# ---- design 1 ----
Figure 1. The metal 3 layer (design 1).
Bar = 20 um.
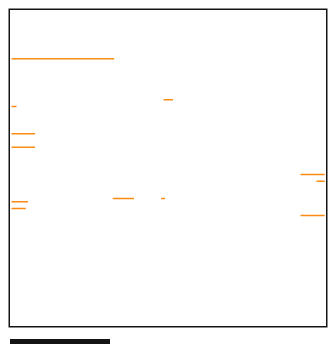

`src/rtl/byte_serializer_pkg.sv`:
```
// Shared constants for the serializer slice: serializer FSM states, default word
// width, and the state encoding of the downstream "101" sequence detector.
package byte_serializer_pkg;

  localparam int SER_DEFAULT_WIDTH = 8;

  typedef enum logic [0:0] {
    IDLE  = 1'b0,
    SHIFT = 1'b1
  } ser_state_t;

  typedef enum logic [1:0] {
    DET_S0  = 2'd0,
    DET_S1  = 2'd1,
    DET_S10 = 2'd2
  } det_state_t;

endpackage

```
`src/rtl/byte_serializer_detector.sv`:
```
// Overlapping "101" detector fed by the serializer's sout. dout is Mealy so it
// pulses in the same cycle the final 1 of the pattern is on din.
module byte_serializer_detector
  import byte_serializer_pkg::*;
(
  input  logic clk,
  input  logic rst,
  input  logic din,
  output logic dout
);

  det_state_t state;

  assign dout = (state == DET_S10) && din;

  always_ff @(posedge clk) begin
    if (rst) begin
      state <= DET_S0;
    end else begin
      case (state)
        DET_S0:  state <= din ? DET_S1 : DET_S0;
        DET_S1:  state <= din ? DET_S1 : DET_S10;
        DET_S10: state <= din ? DET_S1 : DET_S0;
        default: state <= DET_S0;
      endcase
    end
  end

endmodule

```
`src/rtl/byte_serializer_system.sv`:
```
// System wrapper: the serializer's bit stream drives the sequence detector.
module byte_serializer_system
  import byte_serializer_pkg::*;
#(
  parameter int WIDTH = SER_DEFAULT_WIDTH
) (
  input  logic             clk,
  input  logic             rst,
  input  logic [WIDTH-1:0] in_data,
  input  logic             in_valid,
  output logic             in_ready,
  output logic             sout,
  output logic             sout_valid,
  output logic             frame_start,
  output logic             busy,
  output logic             dout
);

  byte_serializer #(.WIDTH(WIDTH)) u_ser (
    .clk         (clk),
    .rst         (rst),
    .in_data     (in_data),
    .in_valid    (in_valid),
    .in_ready    (in_ready),
    .sout        (sout),
    .sout_valid  (sout_valid),
    .frame_start (frame_start),
    .busy        (busy)
  );

  byte_serializer_detector u_det (
    .clk  (clk),
    .rst  (rst),
    .din  (sout),
    .dout (dout)
  );

endmodule

```
`src/rtl/byte_serializer.sv`:
```
// Parallel-to-serial converter with a one-word hold register so back-to-back
// words stream out with no gap cycles. All serial outputs are registered.
module byte_serializer
  import byte_serializer_pkg::*;
#(
  parameter int WIDTH     = SER_DEFAULT_WIDTH,
  parameter bit MSB_FIRST = 1'b1,
  parameter bit IDLE_BIT  = 1'b0
) (
  input  logic             clk,
  input  logic             rst,
  input  logic [WIDTH-1:0] in_data,
  input  logic             in_valid,
  output logic             in_ready,
  output logic             sout,
  output logic             sout_valid,
  output logic             frame_start,
  output logic             busy
);

  localparam int CW = $clog2(WIDTH);
  localparam logic [CW-1:0] LAST = CW'(WIDTH - 1);

  ser_state_t       state;
  logic [CW-1:0]    count;
  logic [WIDTH-1:0] sreg;
  logic [WIDTH-1:0] hold;
  logic             hold_full;

  logic             accept;
  logic             last_bit;
  logic [WIDTH-1:0] load_word;
  logic             load_bit;
  logic [WIDTH-1:0] load_rest;
  logic             reg_bit;
  logic [WIDTH-1:0] reg_rest;

  assign in_ready = !hold_full;
  assign accept   = in_valid && in_ready;
  assign last_bit = (count == LAST);
  assign busy     = (state == SHIFT) || hold_full;

  // The first bit of a word goes straight to sout; the shifter keeps the rest.
  assign load_word = hold_full ? hold : in_data;
  assign load_bit  = MSB_FIRST ? load_word[WIDTH-1] : load_word[0];
  assign load_rest = MSB_FIRST ? {load_word[WIDTH-2:0], 1'b0} : {1'b0, load_word[WIDTH-1:1]};
  assign reg_bit   = MSB_FIRST ? sreg[WIDTH-1] : sreg[0];
  assign reg_rest  = MSB_FIRST ? {sreg[WIDTH-2:0], 1'b0} : {1'b0, sreg[WIDTH-1:1]};

  always_ff @(posedge clk) begin
    if (rst) begin
      state       <= IDLE;
      count       <= '0;
      sreg        <= '0;
      hold        <= '0;
      hold_full   <= 1'b0;
      sout        <= IDLE_BIT;
      sout_valid  <= 1'b0;
      frame_start <= 1'b0;
    end else begin
      frame_start <= 1'b0;
      case (state)
        IDLE: begin
          sout       <= IDLE_BIT;
          sout_valid <= 1'b0;
          if (accept) begin
            state       <= SHIFT;
            count       <= '0;
            sreg        <= load_rest;
            sout        <= load_bit;
            sout_valid  <= 1'b1;
            frame_start <= 1'b1;
          end
        end
        SHIFT: begin
          if (!last_bit) begin
            count <= count + CW'(1);
            sreg  <= reg_rest;
            sout  <= reg_bit;
            if (accept) begin
              hold      <= in_data;
              hold_full <= 1'b1;
            end
          end else if (hold_full || accept) begin
            // A held word always predates any new offer, and in_ready is low
            // while hold is full, so the two sources never collide.
            count       <= '0;
            sreg        <= load_rest;
            sout        <= load_bit;
            frame_start <= 1'b1;
            hold_full   <= 1'b0;
          end else begin
            state      <= IDLE;
            count      <= '0;
            sout       <= IDLE_BIT;
            sout_valid <= 1'b0;
          end
        end
        default: state <= IDLE;
      endcase
    end
  end

endmodule

```
`config.mk`:
```
export PLATFORM = sky130hd
export DESIGN_NAME = byte_serializer_system
export DESIGN_NICKNAME = d
export VERILOG_FILES = /design/src/rtl/byte_serializer_pkg.sv /design/src/rtl/byte_serializer_detector.sv /design/src/rtl/byte_serializer_system.sv /design/src/rtl/byte_serializer.sv
export SDC_FILE = /design/constraint.sdc
export NUM_CORES = 1
export LEC_CHECK = 0
export ABC_CLOCK_PERIOD_IN_PS = 2000
export CELL_PAD_IN_SITES_DETAIL_PLACEMENT = 1
export CELL_PAD_IN_SITES_GLOBAL_PLACEMENT = 2
export CORE_UTILIZATION = 33
export DETAILED_ROUTE_END_ITERATION = 7
export GPL_ROUTABILITY_DRIVEN = 0
export GPL_TIMING_DRIVEN = 0
export MAX_ROUTING_LAYER = met4
export PLACE_DENSITY = 0.87
export SLEW_MARGIN = 15
export SYNTH_ARGS = -nofsm -noshare
export SYNTH_HDL_FRONTEND = slang
export SYNTH_SLANG_ARGS = --single-unit
```
`constraint.sdc`:
```
create_clock -name clk -period 2 [get_ports clk]
set_clock_uncertainty 0.05 [all_clocks]
set_input_delay 0.3 -clock clk [delete_from_list [all_inputs] [get_ports clk]]
set_output_delay 0.3 -clock clk [all_outputs]
set_load 0.005 [all_outputs]
```
# ---- design 2 ----
[src/rtl/prev_prime_if.sv]
// Request/result bundle for prev_prime: start strobe and ceiling in, prime result and status out.
interface prev_prime_if;
  logic       findPrimeEnable;
  logic [6:0] primeNumberInput;
  logic [6:0] primeNumberOutput;
  logic       busy;
  logic       done;

  modport master (
    output findPrimeEnable,
    output primeNumberInput,
    input  primeNumberOutput,
    input  busy,
    input  done
  );

  modport slave (
    input  findPrimeEnable,
    input  primeNumberInput,
    output primeNumberOutput,
    output busy,
    output done
  );
endinterface

[src/rtl/prev_prime.sv]
// Finds the largest prime <= a loaded ceiling by trial division with repeated subtraction.
// Define PREV_PRIME_SQRT_EN to stop trial division once factor*factor exceeds the candidate.
module prev_prime (
  input  logic         clk,
  input  logic         rst,
  prev_prime_if.slave  bus
);

  localparam logic [1:0] IDLE  = 2'd0;
  localparam logic [1:0] TEST  = 2'd1;
  localparam logic [1:0] DIV   = 2'd2;
  localparam logic [1:0] FOUND = 2'd3;

  logic [1:0] state_q, state_d;
  logic [6:0] cand_q, cand_d;
  logic [6:0] factor_q, factor_d;
  logic [6:0] rem_q, rem_d;
  logic [6:0] out_q, out_d;
  logic       done_q, done_d;
  logic [6:0] load_cand;
  logic       prime_exit;

  // Ceilings outside 2..99 wrap to the top of the window.
  assign load_cand = (bus.primeNumberInput >= 7'd2 && bus.primeNumberInput <= 7'd99) ?
                     bus.primeNumberInput : 7'd99;

`ifdef PREV_PRIME_SQRT_EN
  logic [13:0] factor_sq;
  assign factor_sq  = {7'd0, factor_q} * {7'd0, factor_q};
  assign prime_exit = factor_sq > {7'd0, cand_q};
`else
  assign prime_exit = factor_q >= cand_q;
`endif

  always_comb begin
    state_d  = state_q;
    cand_d   = cand_q;
    factor_d = factor_q;
    rem_d    = rem_q;
    out_d    = out_q;
    done_d   = 1'b0;

    if (bus.findPrimeEnable) begin
      // A new request always wins, silently abandoning any search in flight.
      cand_d   = load_cand;
      factor_d = 7'd2;
      state_d  = TEST;
    end else begin
      case (state_q)
        IDLE: begin
          state_d = IDLE;
        end
        TEST: begin
          if (prime_exit) begin
            state_d = FOUND;
          end else begin
            rem_d   = cand_q;
            state_d = DIV;
          end
        end
        DIV: begin
          if (rem_q == 7'd0) begin
            cand_d   = cand_q - 7'd1;
            factor_d = 7'd2;
            state_d  = TEST;
          end else if (rem_q >= factor_q) begin
            rem_d = rem_q - factor_q;
          end else begin
            factor_d = factor_q + 7'd1;
            state_d  = TEST;
          end
        end
        FOUND: begin
          out_d   = cand_q;
          done_d  = 1'b1;
          state_d = IDLE;
        end
        default: begin
          state_d = IDLE;
        end
      endcase
    end
  end

  always_ff @(posedge clk or negedge rst) begin
    if (!rst) begin
      state_q  <= IDLE;
      cand_q   <= 7'd0;
      factor_q <= 7'd2;
      rem_q    <= 7'd0;
      out_q    <= 7'd0;
      done_q   <= 1'b0;
    end else begin
      state_q  <= state_d;
      cand_q   <= cand_d;
      factor_q <= factor_d;
      rem_q    <= rem_d;
      out_q    <= out_d;
      done_q   <= done_d;
    end
  end

  assign bus.primeNumberOutput = out_q;
  assign bus.done              = done_q;
  assign bus.busy              = (state_q != IDLE);

endmodule

[src/flat_wrapper.sv]
// flat-port wrapper written by rule: the top's interface ports become plain ports
module prev_prime_flat 
  (clk, rst, bus_findPrimeEnable, bus_primeNumberInput, bus_primeNumberOutput, bus_busy, bus_done);
  prev_prime_if bus_i ();
  input  logic clk;
  input  logic rst;
  input wire logic [$bits(bus_i.findPrimeEnable)-1:0] bus_findPrimeEnable;
  input wire logic [$bits(bus_i.primeNumberInput)-1:0] bus_primeNumberInput;
  output wire logic [$bits(bus_i.primeNumberOutput)-1:0] bus_primeNumberOutput;
  output wire logic [$bits(bus_i.busy)-1:0] bus_busy;
  output wire logic [$bits(bus_i.done)-1:0] bus_done;
  assign bus_i.findPrimeEnable = bus_findPrimeEnable;
  assign bus_i.primeNumberInput = bus_primeNumberInput;
  assign bus_primeNumberOutput = bus_i.primeNumberOutput;
  assign bus_busy = bus_i.busy;
  assign bus_done = bus_i.done;
  prev_prime u_core (.clk(clk), .rst(rst), .bus(bus_i));
endmodule
[config.mk]
export PLATFORM = sky130hd
export DESIGN_NAME = prev_prime_flat
export DESIGN_NICKNAME = d
export VERILOG_FILES = /design/src/rtl/prev_prime_if.sv /design/src/rtl/prev_prime.sv /design/src/flat_wrapper.sv
export SDC_FILE = /design/constraint.sdc
export NUM_CORES = 1
export LEC_CHECK = 0
export CORE_MARGIN = 1.5
export CORE_UTILIZATION = 45
export CTS_CLUSTER_DIAMETER = 100
export DETAILED_ROUTE_END_ITERATION = 12
export HOLD_SLACK_MARGIN = 0.12
export PLACE_DENSITY = 0.65
export SYNTH_ARGS = -nofsm -noshare
export SYNTH_HDL_FRONTEND = slang
export SYNTH_SLANG_ARGS = --single-unit
[constraint.sdc]
create_clock -name clk -period 4.7 [get_ports clk]
set_input_delay 0.705 -clock clk [delete_from_list [all_inputs] [get_ports clk]]
set_output_delay 0.705 -clock clk [all_outputs]
set_load 0.02 [all_outputs]
# ---- design 3 ----
## config.mk

```make
export PLATFORM = sky130hd
export DESIGN_NAME = fetch_sequencer
export DESIGN_NICKNAME = d
export VERILOG_FILES = /design/src/rtl/fetch_sequencer.sv
export SDC_FILE = /design/constraint.sdc
export NUM_CORES = 1
export LEC_CHECK = 0
export CORE_MARGIN = 3
export CORE_UTILIZATION = 40
export DETAILED_ROUTE_END_ITERATION = 8
export PLACE_DENSITY = 0.86
export SYNTH_ARGS = -nofsm -noshare
export SYNTH_HDL_FRONTEND = slang
export SYNTH_SLANG_ARGS = --single-unit
```

## constraint.sdc

```tcl
create_clock -name clock -period 1.65 [get_ports clock]
set_clock_uncertainty 0.15 [all_clocks]
set_input_delay 0.33 -clock clock [delete_from_list [all_inputs] [get_ports clock]]
set_output_delay 0.33 -clock clock [all_outputs]
set_load 0.01 [all_outputs]
```

## src/rtl/fetch_sequencer.sv

```systemverilog
// Fetch sequencer: owns the PC, drives the instruction address and paces the datapath
// with one-hot five-phase strobes p1..p5. Optional single-step: FETCH_SEQUENCER_SINGLE_STEP_EN.
module fetch_sequencer #(
    parameter int unsigned           ADDR_WIDTH = 16,
    parameter logic [ADDR_WIDTH-1:0] RESET_PC   = '0
) (
    input  logic                  clock,
    input  logic                  reset,
    input  logic                  start,
    input  logic                  halt_req,
    input  logic                  branch_taken,
    input  logic [ADDR_WIDTH-1:0] branch_target,
`ifdef FETCH_SEQUENCER_SINGLE_STEP_EN
    input  logic                  step,
`endif
    output logic [ADDR_WIDTH-1:0] inst_addr,
    output logic [ADDR_WIDTH-1:0] pc_next_seq,
    output logic                  p1,
    output logic                  p2,
    output logic                  p3,
    output logic                  p4,
    output logic                  p5,
    output logic                  running
);

    typedef enum logic [1:0] {
        StIdle,
        StRun,
        StHalted
    } state_e;

    localparam logic [4:0] PhaseNone  = 5'b00000;
    localparam logic [4:0] PhaseFirst = 5'b00001;

    state_e                state_q, state_d;
    logic [4:0]            phase_q, phase_d;
    logic [ADDR_WIDTH-1:0] pc_q, pc_d;
    logic                  halt_pending_q, halt_pending_d;
    logic                  step_mode_q, step_mode_d;
    logic                  end_of_inst;
    logic                  stop_after_inst;

    assign pc_next_seq = pc_q + {{(ADDR_WIDTH-1){1'b0}}, 1'b1};
    assign end_of_inst = phase_q[4];
    // Single-step acts like a halt request that is already pending.
    assign stop_after_inst = halt_pending_q | halt_req | step_mode_q;

    always_comb begin
        state_d        = state_q;
        phase_d        = phase_q;
        pc_d           = pc_q;
        halt_pending_d = halt_pending_q;
        step_mode_d    = step_mode_q;

        unique case (state_q)
            StIdle: begin
                if (start) begin
                    state_d = StRun;
                    phase_d = PhaseFirst;
                end
            end

            StRun: begin
                if (end_of_inst) begin
                    pc_d = branch_taken ? branch_target : pc_next_seq;
                    if (stop_after_inst) begin
                        state_d        = StHalted;
                        phase_d        = PhaseNone;
                        halt_pending_d = 1'b0;
                        step_mode_d    = 1'b0;
                    end else begin
                        phase_d = PhaseFirst;
                    end
                end else begin
                    // An empty phase register would otherwise stall RUN forever.
                    phase_d = (phase_q == PhaseNone) ? PhaseFirst : {phase_q[3:0], 1'b0};
                    if (halt_req) begin
                        halt_pending_d = 1'b1;
                    end
                end
            end

            StHalted: begin
                if (start) begin
                    state_d = StRun;
                    phase_d = PhaseFirst;
                end
`ifdef FETCH_SEQUENCER_SINGLE_STEP_EN
                else if (step) begin
                    state_d     = StRun;
                    phase_d     = PhaseFirst;
                    step_mode_d = 1'b1;
                end
`endif
            end

            default: begin
                state_d        = StIdle;
                phase_d        = PhaseNone;
                halt_pending_d = 1'b0;
                step_mode_d    = 1'b0;
            end
        endcase
    end

    always_ff @(posedge clock or negedge reset) begin
        if (!reset) begin
            state_q        <= StIdle;
            phase_q        <= PhaseNone;
            pc_q           <= RESET_PC;
            halt_pending_q <= 1'b0;
            step_mode_q    <= 1'b0;
        end else begin
            state_q        <= state_d;
            phase_q        <= phase_d;
            pc_q           <= pc_d;
            halt_pending_q <= halt_pending_d;
            step_mode_q    <= step_mode_d;
        end
    end

    assign inst_addr            = pc_q;
    assign {p5, p4, p3, p2, p1} = phase_q;
    assign running              = (state_q == StRun);

endmodule

```

# ---- design 4 ----
$ cat src/rtl/hazard_ctrl_unit.sv
// rtl/hazard_ctrl_unit.sv - pipeline stall/flush/forward control with load-use FSM, memory freeze and event counters
module hazard_ctrl_unit #(
  parameter int REG_AW            = 5,
  parameter int LOAD_STALL_CYCLES = 1,
  parameter int CNT_W             = 16
) (
  input  logic              clk,
  input  logic              reset,
  input  logic [REG_AW-1:0] if_id_rs,
  input  logic [REG_AW-1:0] if_id_rt,
  input  logic              if_id_uses_rt,
  input  logic              id_ex_memread,
  input  logic [REG_AW-1:0] id_ex_rs,
  input  logic [REG_AW-1:0] id_ex_rt,
  input  logic              ex_mem_regwrite,
  input  logic [REG_AW-1:0] ex_mem_rd,
  input  logic              mem_wb_regwrite,
  input  logic [REG_AW-1:0] mem_wb_rd,
  input  logic              ex_branch,
  input  logic              ex_branch_taken,
  input  logic              id_jump,
  input  logic              mem_req,
  input  logic              mem_ready,
  output logic              pc_write,
  output logic              if_id_write,
  output logic              id_ex_bubble,
  output logic              pipe_freeze,
  output logic              if_flush,
  output logic              id_flush,
  output logic              ex_flush,
  output logic [1:0]        forward_a,
  output logic [1:0]        forward_b,
  output logic [CNT_W-1:0]  stall_cnt,
  output logic [CNT_W-1:0]  flush_cnt
);

  typedef enum logic [1:0] {
    IDLE     = 2'd0,
    LU_STALL = 2'd1,
    MEM_WAIT = 2'd2
  } state_t;

  // Bubbles still owed after the first one, which is issued from IDLE.
  localparam logic [3:0]       LU_INIT = 4'(LOAD_STALL_CYCLES - 1);
  localparam logic [CNT_W-1:0] CNT_ONE = {{(CNT_W-1){1'b0}}, 1'b1};
  localparam logic [CNT_W-1:0] CNT_MAX = {CNT_W{1'b1}};

  state_t           r_state, r_saved_state;
  state_t           w_state_nxt, w_saved_state_nxt, w_cur_state;
  logic [3:0]       r_lu_cnt, r_saved_lu;
  logic [3:0]       w_lu_nxt, w_saved_lu_nxt, w_cur_lu;
  logic [CNT_W-1:0] r_stall_cnt, r_flush_cnt;
  logic             w_lu_hit, w_freeze, w_branch;

  assign w_freeze  = mem_req & ~mem_ready;
  assign w_branch  = ex_branch & ex_branch_taken;
  assign w_lu_hit  = id_ex_memread & (id_ex_rt != '0) &
                     ((id_ex_rt == if_id_rs) | (if_id_uses_rt & (id_ex_rt == if_id_rt)));
  assign stall_cnt = r_stall_cnt;
  assign flush_cnt = r_flush_cnt;

  // State, bubble counter and the context parked while memory holds the pipe.
  always_ff @(posedge clk or posedge reset) begin
    if (reset) begin
      r_state       <= IDLE;
      r_saved_state <= IDLE;
      r_lu_cnt      <= 4'd0;
      r_saved_lu    <= 4'd0;
    end else begin
      r_state       <= w_state_nxt;
      r_saved_state <= w_saved_state_nxt;
      r_lu_cnt      <= w_lu_nxt;
      r_saved_lu    <= w_saved_lu_nxt;
    end
  end

  // Next state and pipeline controls; in MEM_WAIT the parked context is the
  // one evaluated, so the release cycle acts exactly as if never frozen.
  always_comb begin
    w_cur_state       = (r_state == MEM_WAIT) ? r_saved_state : r_state;
    w_cur_lu          = (r_state == MEM_WAIT) ? r_saved_lu : r_lu_cnt;
    pc_write          = 1'b1;
    if_id_write       = 1'b1;
    id_ex_bubble      = 1'b0;
    pipe_freeze       = 1'b0;
    if_flush          = 1'b0;
    id_flush          = 1'b0;
    ex_flush          = 1'b0;
    w_state_nxt       = w_cur_state;
    w_lu_nxt          = w_cur_lu;
    w_saved_state_nxt = r_saved_state;
    w_saved_lu_nxt    = r_saved_lu;
    if (w_freeze) begin
      pipe_freeze       = 1'b1;
      pc_write          = 1'b0;
      if_id_write       = 1'b0;
      w_state_nxt       = MEM_WAIT;
      w_lu_nxt          = r_lu_cnt;
      w_saved_state_nxt = w_cur_state;
      w_saved_lu_nxt    = w_cur_lu;
    end else if (w_branch) begin
      if_flush    = 1'b1;
      id_flush    = 1'b1;
      ex_flush    = 1'b1;
      w_state_nxt = IDLE;
      w_lu_nxt    = 4'd0;
    end else if (id_jump) begin
      if_flush    = 1'b1;
      w_state_nxt = IDLE;
      w_lu_nxt    = 4'd0;
    end else if (w_cur_state == LU_STALL) begin
      pc_write     = 1'b0;
      if_id_write  = 1'b0;
      id_ex_bubble = 1'b1;
      if (w_cur_lu <= 4'd1) begin
        w_state_nxt = IDLE;
        w_lu_nxt    = 4'd0;
      end else begin
        w_lu_nxt = w_cur_lu - 4'd1;
      end
    end else if (w_lu_hit) begin
      pc_write     = 1'b0;
      if_id_write  = 1'b0;
      id_ex_bubble = 1'b1;
      if (LOAD_STALL_CYCLES > 1) begin
        w_state_nxt = LU_STALL;
        w_lu_nxt    = LU_INIT;
      end
    end
  end

  // EX operand bypass: the younger producer in EX/MEM beats MEM/WB.
  always_comb begin
    forward_a = 2'b00;
    forward_b = 2'b00;
    if (ex_mem_regwrite && (ex_mem_rd != '0) && (ex_mem_rd == id_ex_rs))
      forward_a = 2'b10;
    else if (mem_wb_regwrite && (mem_wb_rd != '0) && (mem_wb_rd == id_ex_rs))
      forward_a = 2'b01;
    if (ex_mem_regwrite && (ex_mem_rd != '0) && (ex_mem_rd == id_ex_rt))
      forward_b = 2'b10;
    else if (mem_wb_regwrite && (mem_wb_rd != '0) && (mem_wb_rd == id_ex_rt))
      forward_b = 2'b01;
  end

  // Saturating bubble and fetch-flush event counters.
  always_ff @(posedge clk or posedge reset) begin
    if (reset) begin
      r_stall_cnt <= '0;
      r_flush_cnt <= '0;
    end else begin
      if (id_ex_bubble && (r_stall_cnt != CNT_MAX))
        r_stall_cnt <= r_stall_cnt + CNT_ONE;
      if (if_flush && (r_flush_cnt != CNT_MAX))
        r_flush_cnt <= r_flush_cnt + CNT_ONE;
    end
  end

endmodule

$ cat config.mk
export PLATFORM = sky130hd
export DESIGN_NAME = hazard_ctrl_unit
export DESIGN_NICKNAME = d
export VERILOG_FILES = /design/src/rtl/hazard_ctrl_unit.sv
export SDC_FILE = /design/constraint.sdc
export NUM_CORES = 1
export LEC_CHECK = 0
export CORE_ASPECT_RATIO = 0.6
export CORE_MARGIN = 1
export CORE_UTILIZATION = 30
export CTS_CLUSTER_SIZE = 14
export DETAILED_ROUTE_END_ITERATION = 16
export SETUP_SLACK_MARGIN = 0.2
export SYNTH_ARGS = -nofsm -noshare
export SYNTH_HDL_FRONTEND = slang
export SYNTH_SLANG_ARGS = --single-unit
$ cat constraint.sdc
create_clock -name clk -period 3.88 [get_ports clk]
set_input_delay 0.776 -clock clk [delete_from_list [all_inputs] [get_ports clk]]
set_output_delay 0.776 -clock clk [all_outputs]
set_load 0.05 [all_outputs]
# ---- design 5 ----
`config.mk`:
```
export PLATFORM = sky130hd
export DESIGN_NAME = sr_flag_arbiter
export DESIGN_NICKNAME = d
export VERILOG_FILES = /design/src/rtl/sr_flag_arbiter.sv
export SDC_FILE = /design/constraint.sdc
export NUM_CORES = 1
export LEC_CHECK = 0
export CAP_MARGIN = 10
export CORE_ASPECT_RATIO = 1.2
export CORE_MARGIN = 2
export CORE_UTILIZATION = 32
export CTS_BUF_LIST = sky130_fd_sc_hd__clkbuf_8
export CTS_CLUSTER_SIZE = 20
export DETAILED_ROUTE_END_ITERATION = 6
export RECOVER_POWER = 25
export SETUP_SLACK_MARGIN = 0.3
export SYNTH_ARGS = -nofsm -noshare
export SYNTH_HDL_FRONTEND = slang
export SYNTH_SLANG_ARGS = --single-unit
```
`constraint.sdc`:
```
create_clock -name clk -period 2.3 [get_ports clk]
set_input_delay 0.575 -clock clk [delete_from_list [all_inputs] [get_ports clk]]
set_output_delay 0.575 -clock clk [all_outputs]
set_load 0.02 [all_outputs]
```
`src/rtl/sr_flag_arbiter.sv`:
```
// sr_flag_arbiter: round-robin sequencer that shares an SR flag bank among requesters.
// Optional macro SR_FLAG_ARB_READBACK_EN adds a q_in readback check in CHECK.
module sr_flag_arbiter #(
  parameter int NUM_REQ   = 4,
  parameter int NUM_FLAGS = 8,
  parameter int IDX_W     = $clog2(NUM_FLAGS)
) (
  input  logic                     clk,
  input  logic                     rst_n,
  input  logic [NUM_REQ-1:0]       req,
  input  logic [NUM_REQ-1:0]       req_set,
  input  logic [NUM_REQ*IDX_W-1:0] req_idx,
  input  logic [NUM_FLAGS-1:0]     q_in,
  output logic [NUM_FLAGS-1:0]     s_out,
  output logic [NUM_FLAGS-1:0]     r_out,
  output logic [NUM_REQ-1:0]       ack,
  output logic                     err,
  output logic                     busy
);
  localparam int WIN_W = $clog2(NUM_REQ);

  typedef enum logic [1:0] {IDLE, DRIVE, CHECK} state_t;

  state_t               r_state;
  logic [WIN_W-1:0]     r_last_win;
  logic [WIN_W-1:0]     r_win;
  logic                 r_set;
  logic                 r_oor;
  logic [IDX_W-1:0]     r_idx;
  logic [NUM_FLAGS-1:0] r_s;
  logic [NUM_FLAGS-1:0] r_r;
  logic [NUM_REQ-1:0]   r_ack;
  logic                 r_err;
  logic                 r_busy;

  logic [IDX_W-1:0]     w_idx [NUM_REQ];
  logic                 w_found;
  logic [WIN_W-1:0]     w_win;
  logic [IDX_W-1:0]     w_sel_idx;
  logic                 w_sel_set;
  logic                 w_sel_oor;

  genvar gi;
  generate
    for (gi = 0; gi < NUM_REQ; gi++) begin : g_unpack
      assign w_idx[gi] = req_idx[gi*IDX_W +: IDX_W];
    end
  endgenerate

  // Search starts one past the last winner so a repeat requester queues behind all others.
  always_comb begin
    w_found = 1'b0;
    w_win   = r_last_win;
    for (int k = 1; k <= NUM_REQ; k++) begin
      if (!w_found && req[(int'(r_last_win) + k) % NUM_REQ]) begin
        w_found = 1'b1;
        w_win   = WIN_W'((int'(r_last_win) + k) % NUM_REQ);
      end
    end
  end

  assign w_sel_idx = w_idx[w_win];
  assign w_sel_set = req_set[w_win];
  assign w_sel_oor = int'(w_sel_idx) >= NUM_FLAGS;

  always_ff @(posedge clk) begin
    if (!rst_n) begin
      r_state    <= IDLE;
      r_last_win <= WIN_W'(NUM_REQ - 1);
      r_win      <= '0;
      r_set      <= 1'b0;
      r_oor      <= 1'b0;
      r_idx      <= '0;
      r_s        <= '0;
      r_r        <= '0;
      r_ack      <= '0;
      r_err      <= 1'b0;
      r_busy     <= 1'b0;
    end else begin
      r_s   <= '0;
      r_r   <= '0;
      r_ack <= '0;
      r_err <= 1'b0;
      case (r_state)
        IDLE: begin
          if (w_found) begin
            r_win  <= w_win;
            r_set  <= w_sel_set;
            r_idx  <= w_sel_idx;
            r_oor  <= w_sel_oor;
            if (!w_sel_oor) begin
              if (w_sel_set) r_s[w_sel_idx] <= 1'b1;
              else           r_r[w_sel_idx] <= 1'b1;
            end
            r_busy  <= 1'b1;
            r_state <= DRIVE;
          end
        end
        DRIVE: begin
          r_ack[r_win] <= 1'b1;
          r_err        <= r_oor;
          r_last_win   <= r_win;
          r_state      <= CHECK;
        end
        CHECK: begin
          r_busy  <= 1'b0;
          r_state <= IDLE;
        end
        default: begin
          r_busy  <= 1'b0;
          r_state <= IDLE;
        end
      endcase
    end
  end

`ifdef SR_FLAG_ARB_READBACK_EN
  logic w_rb_fail;
  // The bank captures on the edge ending DRIVE, so q_in is compared live during CHECK.
  assign w_rb_fail = (r_state == CHECK) && !r_oor && (q_in[r_idx] != r_set);
  assign err       = r_err | w_rb_fail;
`else
  logic w_unused_rb;
  assign w_unused_rb = ^{q_in, r_idx, r_set};
  assign err         = r_err;
`endif

  assign s_out = r_s;
  assign r_out = r_r;
  assign ack   = r_ack;
  assign busy  = r_busy;
endmodule

```
Figure 2. Met1 routing (design 5).
Bar = 20 um.
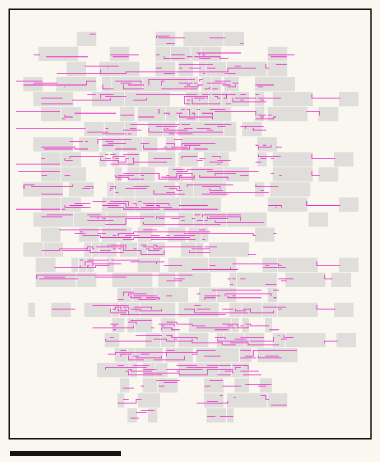
219 nets have wire on it. The layer holds 41% of the routed length.

==> Slide: Implementation Results, design 5 <==
Physical Implementation Snapshot

Outcome
  • Status: complete, no violations

Drt
  • Top routing layer used: met4
  • DR vias: about 1,400

Finish
  • Reg area: 543.0 um^2
  • Fraction of area in non-clock buffers: 0.2730

Power
  • P per Cell Area: around 600 nW/um^2
  • Combinational gate power: between 600 and 700 uW
  • Internal power: 952.3 uW

Global route
  • GRT overflow: 0
  • Routing usage on met3: 0.03079
  • Initial antenna violation count: 0
  • Routing usage on met1: 0.1953

Logic synthesis
  • Yosys adder share: 0
  • Distinct lib cells used: about 46
  • Async S/R FF share, synth: 0

Placement
  • Dpl ws: -327.6 ps

STA
  • Final Max Slew Viols: 0
  • Finish-stage setup viols: 0
  • Setup TNS: 0 ps

Clock network
  • Worst skew pair latency: around 270 ps
  • TritonCTS clock tree: done

Critical path
  • Crit path max-delay family: multiplexers

Floorplanning
  • Num ports: about 52
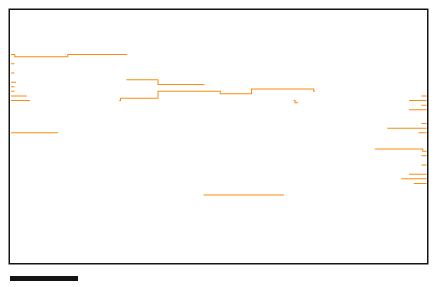
Figure 3: design 4, the metal 3 layer.
Bar = 20 um.
25 nets have wire on it. The layer carries 235 um of wire. The wires run mostly horizontal.

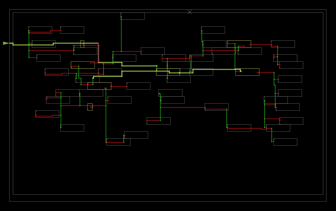
Figure 4: design 4, clock routing.
Clk power: 398 uW
Clock buffer cells: 6
Clock Sinks: 44
CTS Buf Count: 5

==> Slide: Implementation Results, design 4 <==
Physical Implementation Snapshot

Outcome
  • Status: finished, violations left
  • Failing checks: design-rule violations

Critical path
  • WP depth: 6
  • Reg-to-Reg End: r_lu_cnt[0]$_DFFE_PP0N_
  • CP peak stage delay: around 530 ps

Floorplanning
  • TAP cells: approximately 110
  • Die Span X: roughly 120 um
  • Core Footprint: ~8500 um^2
  • Die Height: about 75 um

Finish
  • Top cells excl fill/tap: clkdlybuf4s50_1 (75), dfrtp_1 (44), xnor2_1 (34)
  • Fillers: 817
  • Number of signal-net buffers in the layout: 88
  • Commonest Layout Cell: clkdlybuf4s50_1
  • Reg area: about 1100 um^2
  • Fin nets: 394

Logic synthesis
  • Cell count after synthesis: about 270
  • Yosys adder share: 0.01895
  • Aoi share: 0.08953
  • Largest family of logic cells by area: simple AND/OR/NAND/NOR gates
  • Distinct lib cells used: roughly 44
  • Area fraction in and, or, nand and nor cells: 0.2127
  • Synth Warn #: 0

Power
  • Internal power: about 940 uW
  • Comb pwr share: 0.338
  • VDD IR max: approximately 0.39 mV
  • Clk pwr share: 0.274
  • P per Cell Area: around 380 nW/um^2
  • Sw Share: 0.3550

Global route
  • First-pass GRT wire length: between 10 and 15 mm
  • GR Util met2: 0.2253

Drt
  • Initial DRC Count: roughly 120
  • First drt pass iteration count: 10
  • Residual DRC: 1
  • Routed WL: approximately 6.5 mm
  • Antenna-violating nets left: 0

STA
  • Setup TNS: 0 ps

Placement
  • GP Congestion: approximately 0.94

Clock network
  • Worst skew pair latency: 280 ps
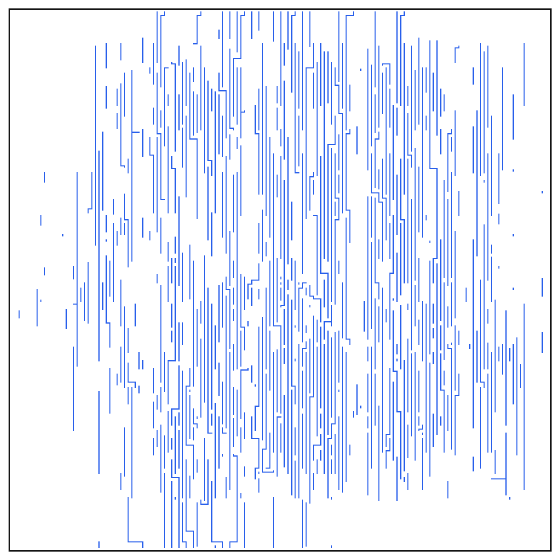
Figure 5: design 3, the metal 2 layer.
The wires run mostly vertical. The longest straight run is 26.5 um. The layer holds 50% of the routed length. 302 nets have wire on it. The layer carries 3,630 um of wire.

==> Slide: Implementation Results, design 3 <==
Physical Implementation Snapshot

Placement
  • Placement Cell Area: around 2600 um^2

STA
  • Final WS setup: -737.1 ps
  • Fin crit period: between 2000 and 2500 ps
  • Finish-stage setup viols: 29

Power
  • Combinational gate power: between 3000 and 4000 uW
  • Register share of total power: 0.218
  • Sequential power: around 1100 uW
  • P per Cell Area: between 1500 and 2000 nW/um^2
  • Internal power: 2825 uW
  • Leakage power: ~0.0014 uW
  • VDD IR max: around 0.97 mV

Critical path
  • R2R Path Start: inst_addr[7]$_DFFE_PN0N_
  • Critical path buffers and inverters: 3
  • Worst r2r path cells: 8
  • Worst Path Arrival: about 1900 ps
  • Crit path max-delay family: buffers and inverters

Finish
  • Finished Layout Cells: around 360
  • Top cells excl fill/tap: buf_4 (53), buf_6 (23), dfrtp_1 (20)
  • Area growth, synth to finish: 94.77%
  • Commonest Layout Cell: buf_4
  • Comb/total area: 0.3763
  • Fraction of area in non-clock buffers: 0.3722
  • Clock buffer cells: 4

Drt
  • Met3 wire length: between 500 and 600 um
  • Top routing layer used: met4
  • Met1 wire length: approximately 2.8 mm
  • DR vias: between 2,000 and 2,500

Logic synthesis
  • Synth Register Bits: 24
  • Yosys adder share: 0.008045
  • Ys flop type: dfrtp_1
  • Syn nets: just over 200
  • Yosys top cell by instances: dfrtp_1

Outcome
  • Status: finished, violations left
  • Failing checks: negative setup slack

Clock network
  • Clock buffer depth: 2
  • Post-CTS setup buffers: 16
  • H-tree Lvls: 1
  • CTS Buf Count: 3

Floorplanning
  • Core Footprint: between 3000 and 4000 um^2
  • Num ports: around 59

Global route
  • Initial antenna violation count: 0
  • Largest net degree at the start of global routing: 25

Job
  • Max cap viols: 0
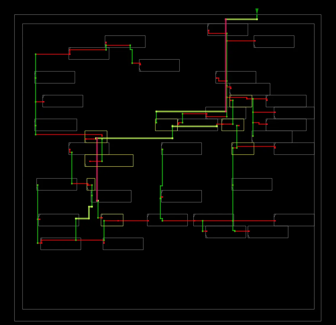
Figure 6: design 2, clock routing.
CTS Buf Count: 5
Layout Skew: 3.457 ps
Clk power: 273 uW
FF+latch count: 31

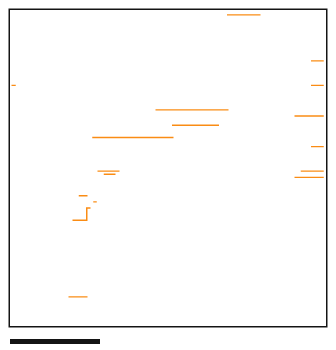
Figure 7: design 2, the metal 3 layer.
Bar = 20 um.
13 nets have wire on it. The layer holds 2.1% of the routed length. The layer carries 95.2 um of wire.
routing usage on met3: 0.04040
DR vias: 1,686

==> Slide: Implementation Results, design 2 <==
Physical Implementation Snapshot

Outcome
  • Status: complete, no violations

Critical path
  • CP Capture Point: u_core.factor_q[5]$_DFFE_PN0P_
  • CP peak stage delay: approximately 600 ps
  • Setup slack, reg-to-reg: around 2100 ps
  • Cell Chain, Critical Path: inv_1 -> ha_1 -> inv_1 -> o21ai_1 -> a211oi_4 -> nand4_1 -> or4_1 -> a31oi_1

Finish
  • Clock buf/inv share: 0.04947
  • Comb_multi_in: around 170
  • Finished Layout Cells: approximately 300
  • Largest cell class: combinational gates
  • Number of signal-net buffers in the layout: 19
  • Commonest Layout Cell: dfrtp_1

Drt
  • Met2 WL: 2.033 mm
  • Via density: around 5.6
  • First drt pass iteration count: 4
  • Met1 wire length: 2.379 mm
  • Met3 wire length: 95 um
  • Routed length per instance: approximately 15 um

Power
  • Sequential power: around 400 uW
  • Register share of total power: 0.331
  • P per Cell Area: approximately 510 nW/um^2
  • Combinational gate power: between 500 and 600 uW
  • Main power group: combinational cells

Floorplanning
  • FP Core Util: 0.4652
  • Num ports: 19

Global route
  • Largest net degree at the start of global routing: 32
  • Initial antenna violation count: 0
  • First-pass GRT wire length: around 8.0 mm

Placement
  • GP Congestion: 0.8039
  • Number of buffers added on ports: 18

STA
  • Worst Max-Slew Pin Slew: approximately 790 ps
  • Max_slew headroom: 0.4693
  • Final worst-path cycle share: 0.5441
  • Final WS setup: 2143 ps
  • Final Max Slew Viols: 0

Job
  • Total tool warning count: 26

Logic synthesis
  • Yosys chip area: 2026 um^2
  • Async S/R FF share, synth: 1.000
  • Distinct lib cells used: 44
  • Seq/Total Area, Yosys: 0.3836
  • Aoi share: 0.1964

Hold path
  • Hold endpoint: u_core.bus.primeNumberOutput[3]$_DFFE_PN0P_
  • Hold-critical path depth: 2

Clock network
  • Worst skew pair latency: between 200 and 300 ps
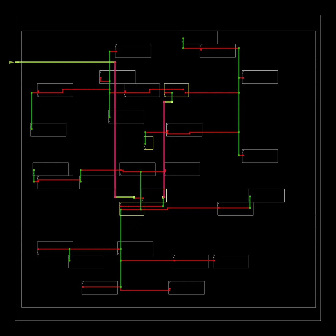
Figure 8: design 1, clock routing.
worst skew pair latency: 270 ps
FF+latch count: 25
Clock buffer cells: 3
Clk power: 310 uW
Clock Sinks: 25

Notes on Figure 1 above:
The longest straight run is 20.2 um. 10 nets have wire on it. The wires run mostly horizontal.
Routed WL: 3.083 mm
DR vias: 1,059
routing usage on met3: 0.02174

==> Slide: Implementation Results, design 1 <==
Physical Implementation Snapshot

Outcome
  • Status: complete, no violations

STA
  • Finish-stage setup viols: 0
  • Final Hold Viols: 0

Power
  • Combinational gate power: slightly below 200 uW
  • Leakage power: ~0.00058 uW

Clock network
  • TritonCTS clock tree: done
  • Post-cts hold buffer count: 0

Critical path
  • Worst setup path class: flop to output port
  • WP depth: 5
  • Worst Path Arrival: around 1500 ps

Finish
  • Logic area: around 640 um^2
  • Fin nets: ~170

Hold path
  • Hold WC Path Type: input port to flop

Global route
  • GR Util met2: 0.2890

Logic synthesis
  • Yosys top cell by instances: dfxtp_1
  • XOR/XNOR Area Share: 0
  • Area leader, netlist: dfxtp_1

Placement
  • Number of buffers added on ports: 15

==> gallery <==
Sizing map.
panel A
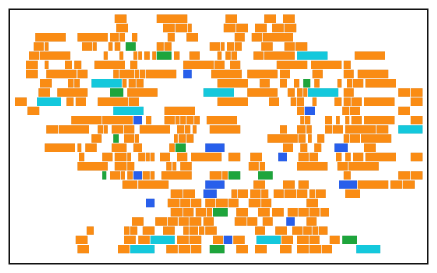
panel B
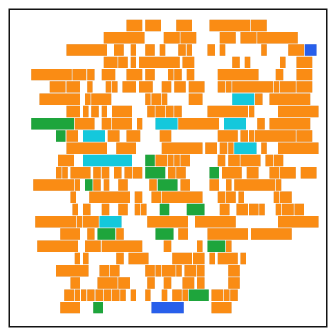
panel C
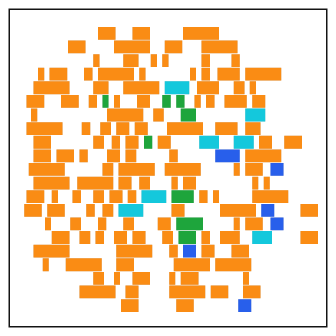
panel D
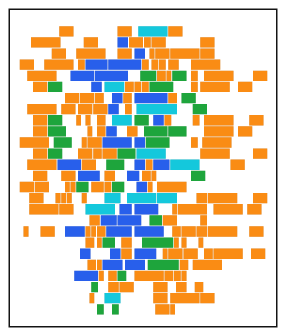
Design 5 is panel D.
Design 4 is panel A.
Design 1 is panel C.
Design 2 is panel B.
Of these, most cells: panel A

Key to panel B:
Key: _0 and _1 cells = orange [cells 226]; _3 and _4 cells = blue [cells 2]; _2 cells = green [cells 14]; _6 and larger = cyan [cells 7]


# ---- design 6 ----
Figure 9. Clock routing (design 6).
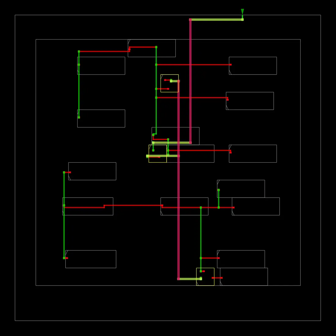

`src/rtl/piso_pkg.sv`:
```
// Shared types and helpers for the serializer / deserializer pair.
package piso_pkg;

    typedef enum logic {
        ST_IDLE,
        ST_SHIFT
    } state_t;

    // Bit-counter width for a given word width: max(1, clog2(width)).
    function automatic int cnt_w(input int width);
        return (width <= 1) ? 1 : $clog2(width);
    endfunction

endpackage

```
`src/rtl/piso_bit_counter.sv`:
```
// Modulo-WIDTH bit counter with synchronous active-low clear and terminal count.
module piso_bit_counter
    import piso_pkg::*;
#(
    parameter int WIDTH = 8
) (
    input  logic                      clk,
    input  logic                      rst,
    input  logic                      en,
    output logic [cnt_w(WIDTH)-1:0]   count,
    output logic                      tc
);

    localparam int            CW   = cnt_w(WIDTH);
    localparam logic [CW-1:0] LAST = CW'(WIDTH - 1);

    // Count 0..WIDTH-1 while enabled, wrapping to 0 after the last value.
    always_ff @(posedge clk) begin
        if (!rst) begin
            count <= '0;
        end else if (en) begin
            count <= tc ? '0 : count + 1'b1;
        end
    end

    assign tc = (count == LAST);

endmodule

```
`src/rtl/piso_shift_tx.sv`:
```
// Parallel-in / serial-out transmitter with valid/ready load and frame markers.
module piso_shift_tx
    import piso_pkg::*;
#(
    parameter int   WIDTH      = 8,
    parameter bit   MSB_FIRST  = 1'b1,
    parameter logic IDLE_LEVEL = 1'b0
) (
    input  logic             clk,
    input  logic             rst,
    input  logic [WIDTH-1:0] load_data,
    input  logic             load_valid,
    output logic             load_ready,
    output logic             ser_out,
    output logic             ser_valid,
    output logic             frame_start,
    output logic             frame_end
);

    localparam int CW = cnt_w(WIDTH);

    state_t           state;
    state_t           state_nx;
    logic [WIDTH-1:0] shreg;
    logic [CW-1:0]    count;
    logic             tc;
    logic             shifting;
    logic             accept;

    piso_bit_counter #(
        .WIDTH (WIDTH)
    ) u_cnt (
        .clk   (clk),
        .rst   (rst),
        .en    (shifting),
        .count (count),
        .tc    (tc)
    );

    assign accept = load_valid && load_ready;

    // State register.
    always_ff @(posedge clk) begin
        if (!rst) begin
            state <= ST_IDLE;
        end else begin
            state <= state_nx;
        end
    end

    // Next state: leave SHIFT only when the last bit goes out with no new word behind it.
    always_comb begin
        state_nx = state;
        case (state)
            ST_IDLE:  if (accept) state_nx = ST_SHIFT;
            ST_SHIFT: if (tc && !accept) state_nx = ST_IDLE;
            default:  state_nx = ST_IDLE;
        endcase
    end

    // Handshake and shift enable decoded from state; no accept while in reset.
    always_comb begin
        load_ready = 1'b0;
        shifting   = 1'b0;
        case (state)
            ST_IDLE: begin
                load_ready = rst;
            end
            ST_SHIFT: begin
                shifting   = 1'b1;
                load_ready = rst && tc;
            end
            default: begin
                load_ready = 1'b0;
            end
        endcase
    end

    // Shift register and registered serial outputs; a new word replaces the shift on accept.
    always_ff @(posedge clk) begin
        if (!rst) begin
            shreg       <= '0;
            ser_out     <= IDLE_LEVEL;
            ser_valid   <= 1'b0;
            frame_start <= 1'b0;
            frame_end   <= 1'b0;
        end else begin
            if (shifting) begin
                ser_out     <= MSB_FIRST ? shreg[WIDTH-1] : shreg[0];
                ser_valid   <= 1'b1;
                frame_start <= (count == '0);
                frame_end   <= tc;
            end else begin
                ser_out     <= IDLE_LEVEL;
                ser_valid   <= 1'b0;
                frame_start <= 1'b0;
                frame_end   <= 1'b0;
            end
            if (accept) begin
                shreg <= load_data;
            end else if (shifting) begin
                shreg <= MSB_FIRST ? (shreg << 1) : (shreg >> 1);
            end
        end
    end

endmodule

```
`config.mk`:
```
export PLATFORM = sky130hd
export DESIGN_NAME = piso_shift_tx
export DESIGN_NICKNAME = d
export VERILOG_FILES = /design/src/rtl/piso_pkg.sv /design/src/rtl/piso_bit_counter.sv /design/src/rtl/piso_shift_tx.sv
export SDC_FILE = /design/constraint.sdc
export NUM_CORES = 1
export LEC_CHECK = 0
export CAP_MARGIN = 5
export CORE_MARGIN = 3
export CORE_UTILIZATION = 43
export DETAILED_ROUTE_END_ITERATION = 8
export GPL_ROUTABILITY_DRIVEN = 0
export PLACE_DENSITY = 0.8
export RECOVER_POWER = 25
export SETUP_SLACK_MARGIN = 0.1
export SLEW_MARGIN = 20
export SYNTH_ARGS = -nofsm -noshare
export SYNTH_HDL_FRONTEND = slang
export SYNTH_SLANG_ARGS = --single-unit
```
`constraint.sdc`:
```
create_clock -name clk -period 1.25 [get_ports clk]
set_input_delay 0.125 -clock clk [delete_from_list [all_inputs] [get_ports clk]]
set_output_delay 0.125 -clock clk [all_outputs]
set_load 0.01 [all_outputs]
```
# ---- design 7 ----
### config.mk
export PLATFORM = sky130hd
export DESIGN_NAME = rbm_sample_sched
export DESIGN_NICKNAME = d
export VERILOG_FILES = /design/src/rtl/rbm_sample_sched.sv
export SDC_FILE = /design/constraint.sdc
export NUM_CORES = 1
export LEC_CHECK = 0
export CORE_MARGIN = 2
export CORE_UTILIZATION = 55
export CTS_BUF_LIST = sky130_fd_sc_hd__clkbuf_8
export DETAILED_ROUTE_END_ITERATION = 6
export GPL_TIMING_DRIVEN = 0
export HOLD_SLACK_MARGIN = 0.05
export PLACE_DENSITY = 0.82
export SLEW_MARGIN = 25
export SYNTH_ARGS = -nofsm -noshare
export SYNTH_HDL_FRONTEND = slang
export SYNTH_SLANG_ARGS = --single-unit
### constraint.sdc
create_clock -name clk -period 6.55 [get_ports clk]
set_input_delay 1.6375 -clock clk [delete_from_list [all_inputs] [get_ports clk]]
set_output_delay 1.6375 -clock clk [all_outputs]
set_load 0.1 [all_outputs]
### src/rtl/rbm_sample_sched.sv
// rbm_sample_sched: RBM Gibbs-sampling run sequencer with decimating sample FIFO; RBM_MATCH_COUNT_EN adds a pattern match counter
module rbm_sample_sched #(
  parameter int NUM_VNODES = 3,
  parameter int CNT_W      = 32,
  parameter int INT_W      = 16,
  parameter int FIFO_DEPTH = 4
) (
  input  logic                  clk,
  input  logic                  reset,
  input  logic                  start,
  input  logic                  abort,
  input  logic [CNT_W-1:0]      burn_in,
  input  logic [INT_W-1:0]      interval,
  input  logic [CNT_W-1:0]      num_samples,
  output logic                  rbm_reset,
  output logic                  rbm_stall,
  input  logic [NUM_VNODES-1:0] rbm_node_data,
  output logic [NUM_VNODES-1:0] sample_data,
  output logic                  sample_valid,
  input  logic                  sample_ready,
  output logic                  busy,
  output logic                  done
`ifdef RBM_MATCH_COUNT_EN
  ,
  input  logic [NUM_VNODES-1:0] match_pattern,
  input  logic [NUM_VNODES-1:0] match_mask,
  output logic [CNT_W-1:0]      match_count
`endif
);
  localparam int AW = $clog2(FIFO_DEPTH);
  localparam int LW = AW + 1;
  typedef enum logic [2:0] {IDLE, INIT, BURN, RUN, DRAIN} state_t;
  state_t state;
  logic adv_q, init_cnt, push, pop, last;
  logic [CNT_W-1:0] burn_q, num_q, burn_cnt, smp_cnt;
  logic [INT_W-1:0] ivl_q, int_cnt;
  logic [NUM_VNODES-1:0] mem [FIFO_DEPTH];
  logic [AW-1:0] wr_ptr, rd_ptr;
  logic [LW-1:0] level, level_nxt;
  assign push = state == RUN && adv_q && int_cnt + INT_W'(1) == ivl_q;
  assign pop = sample_valid && sample_ready;
  assign last = push && smp_cnt + CNT_W'(1) == num_q;
  assign level_nxt = level + LW'(push) - LW'(pop);
  assign sample_valid = level != '0;
  assign sample_data = mem[rd_ptr];
  assign busy = state != IDLE;
  always_ff @(posedge clk)
    if (push) mem[wr_ptr] <= rbm_node_data;
  always_ff @(posedge clk or posedge reset)
    if (reset) begin
      state <= IDLE;
      rbm_reset <= 1'b1;
      rbm_stall <= 1'b1;
      done <= 1'b0;
      adv_q <= 1'b0;
      init_cnt <= 1'b0;
      burn_q <= '0;
      num_q <= '0;
      ivl_q <= '0;
      burn_cnt <= '0;
      smp_cnt <= '0;
      int_cnt <= '0;
      wr_ptr <= '0;
      rd_ptr <= '0;
      level <= '0;
    end else begin
      adv_q <= !rbm_stall && !rbm_reset;
      done <= 1'b0;
      wr_ptr <= push ? wr_ptr + AW'(1) : wr_ptr;
      rd_ptr <= pop ? rd_ptr + AW'(1) : rd_ptr;
      level <= level_nxt;
      if (abort) begin
        state <= IDLE;
        rbm_reset <= 1'b1;
        rbm_stall <= 1'b1;
        wr_ptr <= '0;
        rd_ptr <= '0;
        level <= '0;
      end else
        case (state)
          IDLE: if (start) begin
            state <= INIT;
            init_cnt <= 1'b0;
            burn_q <= burn_in;
            num_q <= num_samples;
            ivl_q <= interval == '0 ? INT_W'(1) : interval;
            burn_cnt <= '0;
            smp_cnt <= '0;
            int_cnt <= '0;
          end
          INIT: begin
            init_cnt <= 1'b1;
            if (init_cnt) begin
              rbm_reset <= 1'b0;
              rbm_stall <= num_q == '0;
              state <= num_q == '0 ? DRAIN : burn_q == '0 ? RUN : BURN;
            end
          end
          BURN: if (adv_q) begin
            burn_cnt <= burn_cnt + CNT_W'(1);
            if (burn_cnt + CNT_W'(1) == burn_q) state <= RUN;
          end
          RUN: begin
            if (adv_q) int_cnt <= push ? '0 : int_cnt + INT_W'(1);
            if (push) smp_cnt <= smp_cnt + CNT_W'(1);
            // one update may still be in flight after stall rises, so stall one entry early
            rbm_stall <= last || level_nxt >= LW'(FIFO_DEPTH - 1);
            if (last) state <= DRAIN;
          end
          DRAIN: if (level_nxt == '0) begin
            state <= IDLE;
            rbm_reset <= 1'b1;
            done <= 1'b1;
          end
          default: state <= IDLE;
        endcase
    end
`ifdef RBM_MATCH_COUNT_EN
  logic [NUM_VNODES-1:0] pat_q, mask_q;
  always_ff @(posedge clk or posedge reset)
    if (reset) begin
      pat_q <= '0;
      mask_q <= '0;
      match_count <= '0;
    end else if (state == IDLE && start && !abort) begin
      pat_q <= match_pattern;
      mask_q <= match_mask;
      match_count <= '0;
    end else if (push && ((rbm_node_data ^ pat_q) & mask_q) == '0 && match_count != '1)
      match_count <= match_count + CNT_W'(1);
`endif
endmodule

# ---- design 8 ----
`config.mk`:
```
export PLATFORM = sky130hd
export DESIGN_NAME = gshare_predictor_flat
export DESIGN_NICKNAME = d
export VERILOG_FILES = /design/src/rtl/gshare_predictor_if.sv /design/src/rtl/gshare_predictor.sv /design/src/flat_wrapper.sv
export SDC_FILE = /design/constraint.sdc
export NUM_CORES = 1
export LEC_CHECK = 0
export CELL_PAD_IN_SITES_DETAIL_PLACEMENT = 1
export CELL_PAD_IN_SITES_GLOBAL_PLACEMENT = 1
export CORE_AREA = 3 3 260 262
export CTS_CLUSTER_SIZE = 24
export DETAILED_ROUTE_END_ITERATION = 8
export DIE_AREA = 0 0 263 265
export MAX_ROUTING_LAYER = met4
export PLACE_DENSITY = 0.85
export SYNTH_ARGS = -nofsm -noshare
export SYNTH_HDL_FRONTEND = slang
export SYNTH_SLANG_ARGS = --single-unit
```
`constraint.sdc`:
```
create_clock -name clk -period 26.4 [get_ports clk]
set_clock_uncertainty 0.05 [all_clocks]
set_input_delay 5.28 -clock clk [delete_from_list [all_inputs] [get_ports clk]]
set_output_delay 5.28 -clock clk [all_outputs]
set_load 0.005 [all_outputs]
```
`src/rtl/gshare_predictor_if.sv`:
```
// Fetch/prediction, commit-training, flush and perf-counter bundle between
// the front end / ROB (master) and gshare_predictor (slave).
interface gshare_predictor_if #(
  parameter int GHR_W = 8
);
  logic             fetch_valid;
  logic [31:0]      instr;
  logic [31:0]      cur_pc;
  logic             if_jump;
  logic [31:0]      predict_pc;
  logic [GHR_W-1:0] predict_ghr;

  logic             commit_valid;
  logic [31:0]      commit_pc;
  logic [GHR_W-1:0] commit_ghr;
  logic             commit_taken;
  logic             commit_mispredict;
  logic             rob_flush;

  logic [31:0]      br_cnt;
  logic [31:0]      miss_cnt;

  modport master (
    output fetch_valid, instr, cur_pc,
    output commit_valid, commit_pc, commit_ghr, commit_taken, commit_mispredict,
    output rob_flush,
    input  if_jump, predict_pc, predict_ghr,
    input  br_cnt, miss_cnt
  );

  modport slave (
    input  fetch_valid, instr, cur_pc,
    input  commit_valid, commit_pc, commit_ghr, commit_taken, commit_mispredict,
    input  rob_flush,
    output if_jump, predict_pc, predict_ghr,
    output br_cnt, miss_cnt
  );
endinterface

```
`src/rtl/gshare_predictor.sv`:
```
// gshare / bimodal direction predictor: 2-bit counter PHT, speculative history
// repaired from committed history on flush, commit-time training, perf counters.
module gshare_predictor #(
  parameter int PHT_IDX_W = 8,
  parameter int GHR_W     = 8,      // legal range 1..PHT_IDX_W
  parameter bit GSHARE    = 1'b1
) (
  input logic               clk,
  input logic               rst,
  input logic               rdy,
  gshare_predictor_if.slave bp
);
  localparam int         PHT_DEPTH  = 1 << PHT_IDX_W;
  localparam logic [6:0] OPC_JAL    = 7'b1101111;
  localparam logic [6:0] OPC_BRANCH = 7'b1100011;

  typedef logic [PHT_IDX_W-1:0] idx_t;
  typedef logic [GHR_W-1:0]     ghr_t;

  // Bimodal builds still track history but never fold it into the index.
  function automatic idx_t pht_idx(input logic [31:0] pc, input ghr_t h);
    idx_t hx;
    hx = GSHARE ? idx_t'(h) : '0;
    return pc[PHT_IDX_W+1:2] ^ hx;
  endfunction

  function automatic ghr_t ghr_shift(input ghr_t h, input logic t);
    ghr_t r;
    r    = h << 1;
    r[0] = t;
    return r;
  endfunction

  logic [1:0]  pht_q [PHT_DEPTH];
  ghr_t        spec_ghr_q, spec_ghr_d;
  ghr_t        cmt_ghr_q, cmt_ghr_d;
  logic [31:0] br_cnt_q, br_cnt_d;
  logic [31:0] miss_cnt_q, miss_cnt_d;

  // Fetch-side decode and prediction, all combinational.
  logic [6:0]  opcode;
  logic        is_jal, is_branch;
  logic [31:0] imm_j, imm_b;
  idx_t        fetch_idx;
  logic [1:0]  fetch_ctr;
  logic        if_jump;

  assign opcode    = bp.instr[6:0];
  assign is_jal    = bp.fetch_valid && (opcode == OPC_JAL);
  assign is_branch = bp.fetch_valid && (opcode == OPC_BRANCH);
  assign imm_j     = {{12{bp.instr[31]}}, bp.instr[19:12], bp.instr[20], bp.instr[30:21], 1'b0};
  assign imm_b     = {{20{bp.instr[31]}}, bp.instr[7], bp.instr[30:25], bp.instr[11:8], 1'b0};
  assign fetch_idx = pht_idx(bp.cur_pc, spec_ghr_q);
  assign fetch_ctr = pht_q[fetch_idx];
  assign if_jump   = is_jal || (is_branch && fetch_ctr[1]);

  assign bp.if_jump     = if_jump;
  assign bp.predict_pc  = bp.cur_pc + (if_jump ? (is_jal ? imm_j : imm_b) : 32'd4);
  assign bp.predict_ghr = spec_ghr_q;
  assign bp.br_cnt      = br_cnt_q;
  assign bp.miss_cnt    = miss_cnt_q;

  // Commit-side training: read the old counter, write the saturated result.
  idx_t       train_idx;
  logic [1:0] train_ctr, train_ctr_d;

  assign train_idx = pht_idx(bp.commit_pc, bp.commit_ghr);
  assign train_ctr = pht_q[train_idx];

  always_comb begin
    // NOTE: every always_comb output gets a default first so no path leaves it unassigned (no latch).
    train_ctr_d = train_ctr;
    if (bp.commit_taken) begin
      if (train_ctr != 2'b11) train_ctr_d = train_ctr + 2'd1;
    end else begin
      if (train_ctr != 2'b00) train_ctr_d = train_ctr - 2'd1;
    end
  end

  always_comb begin
    cmt_ghr_d  = cmt_ghr_q;
    br_cnt_d   = br_cnt_q;
    miss_cnt_d = miss_cnt_q;
    if (bp.commit_valid) begin
      cmt_ghr_d = ghr_shift(cmt_ghr_q, bp.commit_taken);
      br_cnt_d  = br_cnt_q + 32'd1;
      if (bp.commit_mispredict) miss_cnt_d = miss_cnt_q + 32'd1;
    end

    // Flush repairs from the post-commit history and drops any fetch shift.
    spec_ghr_d = spec_ghr_q;
    if (bp.rob_flush) begin
      spec_ghr_d = cmt_ghr_d;
    end else if (is_branch) begin
      spec_ghr_d = ghr_shift(spec_ghr_q, if_jump);
    end
  end

  // NOTE: sequential state uses non-blocking assignments so every register samples pre-edge values.
  always_ff @(posedge clk) begin
    if (rst) begin
      // NOTE: the PHT is a flop array and must come up weakly not-taken, so every entry is reset.
      for (int i = 0; i < PHT_DEPTH; i++) pht_q[i] <= 2'b01;
      spec_ghr_q <= '0;
      cmt_ghr_q  <= '0;
      br_cnt_q   <= '0;
      miss_cnt_q <= '0;
    end else if (rdy) begin
      spec_ghr_q <= spec_ghr_d;
      cmt_ghr_q  <= cmt_ghr_d;
      br_cnt_q   <= br_cnt_d;
      miss_cnt_q <= miss_cnt_d;
      if (bp.commit_valid) pht_q[train_idx] <= train_ctr_d;
    end
  end
endmodule
```
`src/flat_wrapper.sv`:
```
// flat-port wrapper written by rule: the top's interface ports become plain ports
module gshare_predictor_flat 
#(
  parameter int PHT_IDX_W = 8,
  parameter int GHR_W     = 8,                                 
  parameter bit GSHARE    = 1'b1
)
  (clk, rst, rdy, bp_fetch_valid, bp_instr, bp_cur_pc, bp_commit_valid, bp_commit_pc, bp_commit_ghr, bp_commit_taken, bp_commit_mispredict, bp_rob_flush, bp_if_jump, bp_predict_pc, bp_predict_ghr, bp_br_cnt, bp_miss_cnt);
  gshare_predictor_if #(.GHR_W(GHR_W)) bp_i ();
  input logic clk;
  input logic rst;
  input logic rdy;
  input wire logic [$bits(bp_i.fetch_valid)-1:0] bp_fetch_valid;
  input wire logic [$bits(bp_i.instr)-1:0] bp_instr;
  input wire logic [$bits(bp_i.cur_pc)-1:0] bp_cur_pc;
  input wire logic [$bits(bp_i.commit_valid)-1:0] bp_commit_valid;
  input wire logic [$bits(bp_i.commit_pc)-1:0] bp_commit_pc;
  input wire logic [$bits(bp_i.commit_ghr)-1:0] bp_commit_ghr;
  input wire logic [$bits(bp_i.commit_taken)-1:0] bp_commit_taken;
  input wire logic [$bits(bp_i.commit_mispredict)-1:0] bp_commit_mispredict;
  input wire logic [$bits(bp_i.rob_flush)-1:0] bp_rob_flush;
  output wire logic [$bits(bp_i.if_jump)-1:0] bp_if_jump;
  output wire logic [$bits(bp_i.predict_pc)-1:0] bp_predict_pc;
  output wire logic [$bits(bp_i.predict_ghr)-1:0] bp_predict_ghr;
  output wire logic [$bits(bp_i.br_cnt)-1:0] bp_br_cnt;
  output wire logic [$bits(bp_i.miss_cnt)-1:0] bp_miss_cnt;
  assign bp_i.fetch_valid = bp_fetch_valid;
  assign bp_i.instr = bp_instr;
  assign bp_i.cur_pc = bp_cur_pc;
  assign bp_i.commit_valid = bp_commit_valid;
  assign bp_i.commit_pc = bp_commit_pc;
  assign bp_i.commit_ghr = bp_commit_ghr;
  assign bp_i.commit_taken = bp_commit_taken;
  assign bp_i.commit_mispredict = bp_commit_mispredict;
  assign bp_i.rob_flush = bp_rob_flush;
  assign bp_if_jump = bp_i.if_jump;
  assign bp_predict_pc = bp_i.predict_pc;
  assign bp_predict_ghr = bp_i.predict_ghr;
  assign bp_br_cnt = bp_i.br_cnt;
  assign bp_miss_cnt = bp_i.miss_cnt;
  gshare_predictor #(.PHT_IDX_W(PHT_IDX_W), .GHR_W(GHR_W), .GSHARE(GSHARE)) u_core (.clk(clk), .rst(rst), .rdy(rdy), .bp(bp_i));
endmodule
```
# ---- design 9 ----
===== src/rtl/decode_regfile_stage.sv =====
// rtl/decode_regfile_stage.sv - MIPS decode stage with register file and a one-deep registered output slot
// Define DECODE_WB_BYPASS_EN to forward same-edge writeback data into the captured operands.
module decode_regfile_stage #(
    parameter int XLEN  = 32,
    parameter int NREGS = 32,
    localparam int AW   = $clog2(NREGS)
) (
    input  logic            clk,
    input  logic            rst,
    input  logic            in_valid,
    output logic            in_ready,
    input  logic [31:0]     instr,
    input  logic            flush,
    input  logic            wb_en,
    input  logic [AW-1:0]   wb_addr,
    input  logic [XLEN-1:0] wb_data,
    output logic            out_valid,
    input  logic            out_ready,
    output logic [5:0]      out_opcode,
    output logic [AW-1:0]   out_rs,
    output logic [AW-1:0]   out_rt,
    output logic [AW-1:0]   out_rd,
    output logic [XLEN-1:0] out_data1,
    output logic [XLEN-1:0] out_data2,
    output logic [XLEN-1:0] out_imm
);

    logic [XLEN-1:0] r_regs [NREGS];

    logic            r_valid;
    logic [5:0]      r_opcode;
    logic [AW-1:0]   r_rs;
    logic [AW-1:0]   r_rt;
    logic [AW-1:0]   r_rd;
    logic [XLEN-1:0] r_data1;
    logic [XLEN-1:0] r_data2;
    logic [XLEN-1:0] r_imm;

    logic [AW-1:0]   w_rs;
    logic [AW-1:0]   w_rt;
    logic [AW-1:0]   w_rd;
    logic [XLEN-1:0] w_imm;
    logic [XLEN-1:0] w_rf_data1;
    logic [XLEN-1:0] w_rf_data2;
    logic [XLEN-1:0] w_data1;
    logic [XLEN-1:0] w_data2;
    logic            w_we;
    logic            w_xfer;

    assign w_rs = instr[21 +: AW];
    assign w_rt = instr[16 +: AW];
    assign w_rd = instr[11 +: AW];

    generate
        if (XLEN <= 16) begin : g_imm_narrow
            assign w_imm = instr[XLEN-1:0];
        end else begin : g_imm_wide
            assign w_imm = {{(XLEN-16){instr[15]}}, instr[15:0]};
        end
    endgenerate

    // Register 0 is never written and resets to zero, so it always reads as zero.
    assign w_we       = wb_en && (wb_addr != '0);
    assign w_rf_data1 = r_regs[w_rs];
    assign w_rf_data2 = r_regs[w_rt];

`ifdef DECODE_WB_BYPASS_EN
    assign w_data1 = (w_we && (wb_addr == w_rs)) ? wb_data : w_rf_data1;
    assign w_data2 = (w_we && (wb_addr == w_rt)) ? wb_data : w_rf_data2;
`else
    assign w_data1 = w_rf_data1;
    assign w_data2 = w_rf_data2;
`endif

    // Flush empties the slot at the next edge, so accepting is always safe while it is asserted.
    assign in_ready = !r_valid || out_ready || flush;
    assign w_xfer   = in_valid && in_ready;

    always_ff @(posedge clk or posedge rst) begin
        if (rst) begin
            for (int i = 0; i < NREGS; i++) begin
                r_regs[i] <= '0;
            end
        end else if (w_we) begin
            r_regs[wb_addr] <= wb_data;
        end
    end

    always_ff @(posedge clk or posedge rst) begin
        if (rst) begin
            r_valid <= 1'b0;
        end else if (flush) begin
            r_valid <= 1'b0;
        end else if (w_xfer) begin
            r_valid <= 1'b1;
        end else if (out_ready) begin
            r_valid <= 1'b0;
        end
    end

    // Operands are sampled only on acceptance, so a held bundle ignores later writebacks.
    always_ff @(posedge clk or posedge rst) begin
        if (rst) begin
            r_opcode <= '0;
            r_rs     <= '0;
            r_rt     <= '0;
            r_rd     <= '0;
            r_data1  <= '0;
            r_data2  <= '0;
            r_imm    <= '0;
        end else if (w_xfer && !flush) begin
            r_opcode <= instr[31:26];
            r_rs     <= w_rs;
            r_rt     <= w_rt;
            r_rd     <= w_rd;
            r_data1  <= w_data1;
            r_data2  <= w_data2;
            r_imm    <= w_imm;
        end
    end

    assign out_valid  = r_valid;
    assign out_opcode = r_opcode;
    assign out_rs     = r_rs;
    assign out_rt     = r_rt;
    assign out_rd     = r_rd;
    assign out_data1  = r_data1;
    assign out_data2  = r_data2;
    assign out_imm    = r_imm;

endmodule

===== config.mk =====
export PLATFORM = sky130hd
export DESIGN_NAME = decode_regfile_stage
export DESIGN_NICKNAME = d
export VERILOG_FILES = /design/src/rtl/decode_regfile_stage.sv
export SDC_FILE = /design/constraint.sdc
export NUM_CORES = 2
export LEC_CHECK = 0
export CAP_MARGIN = 20
export CORE_MARGIN = 3
export CORE_UTILIZATION = 62
export DETAILED_ROUTE_END_ITERATION = 8
export PLACE_DENSITY = 0.81
export SETUP_SLACK_MARGIN = 0.05
export SYNTH_ARGS = -nofsm -noshare
export SYNTH_HDL_FRONTEND = slang
export SYNTH_SLANG_ARGS = --single-unit

===== constraint.sdc =====
create_clock -name clk -period 43 [get_ports clk]
set_input_delay 6.45 -clock clk [delete_from_list [all_inputs] [get_ports clk]]
set_output_delay 6.45 -clock clk [all_outputs]
set_load 0.005 [all_outputs]

# ---- design 10 ----
$ cat src/rtl/btn_pkg.sv
// Shared definitions for the button handling blocks: decoder state encoding
// and the default timing constants also used by the debouncer.
package btn_pkg;

  typedef enum logic [2:0] {
    IDLE      = 3'd0,
    PRESS1    = 3'd1,
    HOLD_LONG = 3'd2,
    GAP       = 3'd3,
    WAIT_REL  = 3'd4
  } btn_state_e;

  localparam int unsigned DEFAULT_CNT_W       = 26;
  localparam int unsigned DEFAULT_LONG_CYCLES = 50_000_000;
  localparam int unsigned DEFAULT_GAP_CYCLES  = 25_000_000;

endpackage

$ cat src/rtl/edge_detector.sv
// Registers a synchronous level and reports its rising and falling edges
// combinationally against the one-cycle-delayed copy.
module edge_detector (
  input  logic clk,
  input  logic reset_n,
  input  logic level,
  output logic level_q,
  output logic rise,
  output logic fall
);

  always_ff @(posedge clk or negedge reset_n) begin
    if (!reset_n) begin
      level_q <= 1'b0;
    end else begin
      level_q <= level;
    end
  end

  assign rise = level & ~level_q;
  assign fall = ~level & level_q;

endmodule

$ cat src/rtl/button_event_decoder.sv
// Classifies debounced button presses into short, long and double presses and
// emits one-cycle registered event pulses for the application FSMs.
module button_event_decoder
  import btn_pkg::*;
#(
  parameter int unsigned LONG_CYCLES = DEFAULT_LONG_CYCLES,
  parameter int unsigned GAP_CYCLES  = DEFAULT_GAP_CYCLES,
  parameter int unsigned CNT_W       = DEFAULT_CNT_W
) (
  input  logic clk,
  input  logic reset_n,
  input  logic btn_db,
  output logic press_evt,
  output logic short_evt,
  output logic long_evt,
  output logic double_evt,
  output logic busy
);

  localparam logic [CNT_W-1:0] LONG_LAST = CNT_W'(LONG_CYCLES - 1);
  localparam logic [CNT_W-1:0] GAP_LAST  = CNT_W'(GAP_CYCLES - 1);

  btn_state_e       state;
  btn_state_e       state_nxt;
  logic [CNT_W-1:0] cnt;
  logic [CNT_W-1:0] cnt_nxt;
  logic             armed;
  logic             btn_q;
  logic             rise;
  logic             fall;
  logic             press_nxt;
  logic             short_nxt;
  logic             long_nxt;
  logic             double_nxt;

  edge_detector u_edge (
    .clk     (clk),
    .reset_n (reset_n),
    .level   (btn_db),
    .level_q (btn_q),
    .rise    (rise),
    .fall    (fall)
  );

  // Armed only after the button has been seen released, so a press held
  // through reset release is never reported.
  always_ff @(posedge clk or negedge reset_n) begin
    if (!reset_n) begin
      state      <= IDLE;
      cnt        <= '0;
      armed      <= 1'b0;
      press_evt  <= 1'b0;
      short_evt  <= 1'b0;
      long_evt   <= 1'b0;
      double_evt <= 1'b0;
    end else begin
      state      <= state_nxt;
      cnt        <= cnt_nxt;
      armed      <= armed | ~btn_db;
      press_evt  <= press_nxt;
      short_evt  <= short_nxt;
      long_evt   <= long_nxt;
      double_evt <= double_nxt;
    end
  end

  // Edges take priority over the terminal counts, so the counter always
  // leaves its state on a terminal compare and never wraps.
  always_comb begin
    state_nxt = state;
    cnt_nxt   = cnt;
    case (state)
      IDLE: begin
        if (armed && rise) begin
          state_nxt = PRESS1;
          cnt_nxt   = '0;
        end
      end
      PRESS1: begin
        if (fall) begin
          state_nxt = GAP;
          cnt_nxt   = '0;
        end else if (cnt == LONG_LAST) begin
          state_nxt = HOLD_LONG;
        end else begin
          cnt_nxt = cnt + CNT_W'(1);
        end
      end
      HOLD_LONG: begin
        if (fall) state_nxt = IDLE;
      end
      GAP: begin
        if (rise) begin
          state_nxt = WAIT_REL;
        end else if (cnt == GAP_LAST) begin
          state_nxt = IDLE;
        end else begin
          cnt_nxt = cnt + CNT_W'(1);
        end
      end
      WAIT_REL: begin
        if (fall) state_nxt = IDLE;
      end
      default: begin
        state_nxt = IDLE;
        cnt_nxt   = '0;
      end
    endcase
  end

  always_comb begin
    press_nxt  = 1'b0;
    short_nxt  = 1'b0;
    long_nxt   = 1'b0;
    double_nxt = 1'b0;
    case (state)
      IDLE:    press_nxt = armed & rise;
      PRESS1:  long_nxt  = ~fall & (cnt == LONG_LAST);
      GAP: begin
        if (rise) begin
          press_nxt  = 1'b1;
          double_nxt = 1'b1;
        end else if (cnt == GAP_LAST) begin
          short_nxt = 1'b1;
        end
      end
      default: ;
    endcase
  end

  assign busy = (state != IDLE);

endmodule

$ cat config.mk
export PLATFORM = sky130hd
export DESIGN_NAME = button_event_decoder
export DESIGN_NICKNAME = d
export VERILOG_FILES = /design/src/rtl/btn_pkg.sv /design/src/rtl/edge_detector.sv /design/src/rtl/button_event_decoder.sv
export SDC_FILE = /design/constraint.sdc
export NUM_CORES = 1
export LEC_CHECK = 0
export ABC_AREA = 1
export CORE_UTILIZATION = 50
export CTS_BUF_LIST = sky130_fd_sc_hd__clkbuf_8
export DETAILED_ROUTE_END_ITERATION = 10
export PLACE_DENSITY = 0.72
export SYNTH_ARGS = -nofsm -noshare
export SYNTH_HDL_FRONTEND = slang
export SYNTH_SLANG_ARGS = --single-unit
export TNS_END_PERCENT = 1
$ cat constraint.sdc
create_clock -name clk -period 1.6 [get_ports clk]
set_input_delay 0.16 -clock clk [delete_from_list [all_inputs] [get_ports clk]]
set_output_delay 0.16 -clock clk [all_outputs]
set_load 0.02 [all_outputs]

## Gallery

Clock routing.
Plate I
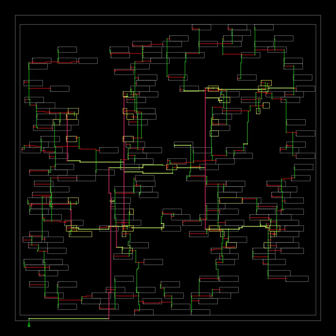
Plate II
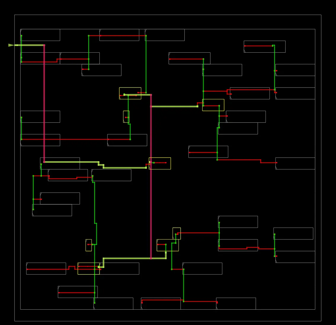
Plate III
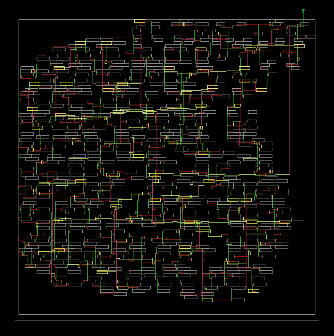
Plate IV
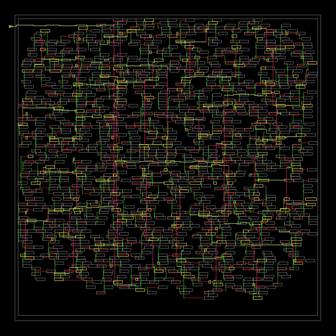
The one with the most clock buffers is Plate IV.
The one with the most sequential cells is Plate IV.
- design 10 = Plate II
- design 9 = Plate IV
- design 8 = Plate III
- design 7 = Plate I

Figure 10. The metal 4 layer (design 10).
Bar = 20 um.
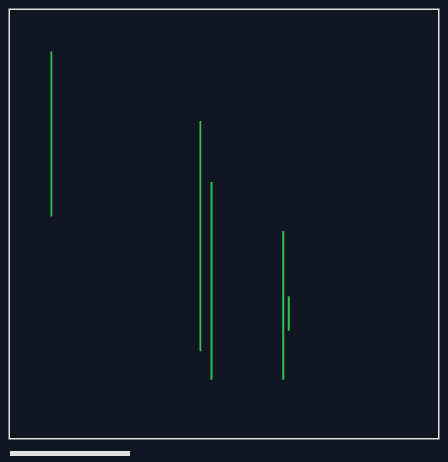
The layer holds 2.1% of the routed length. 5 nets have wire on it. The wires run mostly vertical.

==> Slide: Implementation Results, design 10 <==
Physical Implementation Snapshot

Global route
  • Routing usage on met3: 0.05063

Drt
  • Routed length per instance: between 10 and 15 um
  • First drt pass iteration count: 4
  • Top routing layer used: met4
  • Met3 wire length: roughly 230 um

STA
  • Final WS setup: -71.16 ps
  • Final Max Slew Viols: 0
  • Final Hold Viols: 0
  • Worst Max-Slew Pin Slew: 450.4 ps
  • Finish-stage setup viols: 26

Hold path
  • Hold WC Path Type: input port to async pin

Logic synthesis
  • Distinct lib cells used: 30
  • Yosys top cell by instances: nand2_1
  • Number of cells in Yosys stat: about 360
  • Async S/R FF share, synth: 1.000
  • Largest family of logic cells by area: simple AND/OR/NAND/NOR gates

Clock network
  • Clk root buf: clkbuf_8
  • Clk slew on worst S/H paths: roughly 70 ps
  • Worst skew pair latency: about 290 ps
  • Post-cts hold buffer count: 1
  • Clock Sinks: 35

Power
  • Register share of total power: 0.297

Outcome
  • Failing checks: negative setup slack
  • Status: finished, violations left

Floorplanning
  • Die Span X: approximately 70 um

Finish
  • Diode count: 0
  • Reg area: 878.3 um^2

Placement
  • Number of instances in the placed design: between 400 and 500

Critical path
  • Reg-to-Reg End: cnt[6]$_DFFE_PN0P_
  • R2R Path Start: cnt[1]$_DFFE_PN0P_
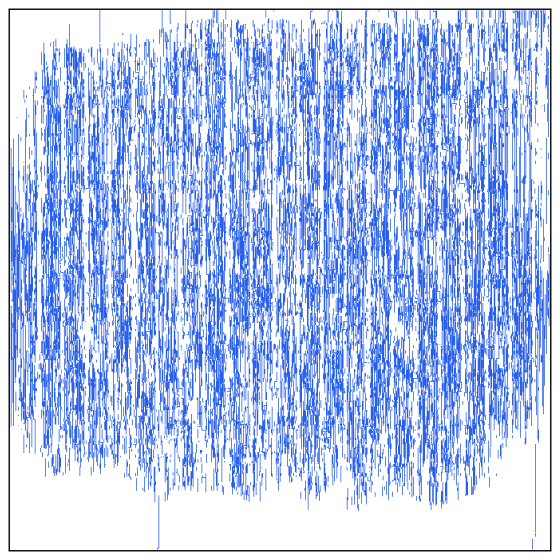
Figure 11: design 9, the metal 2 layer.
The layer carries 77.4 mm of wire. 3,569 nets have wire on it. The longest straight run is 120 um.
DR vias: 37,013
GR Util met2: 0.5248
Routed WL: 166.8 mm

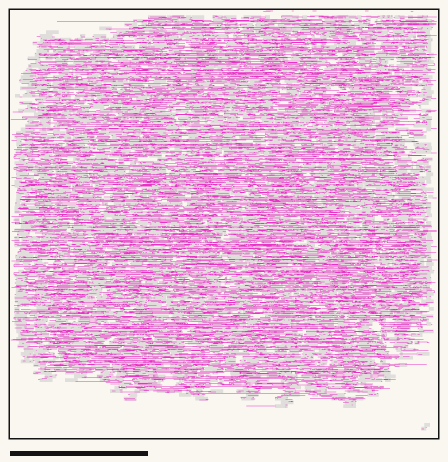
Figure 12: design 9, met1 routing.
Bar = 100 um.
The wires run mostly horizontal. The layer holds 39% of the routed length. The layer carries 65.0 mm of wire. 3,645 nets have wire on it. The longest straight run is 105 um.
routing usage on met1: 0.4884

==> Slide: Implementation Results, design 9 <==
Physical Implementation Snapshot

Logic synthesis
  • Distinct lib cells used: 35
  • Syn nets: slightly below 4,000
  • Top cell area share: 0.4856

Critical path
  • Cell Chain, Critical Path: clkdlybuf4s50_1 -> nand2b_1 -> or2_2 -> clkdlybuf4s50_1
  • Critical path buffers and inverters: 2

Finish
  • Number of signal-net buffers in the layout: roughly 270
  • Largest cell class: sequential cells
  • Finished Layout Cells: a little over 5,000

Power
  • Clk power: between 1000 and 1500 uW
  • VDD IR max: roughly 0.043 mV

Drt
  • Met1 wire length: ~65 mm
  • Initial DRC Count: ~4,300

Job
  • Max cap viols: 0

Floorplanning
  • Core Footprint: between 90,000 and 100,000 um^2

Outcome
  • Status: complete, no violations

STA
  • Layout Skew: 22.68 ps
  • Final WS setup: 28,660 ps
  • Max_slew headroom: 0.2152

Placement
  • GP Congestion: roughly 0.83

Clock network
  • Worst skew pair latency: about 700 ps
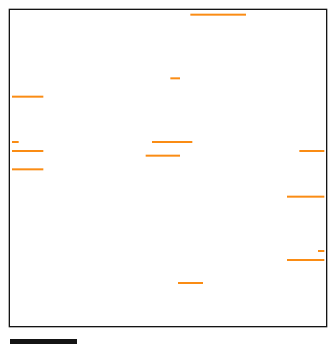
Figure 13: design 6, the metal 3 layer.
Bar = 10 um.
10 nets have wire on it. The wires run mostly horizontal. The longest straight run is 8.00 um. The layer carries 51.6 um of wire.

Notes on Figure 9 above:
Clock Sinks: 16
Clk power: 268 uW
worst skew pair latency: 290 ps

==> Slide: Implementation Results, design 6 <==
Physical Implementation Snapshot

Clock network
  • Post-cts hold buffer count: 0
  • TritonCTS clock tree: done
  • Post-CTS setup buffers: 1

Power
  • Internal power: between 700 and 800 uW
  • Final Power: 1037 uW
  • Comb pwr share: 0.200
  • Clk pwr share: 0.258

Outcome
  • Status: finished, violations left
  • Failing checks: negative setup slack

Drt
  • Top routing layer used: met4
  • First drt pass iteration count: 4
  • Met1 wire length: 618 um
  • Routed length per instance: 13.37 um

Logic synthesis
  • Area fraction in and, or, nand and nor cells: 0.1741
  • Syn nets: around 86
  • Mux area share: 0.1502

Finish
  • Clock buffer cells: 3
  • Fraction of area in non-clock buffers: 0.2114
  • Number of signal-net buffers in the layout: 24
  • Top reg by flops: shreg
  • Comb_multi_in: roughly 50

STA
  • Final Max Slew Viols: 0
  • Fin crit period: roughly 1400 ps
  • Max_slew headroom: 0.8592
  • Peak Freq: slightly below 700 MHz
  • Finish-stage setup viols: 10
  • Final WS setup: -191.2 ps

Critical path
  • CP peak stage delay: between 300 and 400 ps
  • Worst setup path class: flop to output port
  • Startpoint Class: flop

Floorplanning
  • Die Span X: around 47 um
  • TAP cells: 16
  • Core Footprint: between 1500 and 2000 um^2
  • Die Height: about 47 um

Global route
  • GR Util met2: 0.2166
  • First-pass GRT wire length: roughly 2.1 mm

Hold path
  • Hold Crit Start: shreg[7]$_SDFFE_PN0P_
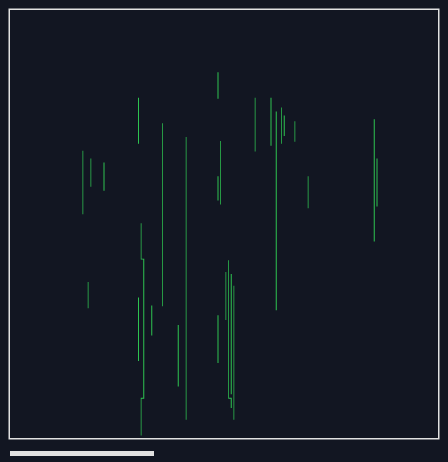
Figure 14: design 7, the metal 4 layer.
Bar = 50 um.
23 nets have wire on it. The layer holds 2.6% of the routed length. The layer carries 764 um of wire. The longest straight run is 97.9 um. The wires run mostly vertical.
Routed WL: 29.68 mm
DR vias: 9,922

==> Slide: Implementation Results, design 7 <==
Physical Implementation Snapshot

Placement
  • Hpwl dp: about 22 mm

Drt
  • Residual DRC: 0
  • Routed length per instance: 18.75 um

Critical path
  • Cell Chain, Critical Path: ha_1 -> nand3_2 -> or3_1 -> o21ai_0 -> o21ai_0 -> nor4_1 -> and3_1 -> buf_4 -> ha_1 -> inv_1 -> fa_1 -> inv_1 -> o311ai_0 -> a211oi_1 -> a21oi_1 -> nand4_1 -> nor4_1 -> a41o_1 -> o311ai_2 -> mux2i_1
  • Reg-to-Reg End: state[0]$_DFFE_PP0P_
  • CP peak stage delay: about 520 ps

Hold path
  • Hold-critical path depth: 1
  • Hold WC Path Type: flop to flop

Logic synthesis
  • Cell count after synthesis: roughly 1,200
  • Biggest area cells: dfrtp_1 (38%), mux2_2 (7.7%), xnor2_1 (5.5%), o21ai_0 (4.4%), nand2_1 (3.3%)
  • Synth Warn #: 0

Clock network
  • Post-cts hold buffer count: 0
  • Clock Sinks: ~190

STA
  • Max_slew headroom: 0.3081
  • Fin crit period: ~5200 ps

Job
  • Max cap viols: 0
  • Total tool warning count: 29

Global route
  • Routing usage on met3: 0.04601
  • Routing usage on met1: 0.3933

Power
  • Combinational gate power: between 1500 and 2000 uW
  • P per Cell Area: 348.2 nW/um^2
  • Clk pwr share: 0.171

Outcome
  • Status: complete, no violations

Floorplanning
  • Core Footprint: roughly 20,000 um^2
  • Num ports: ~96

Finish
  • Comb/total area: 0.4731
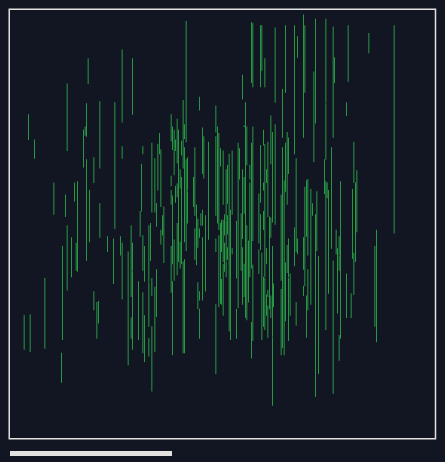
Figure 15: design 8, the metal 4 layer.
Bar = 100 um.
153 nets have wire on it. The layer carries 8,560 um of wire. The layer holds 7.0% of the routed length.

==> Slide: Implementation Results, design 8 <==
Physical Implementation Snapshot

STA
  • Peak Freq: 50.37 MHz
  • Fin Hold WS: 416.9 ps
  • Fin crit period: slightly below 20,000 ps

Outcome
  • Status: complete, no violations

Global route
  • Initial antenna violation count: 5
  • Vias in the first global route: approximately 28,000
  • Grt peak-use layer: met2
  • Largest net degree at the start of global routing: 199

Drt
  • First drt pass iteration count: 6
  • Met1 wire length: 41.31 mm

Power
  • Clk power: between 900 and 1000 uW
  • Clk pwr share: 0.385

Finish
  • Comb/total area: 0.3931
  • Fin nets: about 2,900
  • Reg area: between 15,000 and 20,000 um^2

Logic synthesis
  • Mux area share: 0.1562
  • XOR/XNOR Area Share: 0.02943

Critical path
  • Startpoint Class: input port

Floorplanning
  • TAP cells: about 860

# ---- design 11 ----
Figure 16. Met1 routing (design 11).
Bar = 20 um.
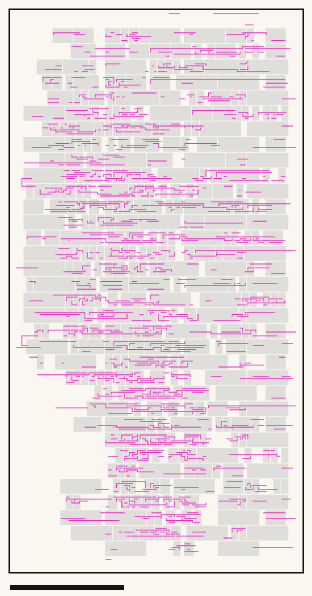

[config.mk]
export PLATFORM = sky130hd
export DESIGN_NAME = window_spill_fill_flat
export DESIGN_NICKNAME = d
export VERILOG_FILES = /design/src/rtl/window_pkg.sv /design/src/rtl/window_spill_fill_if.sv /design/src/rtl/window_spill_fill.sv /design/src/flat_wrapper.sv
export SDC_FILE = /design/constraint.sdc
export NUM_CORES = 1
export LEC_CHECK = 0
export ABC_AREA = 1
export CAP_MARGIN = 40
export CORE_ASPECT_RATIO = 2
export CORE_MARGIN = 2
export CORE_UTILIZATION = 43
export CTS_CLUSTER_DIAMETER = 200
export CTS_CLUSTER_SIZE = 16
export DETAILED_ROUTE_END_ITERATION = 8
export PLACE_DENSITY = 0.87
export SKIP_LAST_GASP = 1
export SLEW_MARGIN = 10
export SYNTH_ARGS = -nofsm -noshare
export SYNTH_HDL_FRONTEND = slang
export SYNTH_SLANG_ARGS = --single-unit
export TNS_END_PERCENT = 10
[constraint.sdc]
create_clock -name clock -period 2.4 [get_ports clock]
set_input_delay 0.48 -clock clock [delete_from_list [all_inputs] [get_ports clock]]
set_output_delay 0.48 -clock clock [all_outputs]
set_load 0.05 [all_outputs]
[src/rtl/window_pkg.sv]
// Shared types and geometry constants for the window spill/fill engine.
package window_pkg;

  // Physical register file geometry.
  localparam int NUM_PHYS = 32;
  localparam int WIN_STEP = 4;
  localparam int WIN_REGS = 8;
  localparam int MAX_RES  = 7;

  // Derived widths and offsets.
  localparam int CWP_W = $clog2(NUM_PHYS);
  localparam int WC_W  = $clog2(WIN_STEP);
  // Lowest group of the oldest resident window, counted back from cwp.
  localparam int SPILL_BACK = (MAX_RES - 1) * WIN_STEP;
  // Group just below cwp, i.e. the part of the older window not shared with the current one.
  localparam int FILL_BACK = WIN_REGS - WIN_STEP;

  typedef enum logic [1:0] {
    WOP_NONE    = 2'b00,
    WOP_RESTORE = 2'b01,
    WOP_SAVE    = 2'b10,
    WOP_BAD     = 2'b11
  } win_op_t;

  typedef enum logic [2:0] {
    S_IDLE,
    S_SPILL,
    S_FILL,
    S_DONE,
    S_ERR
  } wsf_state_t;

endpackage

[src/rtl/window_spill_fill_if.sv]
// Bundle of the control, register-file and memory signals of the spill/fill engine.
interface window_spill_fill_if;
  import window_pkg::*;

  // Control path
  logic             op_valid;
  win_op_t          op;
  logic             op_ready;
  logic             op_done;
  logic             op_err;
  logic [CWP_W-1:0] cwp;
  logic             win_full;

  // Physical register file port
  logic [CWP_W-1:0] rf_sel;
  logic [15:0]      rf_rdata;
  logic [15:0]      rf_wdata;
  logic             rf_we;

  // Memory controller port
  logic [15:0]      mem_addr;
  logic [15:0]      mem_wdata;
  logic [15:0]      mem_rdata;
  logic             mem_we;
  logic             mem_re;
  logic             mem_ready;

  // The engine masters the register-file and memory transfers.
  modport master (
    input  op_valid, op, rf_rdata, mem_rdata, mem_ready,
    output op_ready, op_done, op_err, cwp, win_full,
           rf_sel, rf_wdata, rf_we, mem_addr, mem_wdata, mem_we, mem_re
  );

  // Control path, register file and memory controller side.
  modport slave (
    output op_valid, op, rf_rdata, mem_rdata, mem_ready,
    input  op_ready, op_done, op_err, cwp, win_full,
           rf_sel, rf_wdata, rf_we, mem_addr, mem_wdata, mem_we, mem_re
  );

endinterface

[src/rtl/window_spill_fill.sv]
// Window spill/fill engine: tracks cwp and resident window count, spills the
// oldest 4-register group to a memory stack on SAVE when full, and fills it
// back on RESTORE when only one window is resident.
module window_spill_fill
  import window_pkg::*;
#(
  parameter logic [15:0] SPILL_BASE = 16'hF000,
  parameter int          MAX_DEPTH  = 64
) (
  input logic                 clock,
  input logic                 reset,
  window_spill_fill_if.master bus
);

  localparam int                 DEPTH_W    = $clog2(MAX_DEPTH + 1);
  localparam logic [DEPTH_W-1:0] DEPTH_FULL = DEPTH_W'(MAX_DEPTH);
  localparam logic [DEPTH_W-1:0] DEPTH_ONE  = DEPTH_W'(1);
  localparam logic [2:0]         RES_MAX    = 3'(MAX_RES);
  localparam logic [2:0]         RES_ONE    = 3'd1;
  localparam logic [CWP_W-1:0]   STEP       = CWP_W'(WIN_STEP);
  localparam logic [CWP_W-1:0]   SPILL_OFS  = CWP_W'(SPILL_BACK);
  localparam logic [CWP_W-1:0]   FILL_OFS   = CWP_W'(FILL_BACK);

  wsf_state_t         state, state_nxt;
  logic [CWP_W-1:0]   cwp, cwp_nxt;
  logic [2:0]         resident, resident_nxt;
  logic [DEPTH_W-1:0] depth, depth_nxt;
  logic [WC_W-1:0]    wc, wc_nxt;

  logic [DEPTH_W-1:0] slot;
  logic [15:0]        word_addr;
  logic               last_word;

  assign bus.cwp      = cwp;
  assign bus.win_full = (resident == RES_MAX);

  // Spill writes the next free slot; fill reads back the top occupied slot.
  assign slot      = (state == S_FILL) ? depth - DEPTH_ONE : depth;
  assign word_addr = SPILL_BASE + 16'({slot, wc});
  assign last_word = (wc == '1);

  // Next-state, counters, strobes and transfer addresses decoded from the current state.
  always_comb begin
    // NOTE: every signal gets a default before the case so no path leaves it unassigned (no latches).
    state_nxt     = state;
    cwp_nxt       = cwp;
    resident_nxt  = resident;
    depth_nxt     = depth;
    wc_nxt        = wc;
    bus.op_ready  = 1'b0;
    bus.op_done   = 1'b0;
    bus.op_err    = 1'b0;
    bus.rf_sel    = '0;
    bus.rf_wdata  = '0;
    bus.rf_we     = 1'b0;
    bus.mem_addr  = '0;
    bus.mem_wdata = '0;
    bus.mem_we    = 1'b0;
    bus.mem_re    = 1'b0;

    case (state)
      S_IDLE: begin
        bus.op_ready = 1'b1;
        if (bus.op_valid) begin
          case (bus.op)
            WOP_NONE: state_nxt = S_DONE;
            WOP_SAVE: begin
              if (resident != RES_MAX) begin
                cwp_nxt      = cwp + STEP;
                resident_nxt = resident + RES_ONE;
                state_nxt    = S_DONE;
              end else if (depth == DEPTH_FULL) begin
                state_nxt = S_ERR;
              end else begin
                wc_nxt    = '0;
                state_nxt = S_SPILL;
              end
            end
            WOP_RESTORE: begin
              if (resident != RES_ONE) begin
                cwp_nxt      = cwp - STEP;
                resident_nxt = resident - RES_ONE;
                state_nxt    = S_DONE;
              end else if (depth == '0) begin
                state_nxt = S_ERR;
              end else begin
                wc_nxt    = '0;
                state_nxt = S_FILL;
              end
            end
            default: state_nxt = S_ERR;
          endcase
        end
      end

      S_SPILL: begin
        bus.rf_sel    = cwp - SPILL_OFS + CWP_W'(wc);
        bus.mem_we    = 1'b1;
        bus.mem_wdata = bus.rf_rdata;
        bus.mem_addr  = word_addr;
        if (bus.mem_ready) begin
          wc_nxt = wc + 1'b1;
          if (last_word) begin
            depth_nxt = depth + DEPTH_ONE;
            cwp_nxt   = cwp + STEP;
            state_nxt = S_DONE;
          end
        end
      end

      S_FILL: begin
        bus.rf_sel   = cwp - FILL_OFS + CWP_W'(wc);
        bus.mem_re   = 1'b1;
        bus.mem_addr = word_addr;
        if (bus.mem_ready) begin
          bus.rf_we    = 1'b1;
          bus.rf_wdata = bus.mem_rdata;
          wc_nxt       = wc + 1'b1;
          if (last_word) begin
            depth_nxt = depth - DEPTH_ONE;
            cwp_nxt   = cwp - STEP;
            state_nxt = S_DONE;
          end
        end
      end

      S_DONE: begin
        bus.op_done = 1'b1;
        state_nxt   = S_IDLE;
      end

      S_ERR: begin
        bus.op_err = 1'b1;
        state_nxt  = S_IDLE;
      end

      default: state_nxt = S_IDLE;
    endcase
  end

  // State registers; reset abandons any partial spill or fill on the same edge.
  always_ff @(posedge clock) begin
    // NOTE: non-blocking assignments so every register samples the pre-edge values.
    if (reset) begin
      state    <= S_IDLE;
      cwp      <= '0;
      resident <= RES_ONE;
      depth    <= '0;
      wc       <= '0;
    end else begin
      state    <= state_nxt;
      cwp      <= cwp_nxt;
      resident <= resident_nxt;
      depth    <= depth_nxt;
      wc       <= wc_nxt;
    end
  end

endmodule

[src/flat_wrapper.sv]
// flat-port wrapper written by rule: the top's interface ports become plain ports
module window_spill_fill_flat import window_pkg::*;
#(
  parameter logic [15:0] SPILL_BASE = 16'hF000,
  parameter int          MAX_DEPTH  = 64
)
  (clock, reset, bus_op_valid, bus_op, bus_rf_rdata, bus_mem_rdata, bus_mem_ready, bus_op_ready, bus_op_done, bus_op_err, bus_cwp, bus_win_full, bus_rf_sel, bus_rf_wdata, bus_rf_we, bus_mem_addr, bus_mem_wdata, bus_mem_we, bus_mem_re);
  window_spill_fill_if bus_i ();
  input logic clock;
  input logic reset;
  input wire logic [$bits(bus_i.op_valid)-1:0] bus_op_valid;
  input wire logic [$bits(bus_i.op)-1:0] bus_op;
  input wire logic [$bits(bus_i.rf_rdata)-1:0] bus_rf_rdata;
  input wire logic [$bits(bus_i.mem_rdata)-1:0] bus_mem_rdata;
  input wire logic [$bits(bus_i.mem_ready)-1:0] bus_mem_ready;
  output wire logic [$bits(bus_i.op_ready)-1:0] bus_op_ready;
  output wire logic [$bits(bus_i.op_done)-1:0] bus_op_done;
  output wire logic [$bits(bus_i.op_err)-1:0] bus_op_err;
  output wire logic [$bits(bus_i.cwp)-1:0] bus_cwp;
  output wire logic [$bits(bus_i.win_full)-1:0] bus_win_full;
  output wire logic [$bits(bus_i.rf_sel)-1:0] bus_rf_sel;
  output wire logic [$bits(bus_i.rf_wdata)-1:0] bus_rf_wdata;
  output wire logic [$bits(bus_i.rf_we)-1:0] bus_rf_we;
  output wire logic [$bits(bus_i.mem_addr)-1:0] bus_mem_addr;
  output wire logic [$bits(bus_i.mem_wdata)-1:0] bus_mem_wdata;
  output wire logic [$bits(bus_i.mem_we)-1:0] bus_mem_we;
  output wire logic [$bits(bus_i.mem_re)-1:0] bus_mem_re;
  assign bus_i.op_valid = bus_op_valid;
  assign bus_i.op = bus_op;
  assign bus_i.rf_rdata = bus_rf_rdata;
  assign bus_i.mem_rdata = bus_mem_rdata;
  assign bus_i.mem_ready = bus_mem_ready;
  assign bus_op_ready = bus_i.op_ready;
  assign bus_op_done = bus_i.op_done;
  assign bus_op_err = bus_i.op_err;
  assign bus_cwp = bus_i.cwp;
  assign bus_win_full = bus_i.win_full;
  assign bus_rf_sel = bus_i.rf_sel;
  assign bus_rf_wdata = bus_i.rf_wdata;
  assign bus_rf_we = bus_i.rf_we;
  assign bus_mem_addr = bus_i.mem_addr;
  assign bus_mem_wdata = bus_i.mem_wdata;
  assign bus_mem_we = bus_i.mem_we;
  assign bus_mem_re = bus_i.mem_re;
  window_spill_fill #(.SPILL_BASE(SPILL_BASE), .MAX_DEPTH(MAX_DEPTH)) u_core (.clock(clock), .reset(reset), .bus(bus_i));
endmodule
# ---- design 12 ----
### src/rtl/rxcea.sv
// rtl/rxcea.sv - 5-byte request frame parser feeding txcea with cmd/cmd_flag
module rxcea #(
    parameter logic [15:0] DEV_ID      = 16'h0001,
    parameter logic [15:0] BCAST_ID    = 16'hFFFF,
    parameter int          TIMEOUT_CYC = 5000
) (
    input  logic       sys_clk,
    input  logic       sys_rst,
    input  logic [7:0] rx_data,
    input  logic       rx_flag,
    output logic [7:0] cmd,
    output logic       cmd_flag,
    output logic       frame_err,
    output logic [1:0] err_type,
    output logic       busy
);

    localparam int CW = $clog2(TIMEOUT_CYC) + 1;
    localparam logic [CW-1:0] CNT_LAST = CW'(TIMEOUT_CYC - 1);

    typedef enum logic [2:0] {
        S_IDH = 3'd0,
        S_IDL = 3'd1,
        S_CMD = 3'd2,
        S_CKH = 3'd3,
        S_CKL = 3'd4
    } state_t;

    state_t        state_q, state_d;
    logic [CW-1:0] cnt_q, cnt_d;
    logic [9:0]    sum_q, sum_d;
    logic [15:0]   id_q, id_d;
    logic [7:0]    cmd_r_q, cmd_r_d;
    logic [7:0]    chk_h_q, chk_h_d;
    logic [7:0]    cmd_q, cmd_d;
    logic          cmd_flag_q, cmd_flag_d;
    logic          frame_err_q, frame_err_d;
    logic [1:0]    err_type_q, err_type_d;

    logic timeout;
    logic id_ok;
    logic chk_ok;

    // A stalled partial frame expires only if no byte lands in the expiry cycle.
    assign timeout = (state_q != S_IDH) && !rx_flag && (cnt_q == CNT_LAST);
    assign id_ok   = (id_q == DEV_ID) || (id_q == BCAST_ID);
    assign chk_ok  = ({6'b0, sum_q} == {chk_h_q, rx_data});

    // State and datapath registers; reset discards any partial frame.
    always_ff @(posedge sys_clk or negedge sys_rst) begin
        if (!sys_rst) begin
            state_q     <= S_IDH;
            cnt_q       <= '0;
            sum_q       <= '0;
            id_q        <= '0;
            cmd_r_q     <= '0;
            chk_h_q     <= '0;
            cmd_q       <= '0;
            cmd_flag_q  <= 1'b0;
            frame_err_q <= 1'b0;
            err_type_q  <= 2'b00;
        end else begin
            state_q     <= state_d;
            cnt_q       <= cnt_d;
            sum_q       <= sum_d;
            id_q        <= id_d;
            cmd_r_q     <= cmd_r_d;
            chk_h_q     <= chk_h_d;
            cmd_q       <= cmd_d;
            cmd_flag_q  <= cmd_flag_d;
            frame_err_q <= frame_err_d;
            err_type_q  <= err_type_d;
        end
    end

    // Next state: one step per byte strobe, back to S_IDH on timeout; inter-byte counter.
    always_comb begin
        state_d = state_q;
        cnt_d   = cnt_q;
        if (rx_flag) begin
            case (state_q)
                S_IDH:   state_d = S_IDL;
                S_IDL:   state_d = S_CMD;
                S_CMD:   state_d = S_CKH;
                S_CKH:   state_d = S_CKL;
                default: state_d = S_IDH;
            endcase
        end else if (timeout) begin
            state_d = S_IDH;
        end
        if (rx_flag || (state_q == S_IDH)) begin
            cnt_d = '0;
        end else if (cnt_q < CNT_LAST) begin
            cnt_d = cnt_q + 1'b1;
        end
    end

    // Byte capture, frame evaluation on CHK_L, and registered result pulses.
    always_comb begin
        sum_d       = sum_q;
        id_d        = id_q;
        cmd_r_d     = cmd_r_q;
        chk_h_d     = chk_h_q;
        cmd_d       = cmd_q;
        cmd_flag_d  = 1'b0;
        frame_err_d = 1'b0;
        err_type_d  = err_type_q;
        if (rx_flag) begin
            case (state_q)
                S_IDH: begin
                    sum_d      = {2'b00, rx_data};
                    id_d[15:8] = rx_data;
                end
                S_IDL: begin
                    sum_d     = sum_q + {2'b00, rx_data};
                    id_d[7:0] = rx_data;
                end
                S_CMD: begin
                    sum_d   = sum_q + {2'b00, rx_data};
                    cmd_r_d = rx_data;
                end
                S_CKH: begin
                    chk_h_d = rx_data;
                end
                default: begin
                    // Foreign IDs are dropped silently, checksum not examined.
                    if (id_ok) begin
                        if (chk_ok) begin
                            cmd_d      = cmd_r_q;
                            cmd_flag_d = 1'b1;
                        end else begin
                            frame_err_d = 1'b1;
                            err_type_d  = 2'b01;
                        end
                    end
                end
            endcase
        end else if (timeout) begin
            frame_err_d = 1'b1;
            err_type_d  = 2'b10;
        end
    end

    assign cmd       = cmd_q;
    assign cmd_flag  = cmd_flag_q;
    assign frame_err = frame_err_q;
    assign err_type  = err_type_q;
    assign busy      = (state_q != S_IDH);

endmodule

### config.mk
export PLATFORM = sky130hd
export DESIGN_NAME = rxcea
export DESIGN_NICKNAME = d
export VERILOG_FILES = /design/src/rtl/rxcea.sv
export SDC_FILE = /design/constraint.sdc
export NUM_CORES = 1
export LEC_CHECK = 0
export ABC_CLOCK_PERIOD_IN_PS = 2250
export CAP_MARGIN = 0
export CORE_ASPECT_RATIO = 2
export CORE_UTILIZATION = 57
export DETAILED_ROUTE_END_ITERATION = 10
export DONT_BUFFER_PORTS = 1
export PLACE_DENSITY = 0.75
export SYNTH_ARGS = -nofsm -noshare
export SYNTH_HDL_FRONTEND = slang
export SYNTH_SLANG_ARGS = --single-unit
### constraint.sdc
create_clock -name sys_clk -period 2.25 [get_ports sys_clk]
set_input_delay 0.3375 -clock sys_clk [delete_from_list [all_inputs] [get_ports sys_clk]]
set_output_delay 0.3375 -clock sys_clk [all_outputs]
set_load 0.005 [all_outputs]
Figure 17. Met1 routing (design 12).
Bar = 20 um.
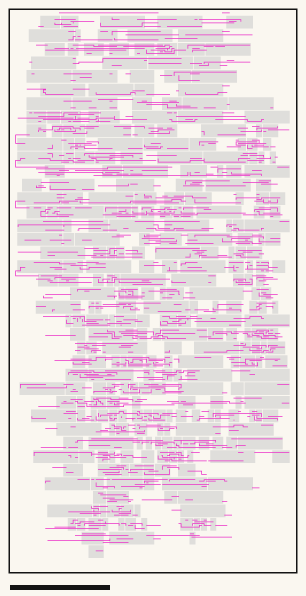
The layer holds 36% of the routed length. The longest straight run is 19.8 um.

==> Slide: Implementation Results, design 12 <==
Physical Implementation Snapshot

Outcome
  • Status: finished, violations left
  • Failing checks: design-rule violations

Drt
  • Met3 wire length: ~340 um
  • Via density: 6.362
  • Residual DRC: 2

STA
  • Final Hold Viols: 0
  • Peak Freq: 453.9 MHz

Power
  • Internal power: 3512 uW
  • Final Power: 5370 uW

Logic synthesis
  • Number of cells in Yosys stat: between 300 and 400
  • Seq/Total Area, Yosys: 0.5097
  • Async S/R FF share, synth: 1.000

Finish
  • Largest regs: id_q (16), cnt_q (14), sum_q (10)

Floorplanning
  • Die Span X: 57.30 um

Global route
  • GRT Resource Usage Total: 0.2654
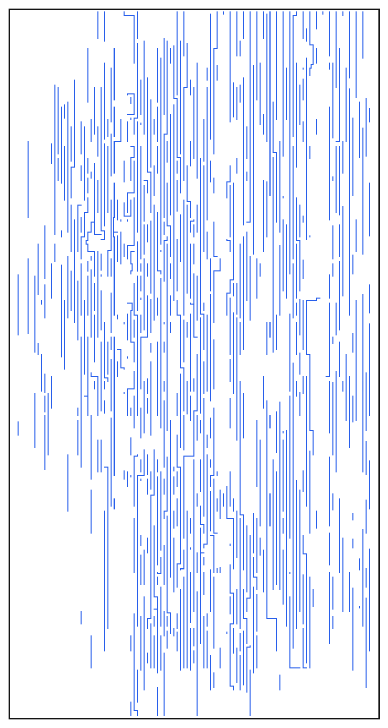
Figure 18: design 11, the metal 2 layer.
416 nets have wire on it. The wires run mostly vertical.

Notes on Figure 16 above:
The layer carries 2,190 um of wire. The layer holds 30% of the routed length. The longest straight run is 23.5 um.
routing usage on met1: 0.2472
DR vias: 2,484
Routed WL: 7.211 mm

==> Slide: Implementation Results, design 11 <==
Physical Implementation Snapshot

Outcome
  • Status: complete, no violations

Critical path
  • CP peak stage delay: around 380 ps
  • Worst setup path class: flop to output port
  • Startpoint Class: flop
  • Cell Chain, Critical Path: nor2_2 -> nand2_4 -> buf_4 -> inv_1 -> nand3_1 -> o21ai_1 -> buf_12
  • Worst Path Arrival: roughly 1900 ps
  • CP Capture Type: output port

Finish
  • Final core occ: 0.8113
  • Commonest Layout Cell: nand2_1
  • Fillers: about 250
  • Top cells excl fill/tap: nand2_1 (68), nor2_1 (61), inv_1 (58)

Clock network
  • H-tree Lvls: 1
  • Clk root buf: clkbuf_8
  • Post-cts hold buffer count: 0

STA
  • RSZ-0062 raised after global routing: yes
  • Final Max Slew Viols: 0
  • Final Hold Viols: 0

Floorplanning
  • Num ports: between 100 and 150
  • Core Footprint: 4297 um^2
  • TAP cells: 54

Logic synthesis
  • Ys flop type: dfxtp_1
  • XOR/XNOR Area Share: 0.03205
  • Yosys top cell by instances: nand2_1
  • Synthesized area per cell: roughly 5.8 um^2
  • Yosys chip area: roughly 1900 um^2

Global route
  • Largest net degree at the start of global routing: 27

Drt
  • Via density: approximately 5.2
  • Initial DRC Count: roughly 60
  • Antenna-violating nets left: 0

Power
  • P per Cell Area: just over 1000 nW/um^2
  • Final Power: between 3000 and 4000 uW
  • Psw: about 1900 uW
  • Main power group: combinational cells

Hold path
  • Hold Crit Start: u_core.resident[1]$_SDFFE_PP0P_

Placement
  • Hpwl dp: just under 6 mm

# ---- design 13 ----
[config.mk]
export PLATFORM = sky130hd
export DESIGN_NAME = wb_arbiter_rr2
export DESIGN_NICKNAME = d
export VERILOG_FILES = /design/src/rtl/wb_arbiter_rr2.sv
export SDC_FILE = /design/constraint.sdc
export NUM_CORES = 1
export LEC_CHECK = 0
export CORE_AREA = 10 10 93 95
export CTS_CLUSTER_SIZE = 16
export DETAILED_ROUTE_END_ITERATION = 8
export DIE_AREA = 0 0 103 105
export PLACE_DENSITY_LB_ADDON = 0.25
export SLEW_MARGIN = 20
export SYNTH_ARGS = -nofsm -noshare
export SYNTH_HDL_FRONTEND = slang
export SYNTH_SLANG_ARGS = --single-unit
[constraint.sdc]
create_clock -name clk_i -period 1.8 [get_ports clk_i]
set_input_delay 0.36 -clock clk_i [delete_from_list [all_inputs] [get_ports clk_i]]
set_output_delay 0.36 -clock clk_i [all_outputs]
set_load 0.01 [all_outputs]
[src/rtl/wb_arbiter_rr2.sv]
// rtl/wb_arbiter_rr2.sv - two-requester round-robin Wishbone arbiter with outstanding-transfer tracking
module wb_arbiter_rr2 #(
  parameter int ADDR_WIDTH = 8
) (
  input  logic                    clk_i,
  input  logic                    rst_i,
  input  logic [1:0]              s_cyc_i,
  input  logic [1:0]              s_stb_i,
  input  logic [1:0]              s_we_i,
  input  logic [7:0]              s_sel_i,
  input  logic [2*ADDR_WIDTH-1:0] s_adr_i,
  input  logic [63:0]             s_dat_i,
  output logic [1:0]              s_ack_o,
  output logic [1:0]              s_err_o,
  output logic [1:0]              s_rty_o,
  output logic [1:0]              s_stall_o,
  output logic [31:0]             s_dat_o,
  output logic                    m_cyc_o,
  output logic                    m_stb_o,
  output logic                    m_we_o,
  output logic [3:0]              m_sel_o,
  output logic [ADDR_WIDTH-1:0]   m_adr_o,
  output logic [31:0]             m_dat_o,
  input  logic                    m_ack_i,
  input  logic                    m_err_i,
  input  logic                    m_rty_i,
  input  logic                    m_stall_i,
  input  logic [31:0]             m_dat_i,
  output logic [1:0]              gnt_o
);

  typedef enum logic [1:0] {
    ST_IDLE = 2'd0,
    ST_OWN0 = 2'd1,
    ST_OWN1 = 2'd2
  } state_e;

  state_e     state_q, state_d;
  logic       last_q, last_d;
  logic [1:0] outst_q, outst_d;

  logic       owning;
  logic       owner;
  logic       outst_full;
  logic       accept;
  logic       term;

  // Owner index is only meaningful while owning; IDLE masks everything it selects.
  assign owning     = (state_q != ST_IDLE);
  assign owner      = (state_q == ST_OWN1);
  assign outst_full = (outst_q == 2'd3);
  assign accept     = m_stb_o & ~m_stall_i;
  assign term       = m_ack_i | m_err_i | m_rty_i;

  assign gnt_o   = {state_q == ST_OWN1, state_q == ST_OWN0};
  assign s_dat_o = m_dat_i;

  // Request path: forward the owner's signals to the slave, all zero when idle.
  always_comb begin
    m_cyc_o = 1'b0;
    m_stb_o = 1'b0;
    m_we_o  = 1'b0;
    m_sel_o = 4'h0;
    m_adr_o = '0;
    m_dat_o = 32'h0;
    if (owning) begin
      m_cyc_o = s_cyc_i[owner];
      // Hold off new requests once three are in flight so the counter never overflows.
      m_stb_o = s_stb_i[owner] & ~outst_full;
      m_we_o  = s_we_i[owner];
      m_sel_o = owner ? s_sel_i[7:4] : s_sel_i[3:0];
      m_adr_o = owner ? s_adr_i[2*ADDR_WIDTH-1:ADDR_WIDTH] : s_adr_i[ADDR_WIDTH-1:0];
      m_dat_o = owner ? s_dat_i[63:32] : s_dat_i[31:0];
    end
  end

  // Return path: terminations reach only the owner; the non-owner always sees stall.
  always_comb begin
    s_ack_o   = 2'b00;
    s_err_o   = 2'b00;
    s_rty_o   = 2'b00;
    s_stall_o = 2'b11;
    if (owning) begin
      s_ack_o[owner]   = m_ack_i;
      s_err_o[owner]   = m_err_i;
      s_rty_o[owner]   = m_rty_i;
      s_stall_o[owner] = m_stall_i | outst_full;
    end
  end

  // Next-state: round-robin grant from IDLE, release on cyc drop, saturating in-flight count.
  always_comb begin
    state_d = state_q;
    last_d  = last_q;
    outst_d = outst_q;
    case (state_q)
      ST_IDLE: begin
        // Late terminations arriving while idle are dropped and never counted.
        outst_d = 2'd0;
        if (s_cyc_i == 2'b11) begin
          state_d = last_q ? ST_OWN0 : ST_OWN1;
          last_d  = ~last_q;
        end else if (s_cyc_i[0]) begin
          state_d = ST_OWN0;
          last_d  = 1'b0;
        end else if (s_cyc_i[1]) begin
          state_d = ST_OWN1;
          last_d  = 1'b1;
        end
      end
      ST_OWN0, ST_OWN1: begin
        if (!s_cyc_i[owner]) begin
          // Dropping cyc aborts the bus cycle; anything still in flight is abandoned.
          state_d = ST_IDLE;
          outst_d = 2'd0;
        end else if (accept && !term) begin
          if (outst_q != 2'd3) begin
            outst_d = outst_q + 2'd1;
          end
        end else if (term && !accept) begin
          if (outst_q != 2'd0) begin
            outst_d = outst_q - 2'd1;
          end
        end
      end
      default: begin
        state_d = ST_IDLE;
        outst_d = 2'd0;
      end
    endcase
  end

  // State registers; last resets to 1 so requester 0 wins the first contention.
  always_ff @(posedge clk_i) begin
    if (rst_i) begin
      state_q <= ST_IDLE;
      last_q  <= 1'b1;
      outst_q <= 2'd0;
    end else begin
      state_q <= state_d;
      last_q  <= last_d;
      outst_q <= outst_d;
    end
  end

endmodule

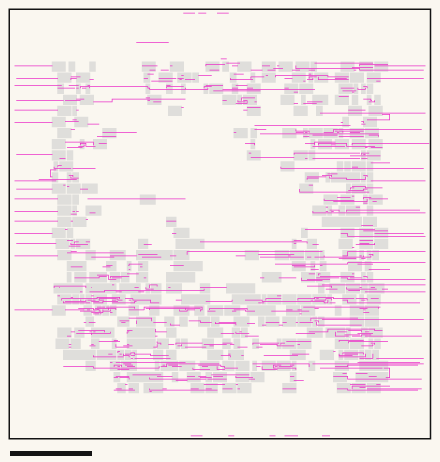
Figure 19: design 13, met1 routing.
Bar = 20 um.
The longest straight run is 35.0 um. The layer carries 2,650 um of wire. 390 nets have wire on it.
DR vias: 1,830
routing usage on met1: 0.1293

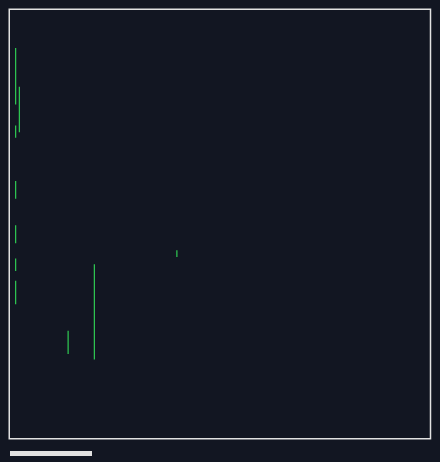
Figure 20: design 13, the metal 4 layer.
Bar = 20 um.
The longest straight run is 23.1 um. The wires run mostly vertical. 10 nets have wire on it. The layer carries 73.4 um of wire.

==> Slide: Implementation Results <==
Physical Implementation Snapshot

Power
  • P per Cell Area: 541.7 nW/um^2
  • Main power group: combinational cells

Clock network
  • Clk slew on worst S/H paths: 30 ps

Critical path
  • Setup slack, reg-to-reg: -230 ps
  • Worst-path fanout max: 4

Outcome
  • Status: finished, violations left
  • Failing checks: negative setup slack

STA
  • Finish-stage setup viols: 38
  • Final WS setup: -230.0 ps
  • Worst Max-Slew Pin Slew: 377.5 ps

Hold path
  • Hold Crit Start: state_q[1]$_SDFFE_PP0P_

Logic synthesis
  • Aoi share: 0.08985
  • Synth Warn #: 0
  • Yosys adder share: 0.03594

Drt
  • Routed WL: 7.341 mm

Finish
  • Area growth, synth to finish: 122.9%
  • Share of cells above drive strength 1: 0.3605
  • Number of signal-net buffers in the layout: between 150 and 200

Floorplanning
  • Core Footprint: ~6800 um^2

Placement
  • Number of buffers added on ports: about 160
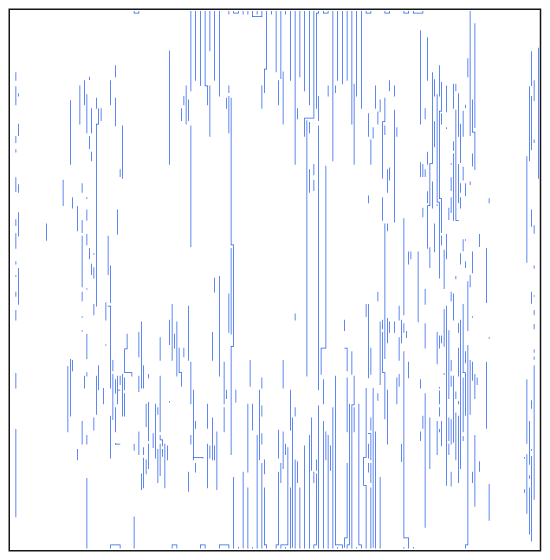
Figure 21: design 13, the metal 2 layer.
The wires run mostly vertical. The layer holds 47% of the routed length. The layer carries 3,440 um of wire. The longest straight run is 51.3 um.



## Gallery

Clock routing.
(a)
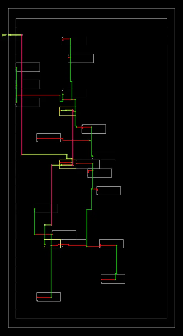
(b)
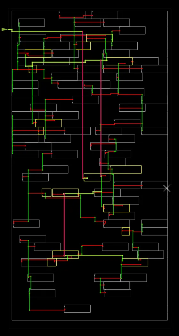
(c)
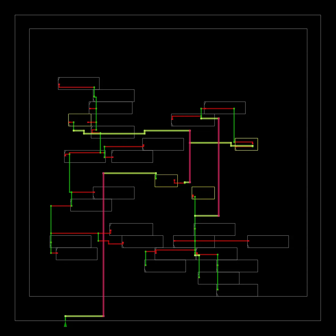
(d)
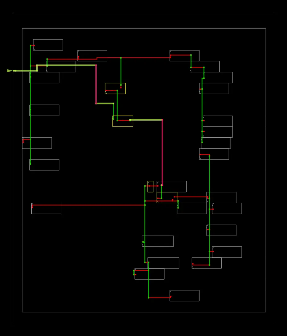
(e)
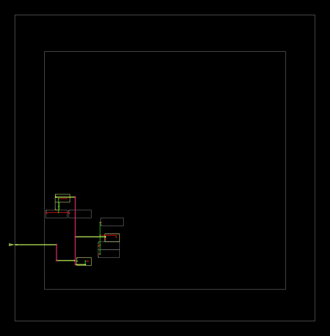
Design 3 is (c).
Design 13 is (e).
Design 5 is (d).
Design 12 is (b).
Design 11 is (a).


==> gallery <==
The metal 4 layer.
shot_01.png
Bar = 20 um.
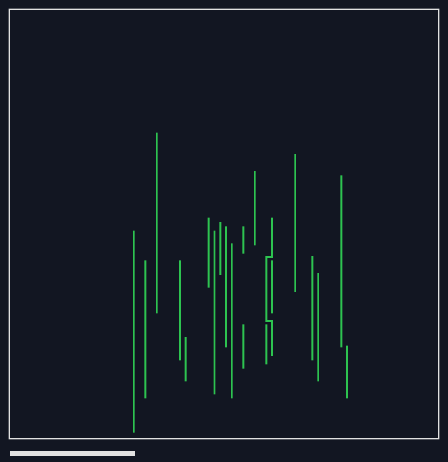
shot_02.png
Bar = 20 um.
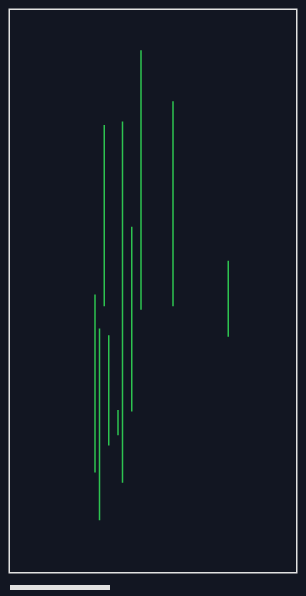
shot_03.png
Bar = 20 um.
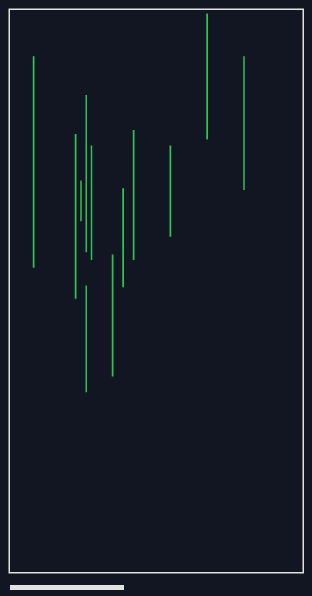
shot_04.png
Bar = 100 um.
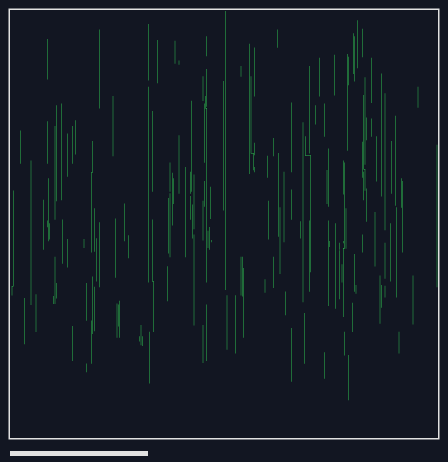
- largest die: shot_04.png
| picture | from |
|---|---|
| shot_01.png | design 3 |
| shot_02.png | design 12 |
| shot_04.png | design 9 |
| shot_03.png | design 11 |

Power figures rest on the tool's default switching activity, not on a simulated workload.
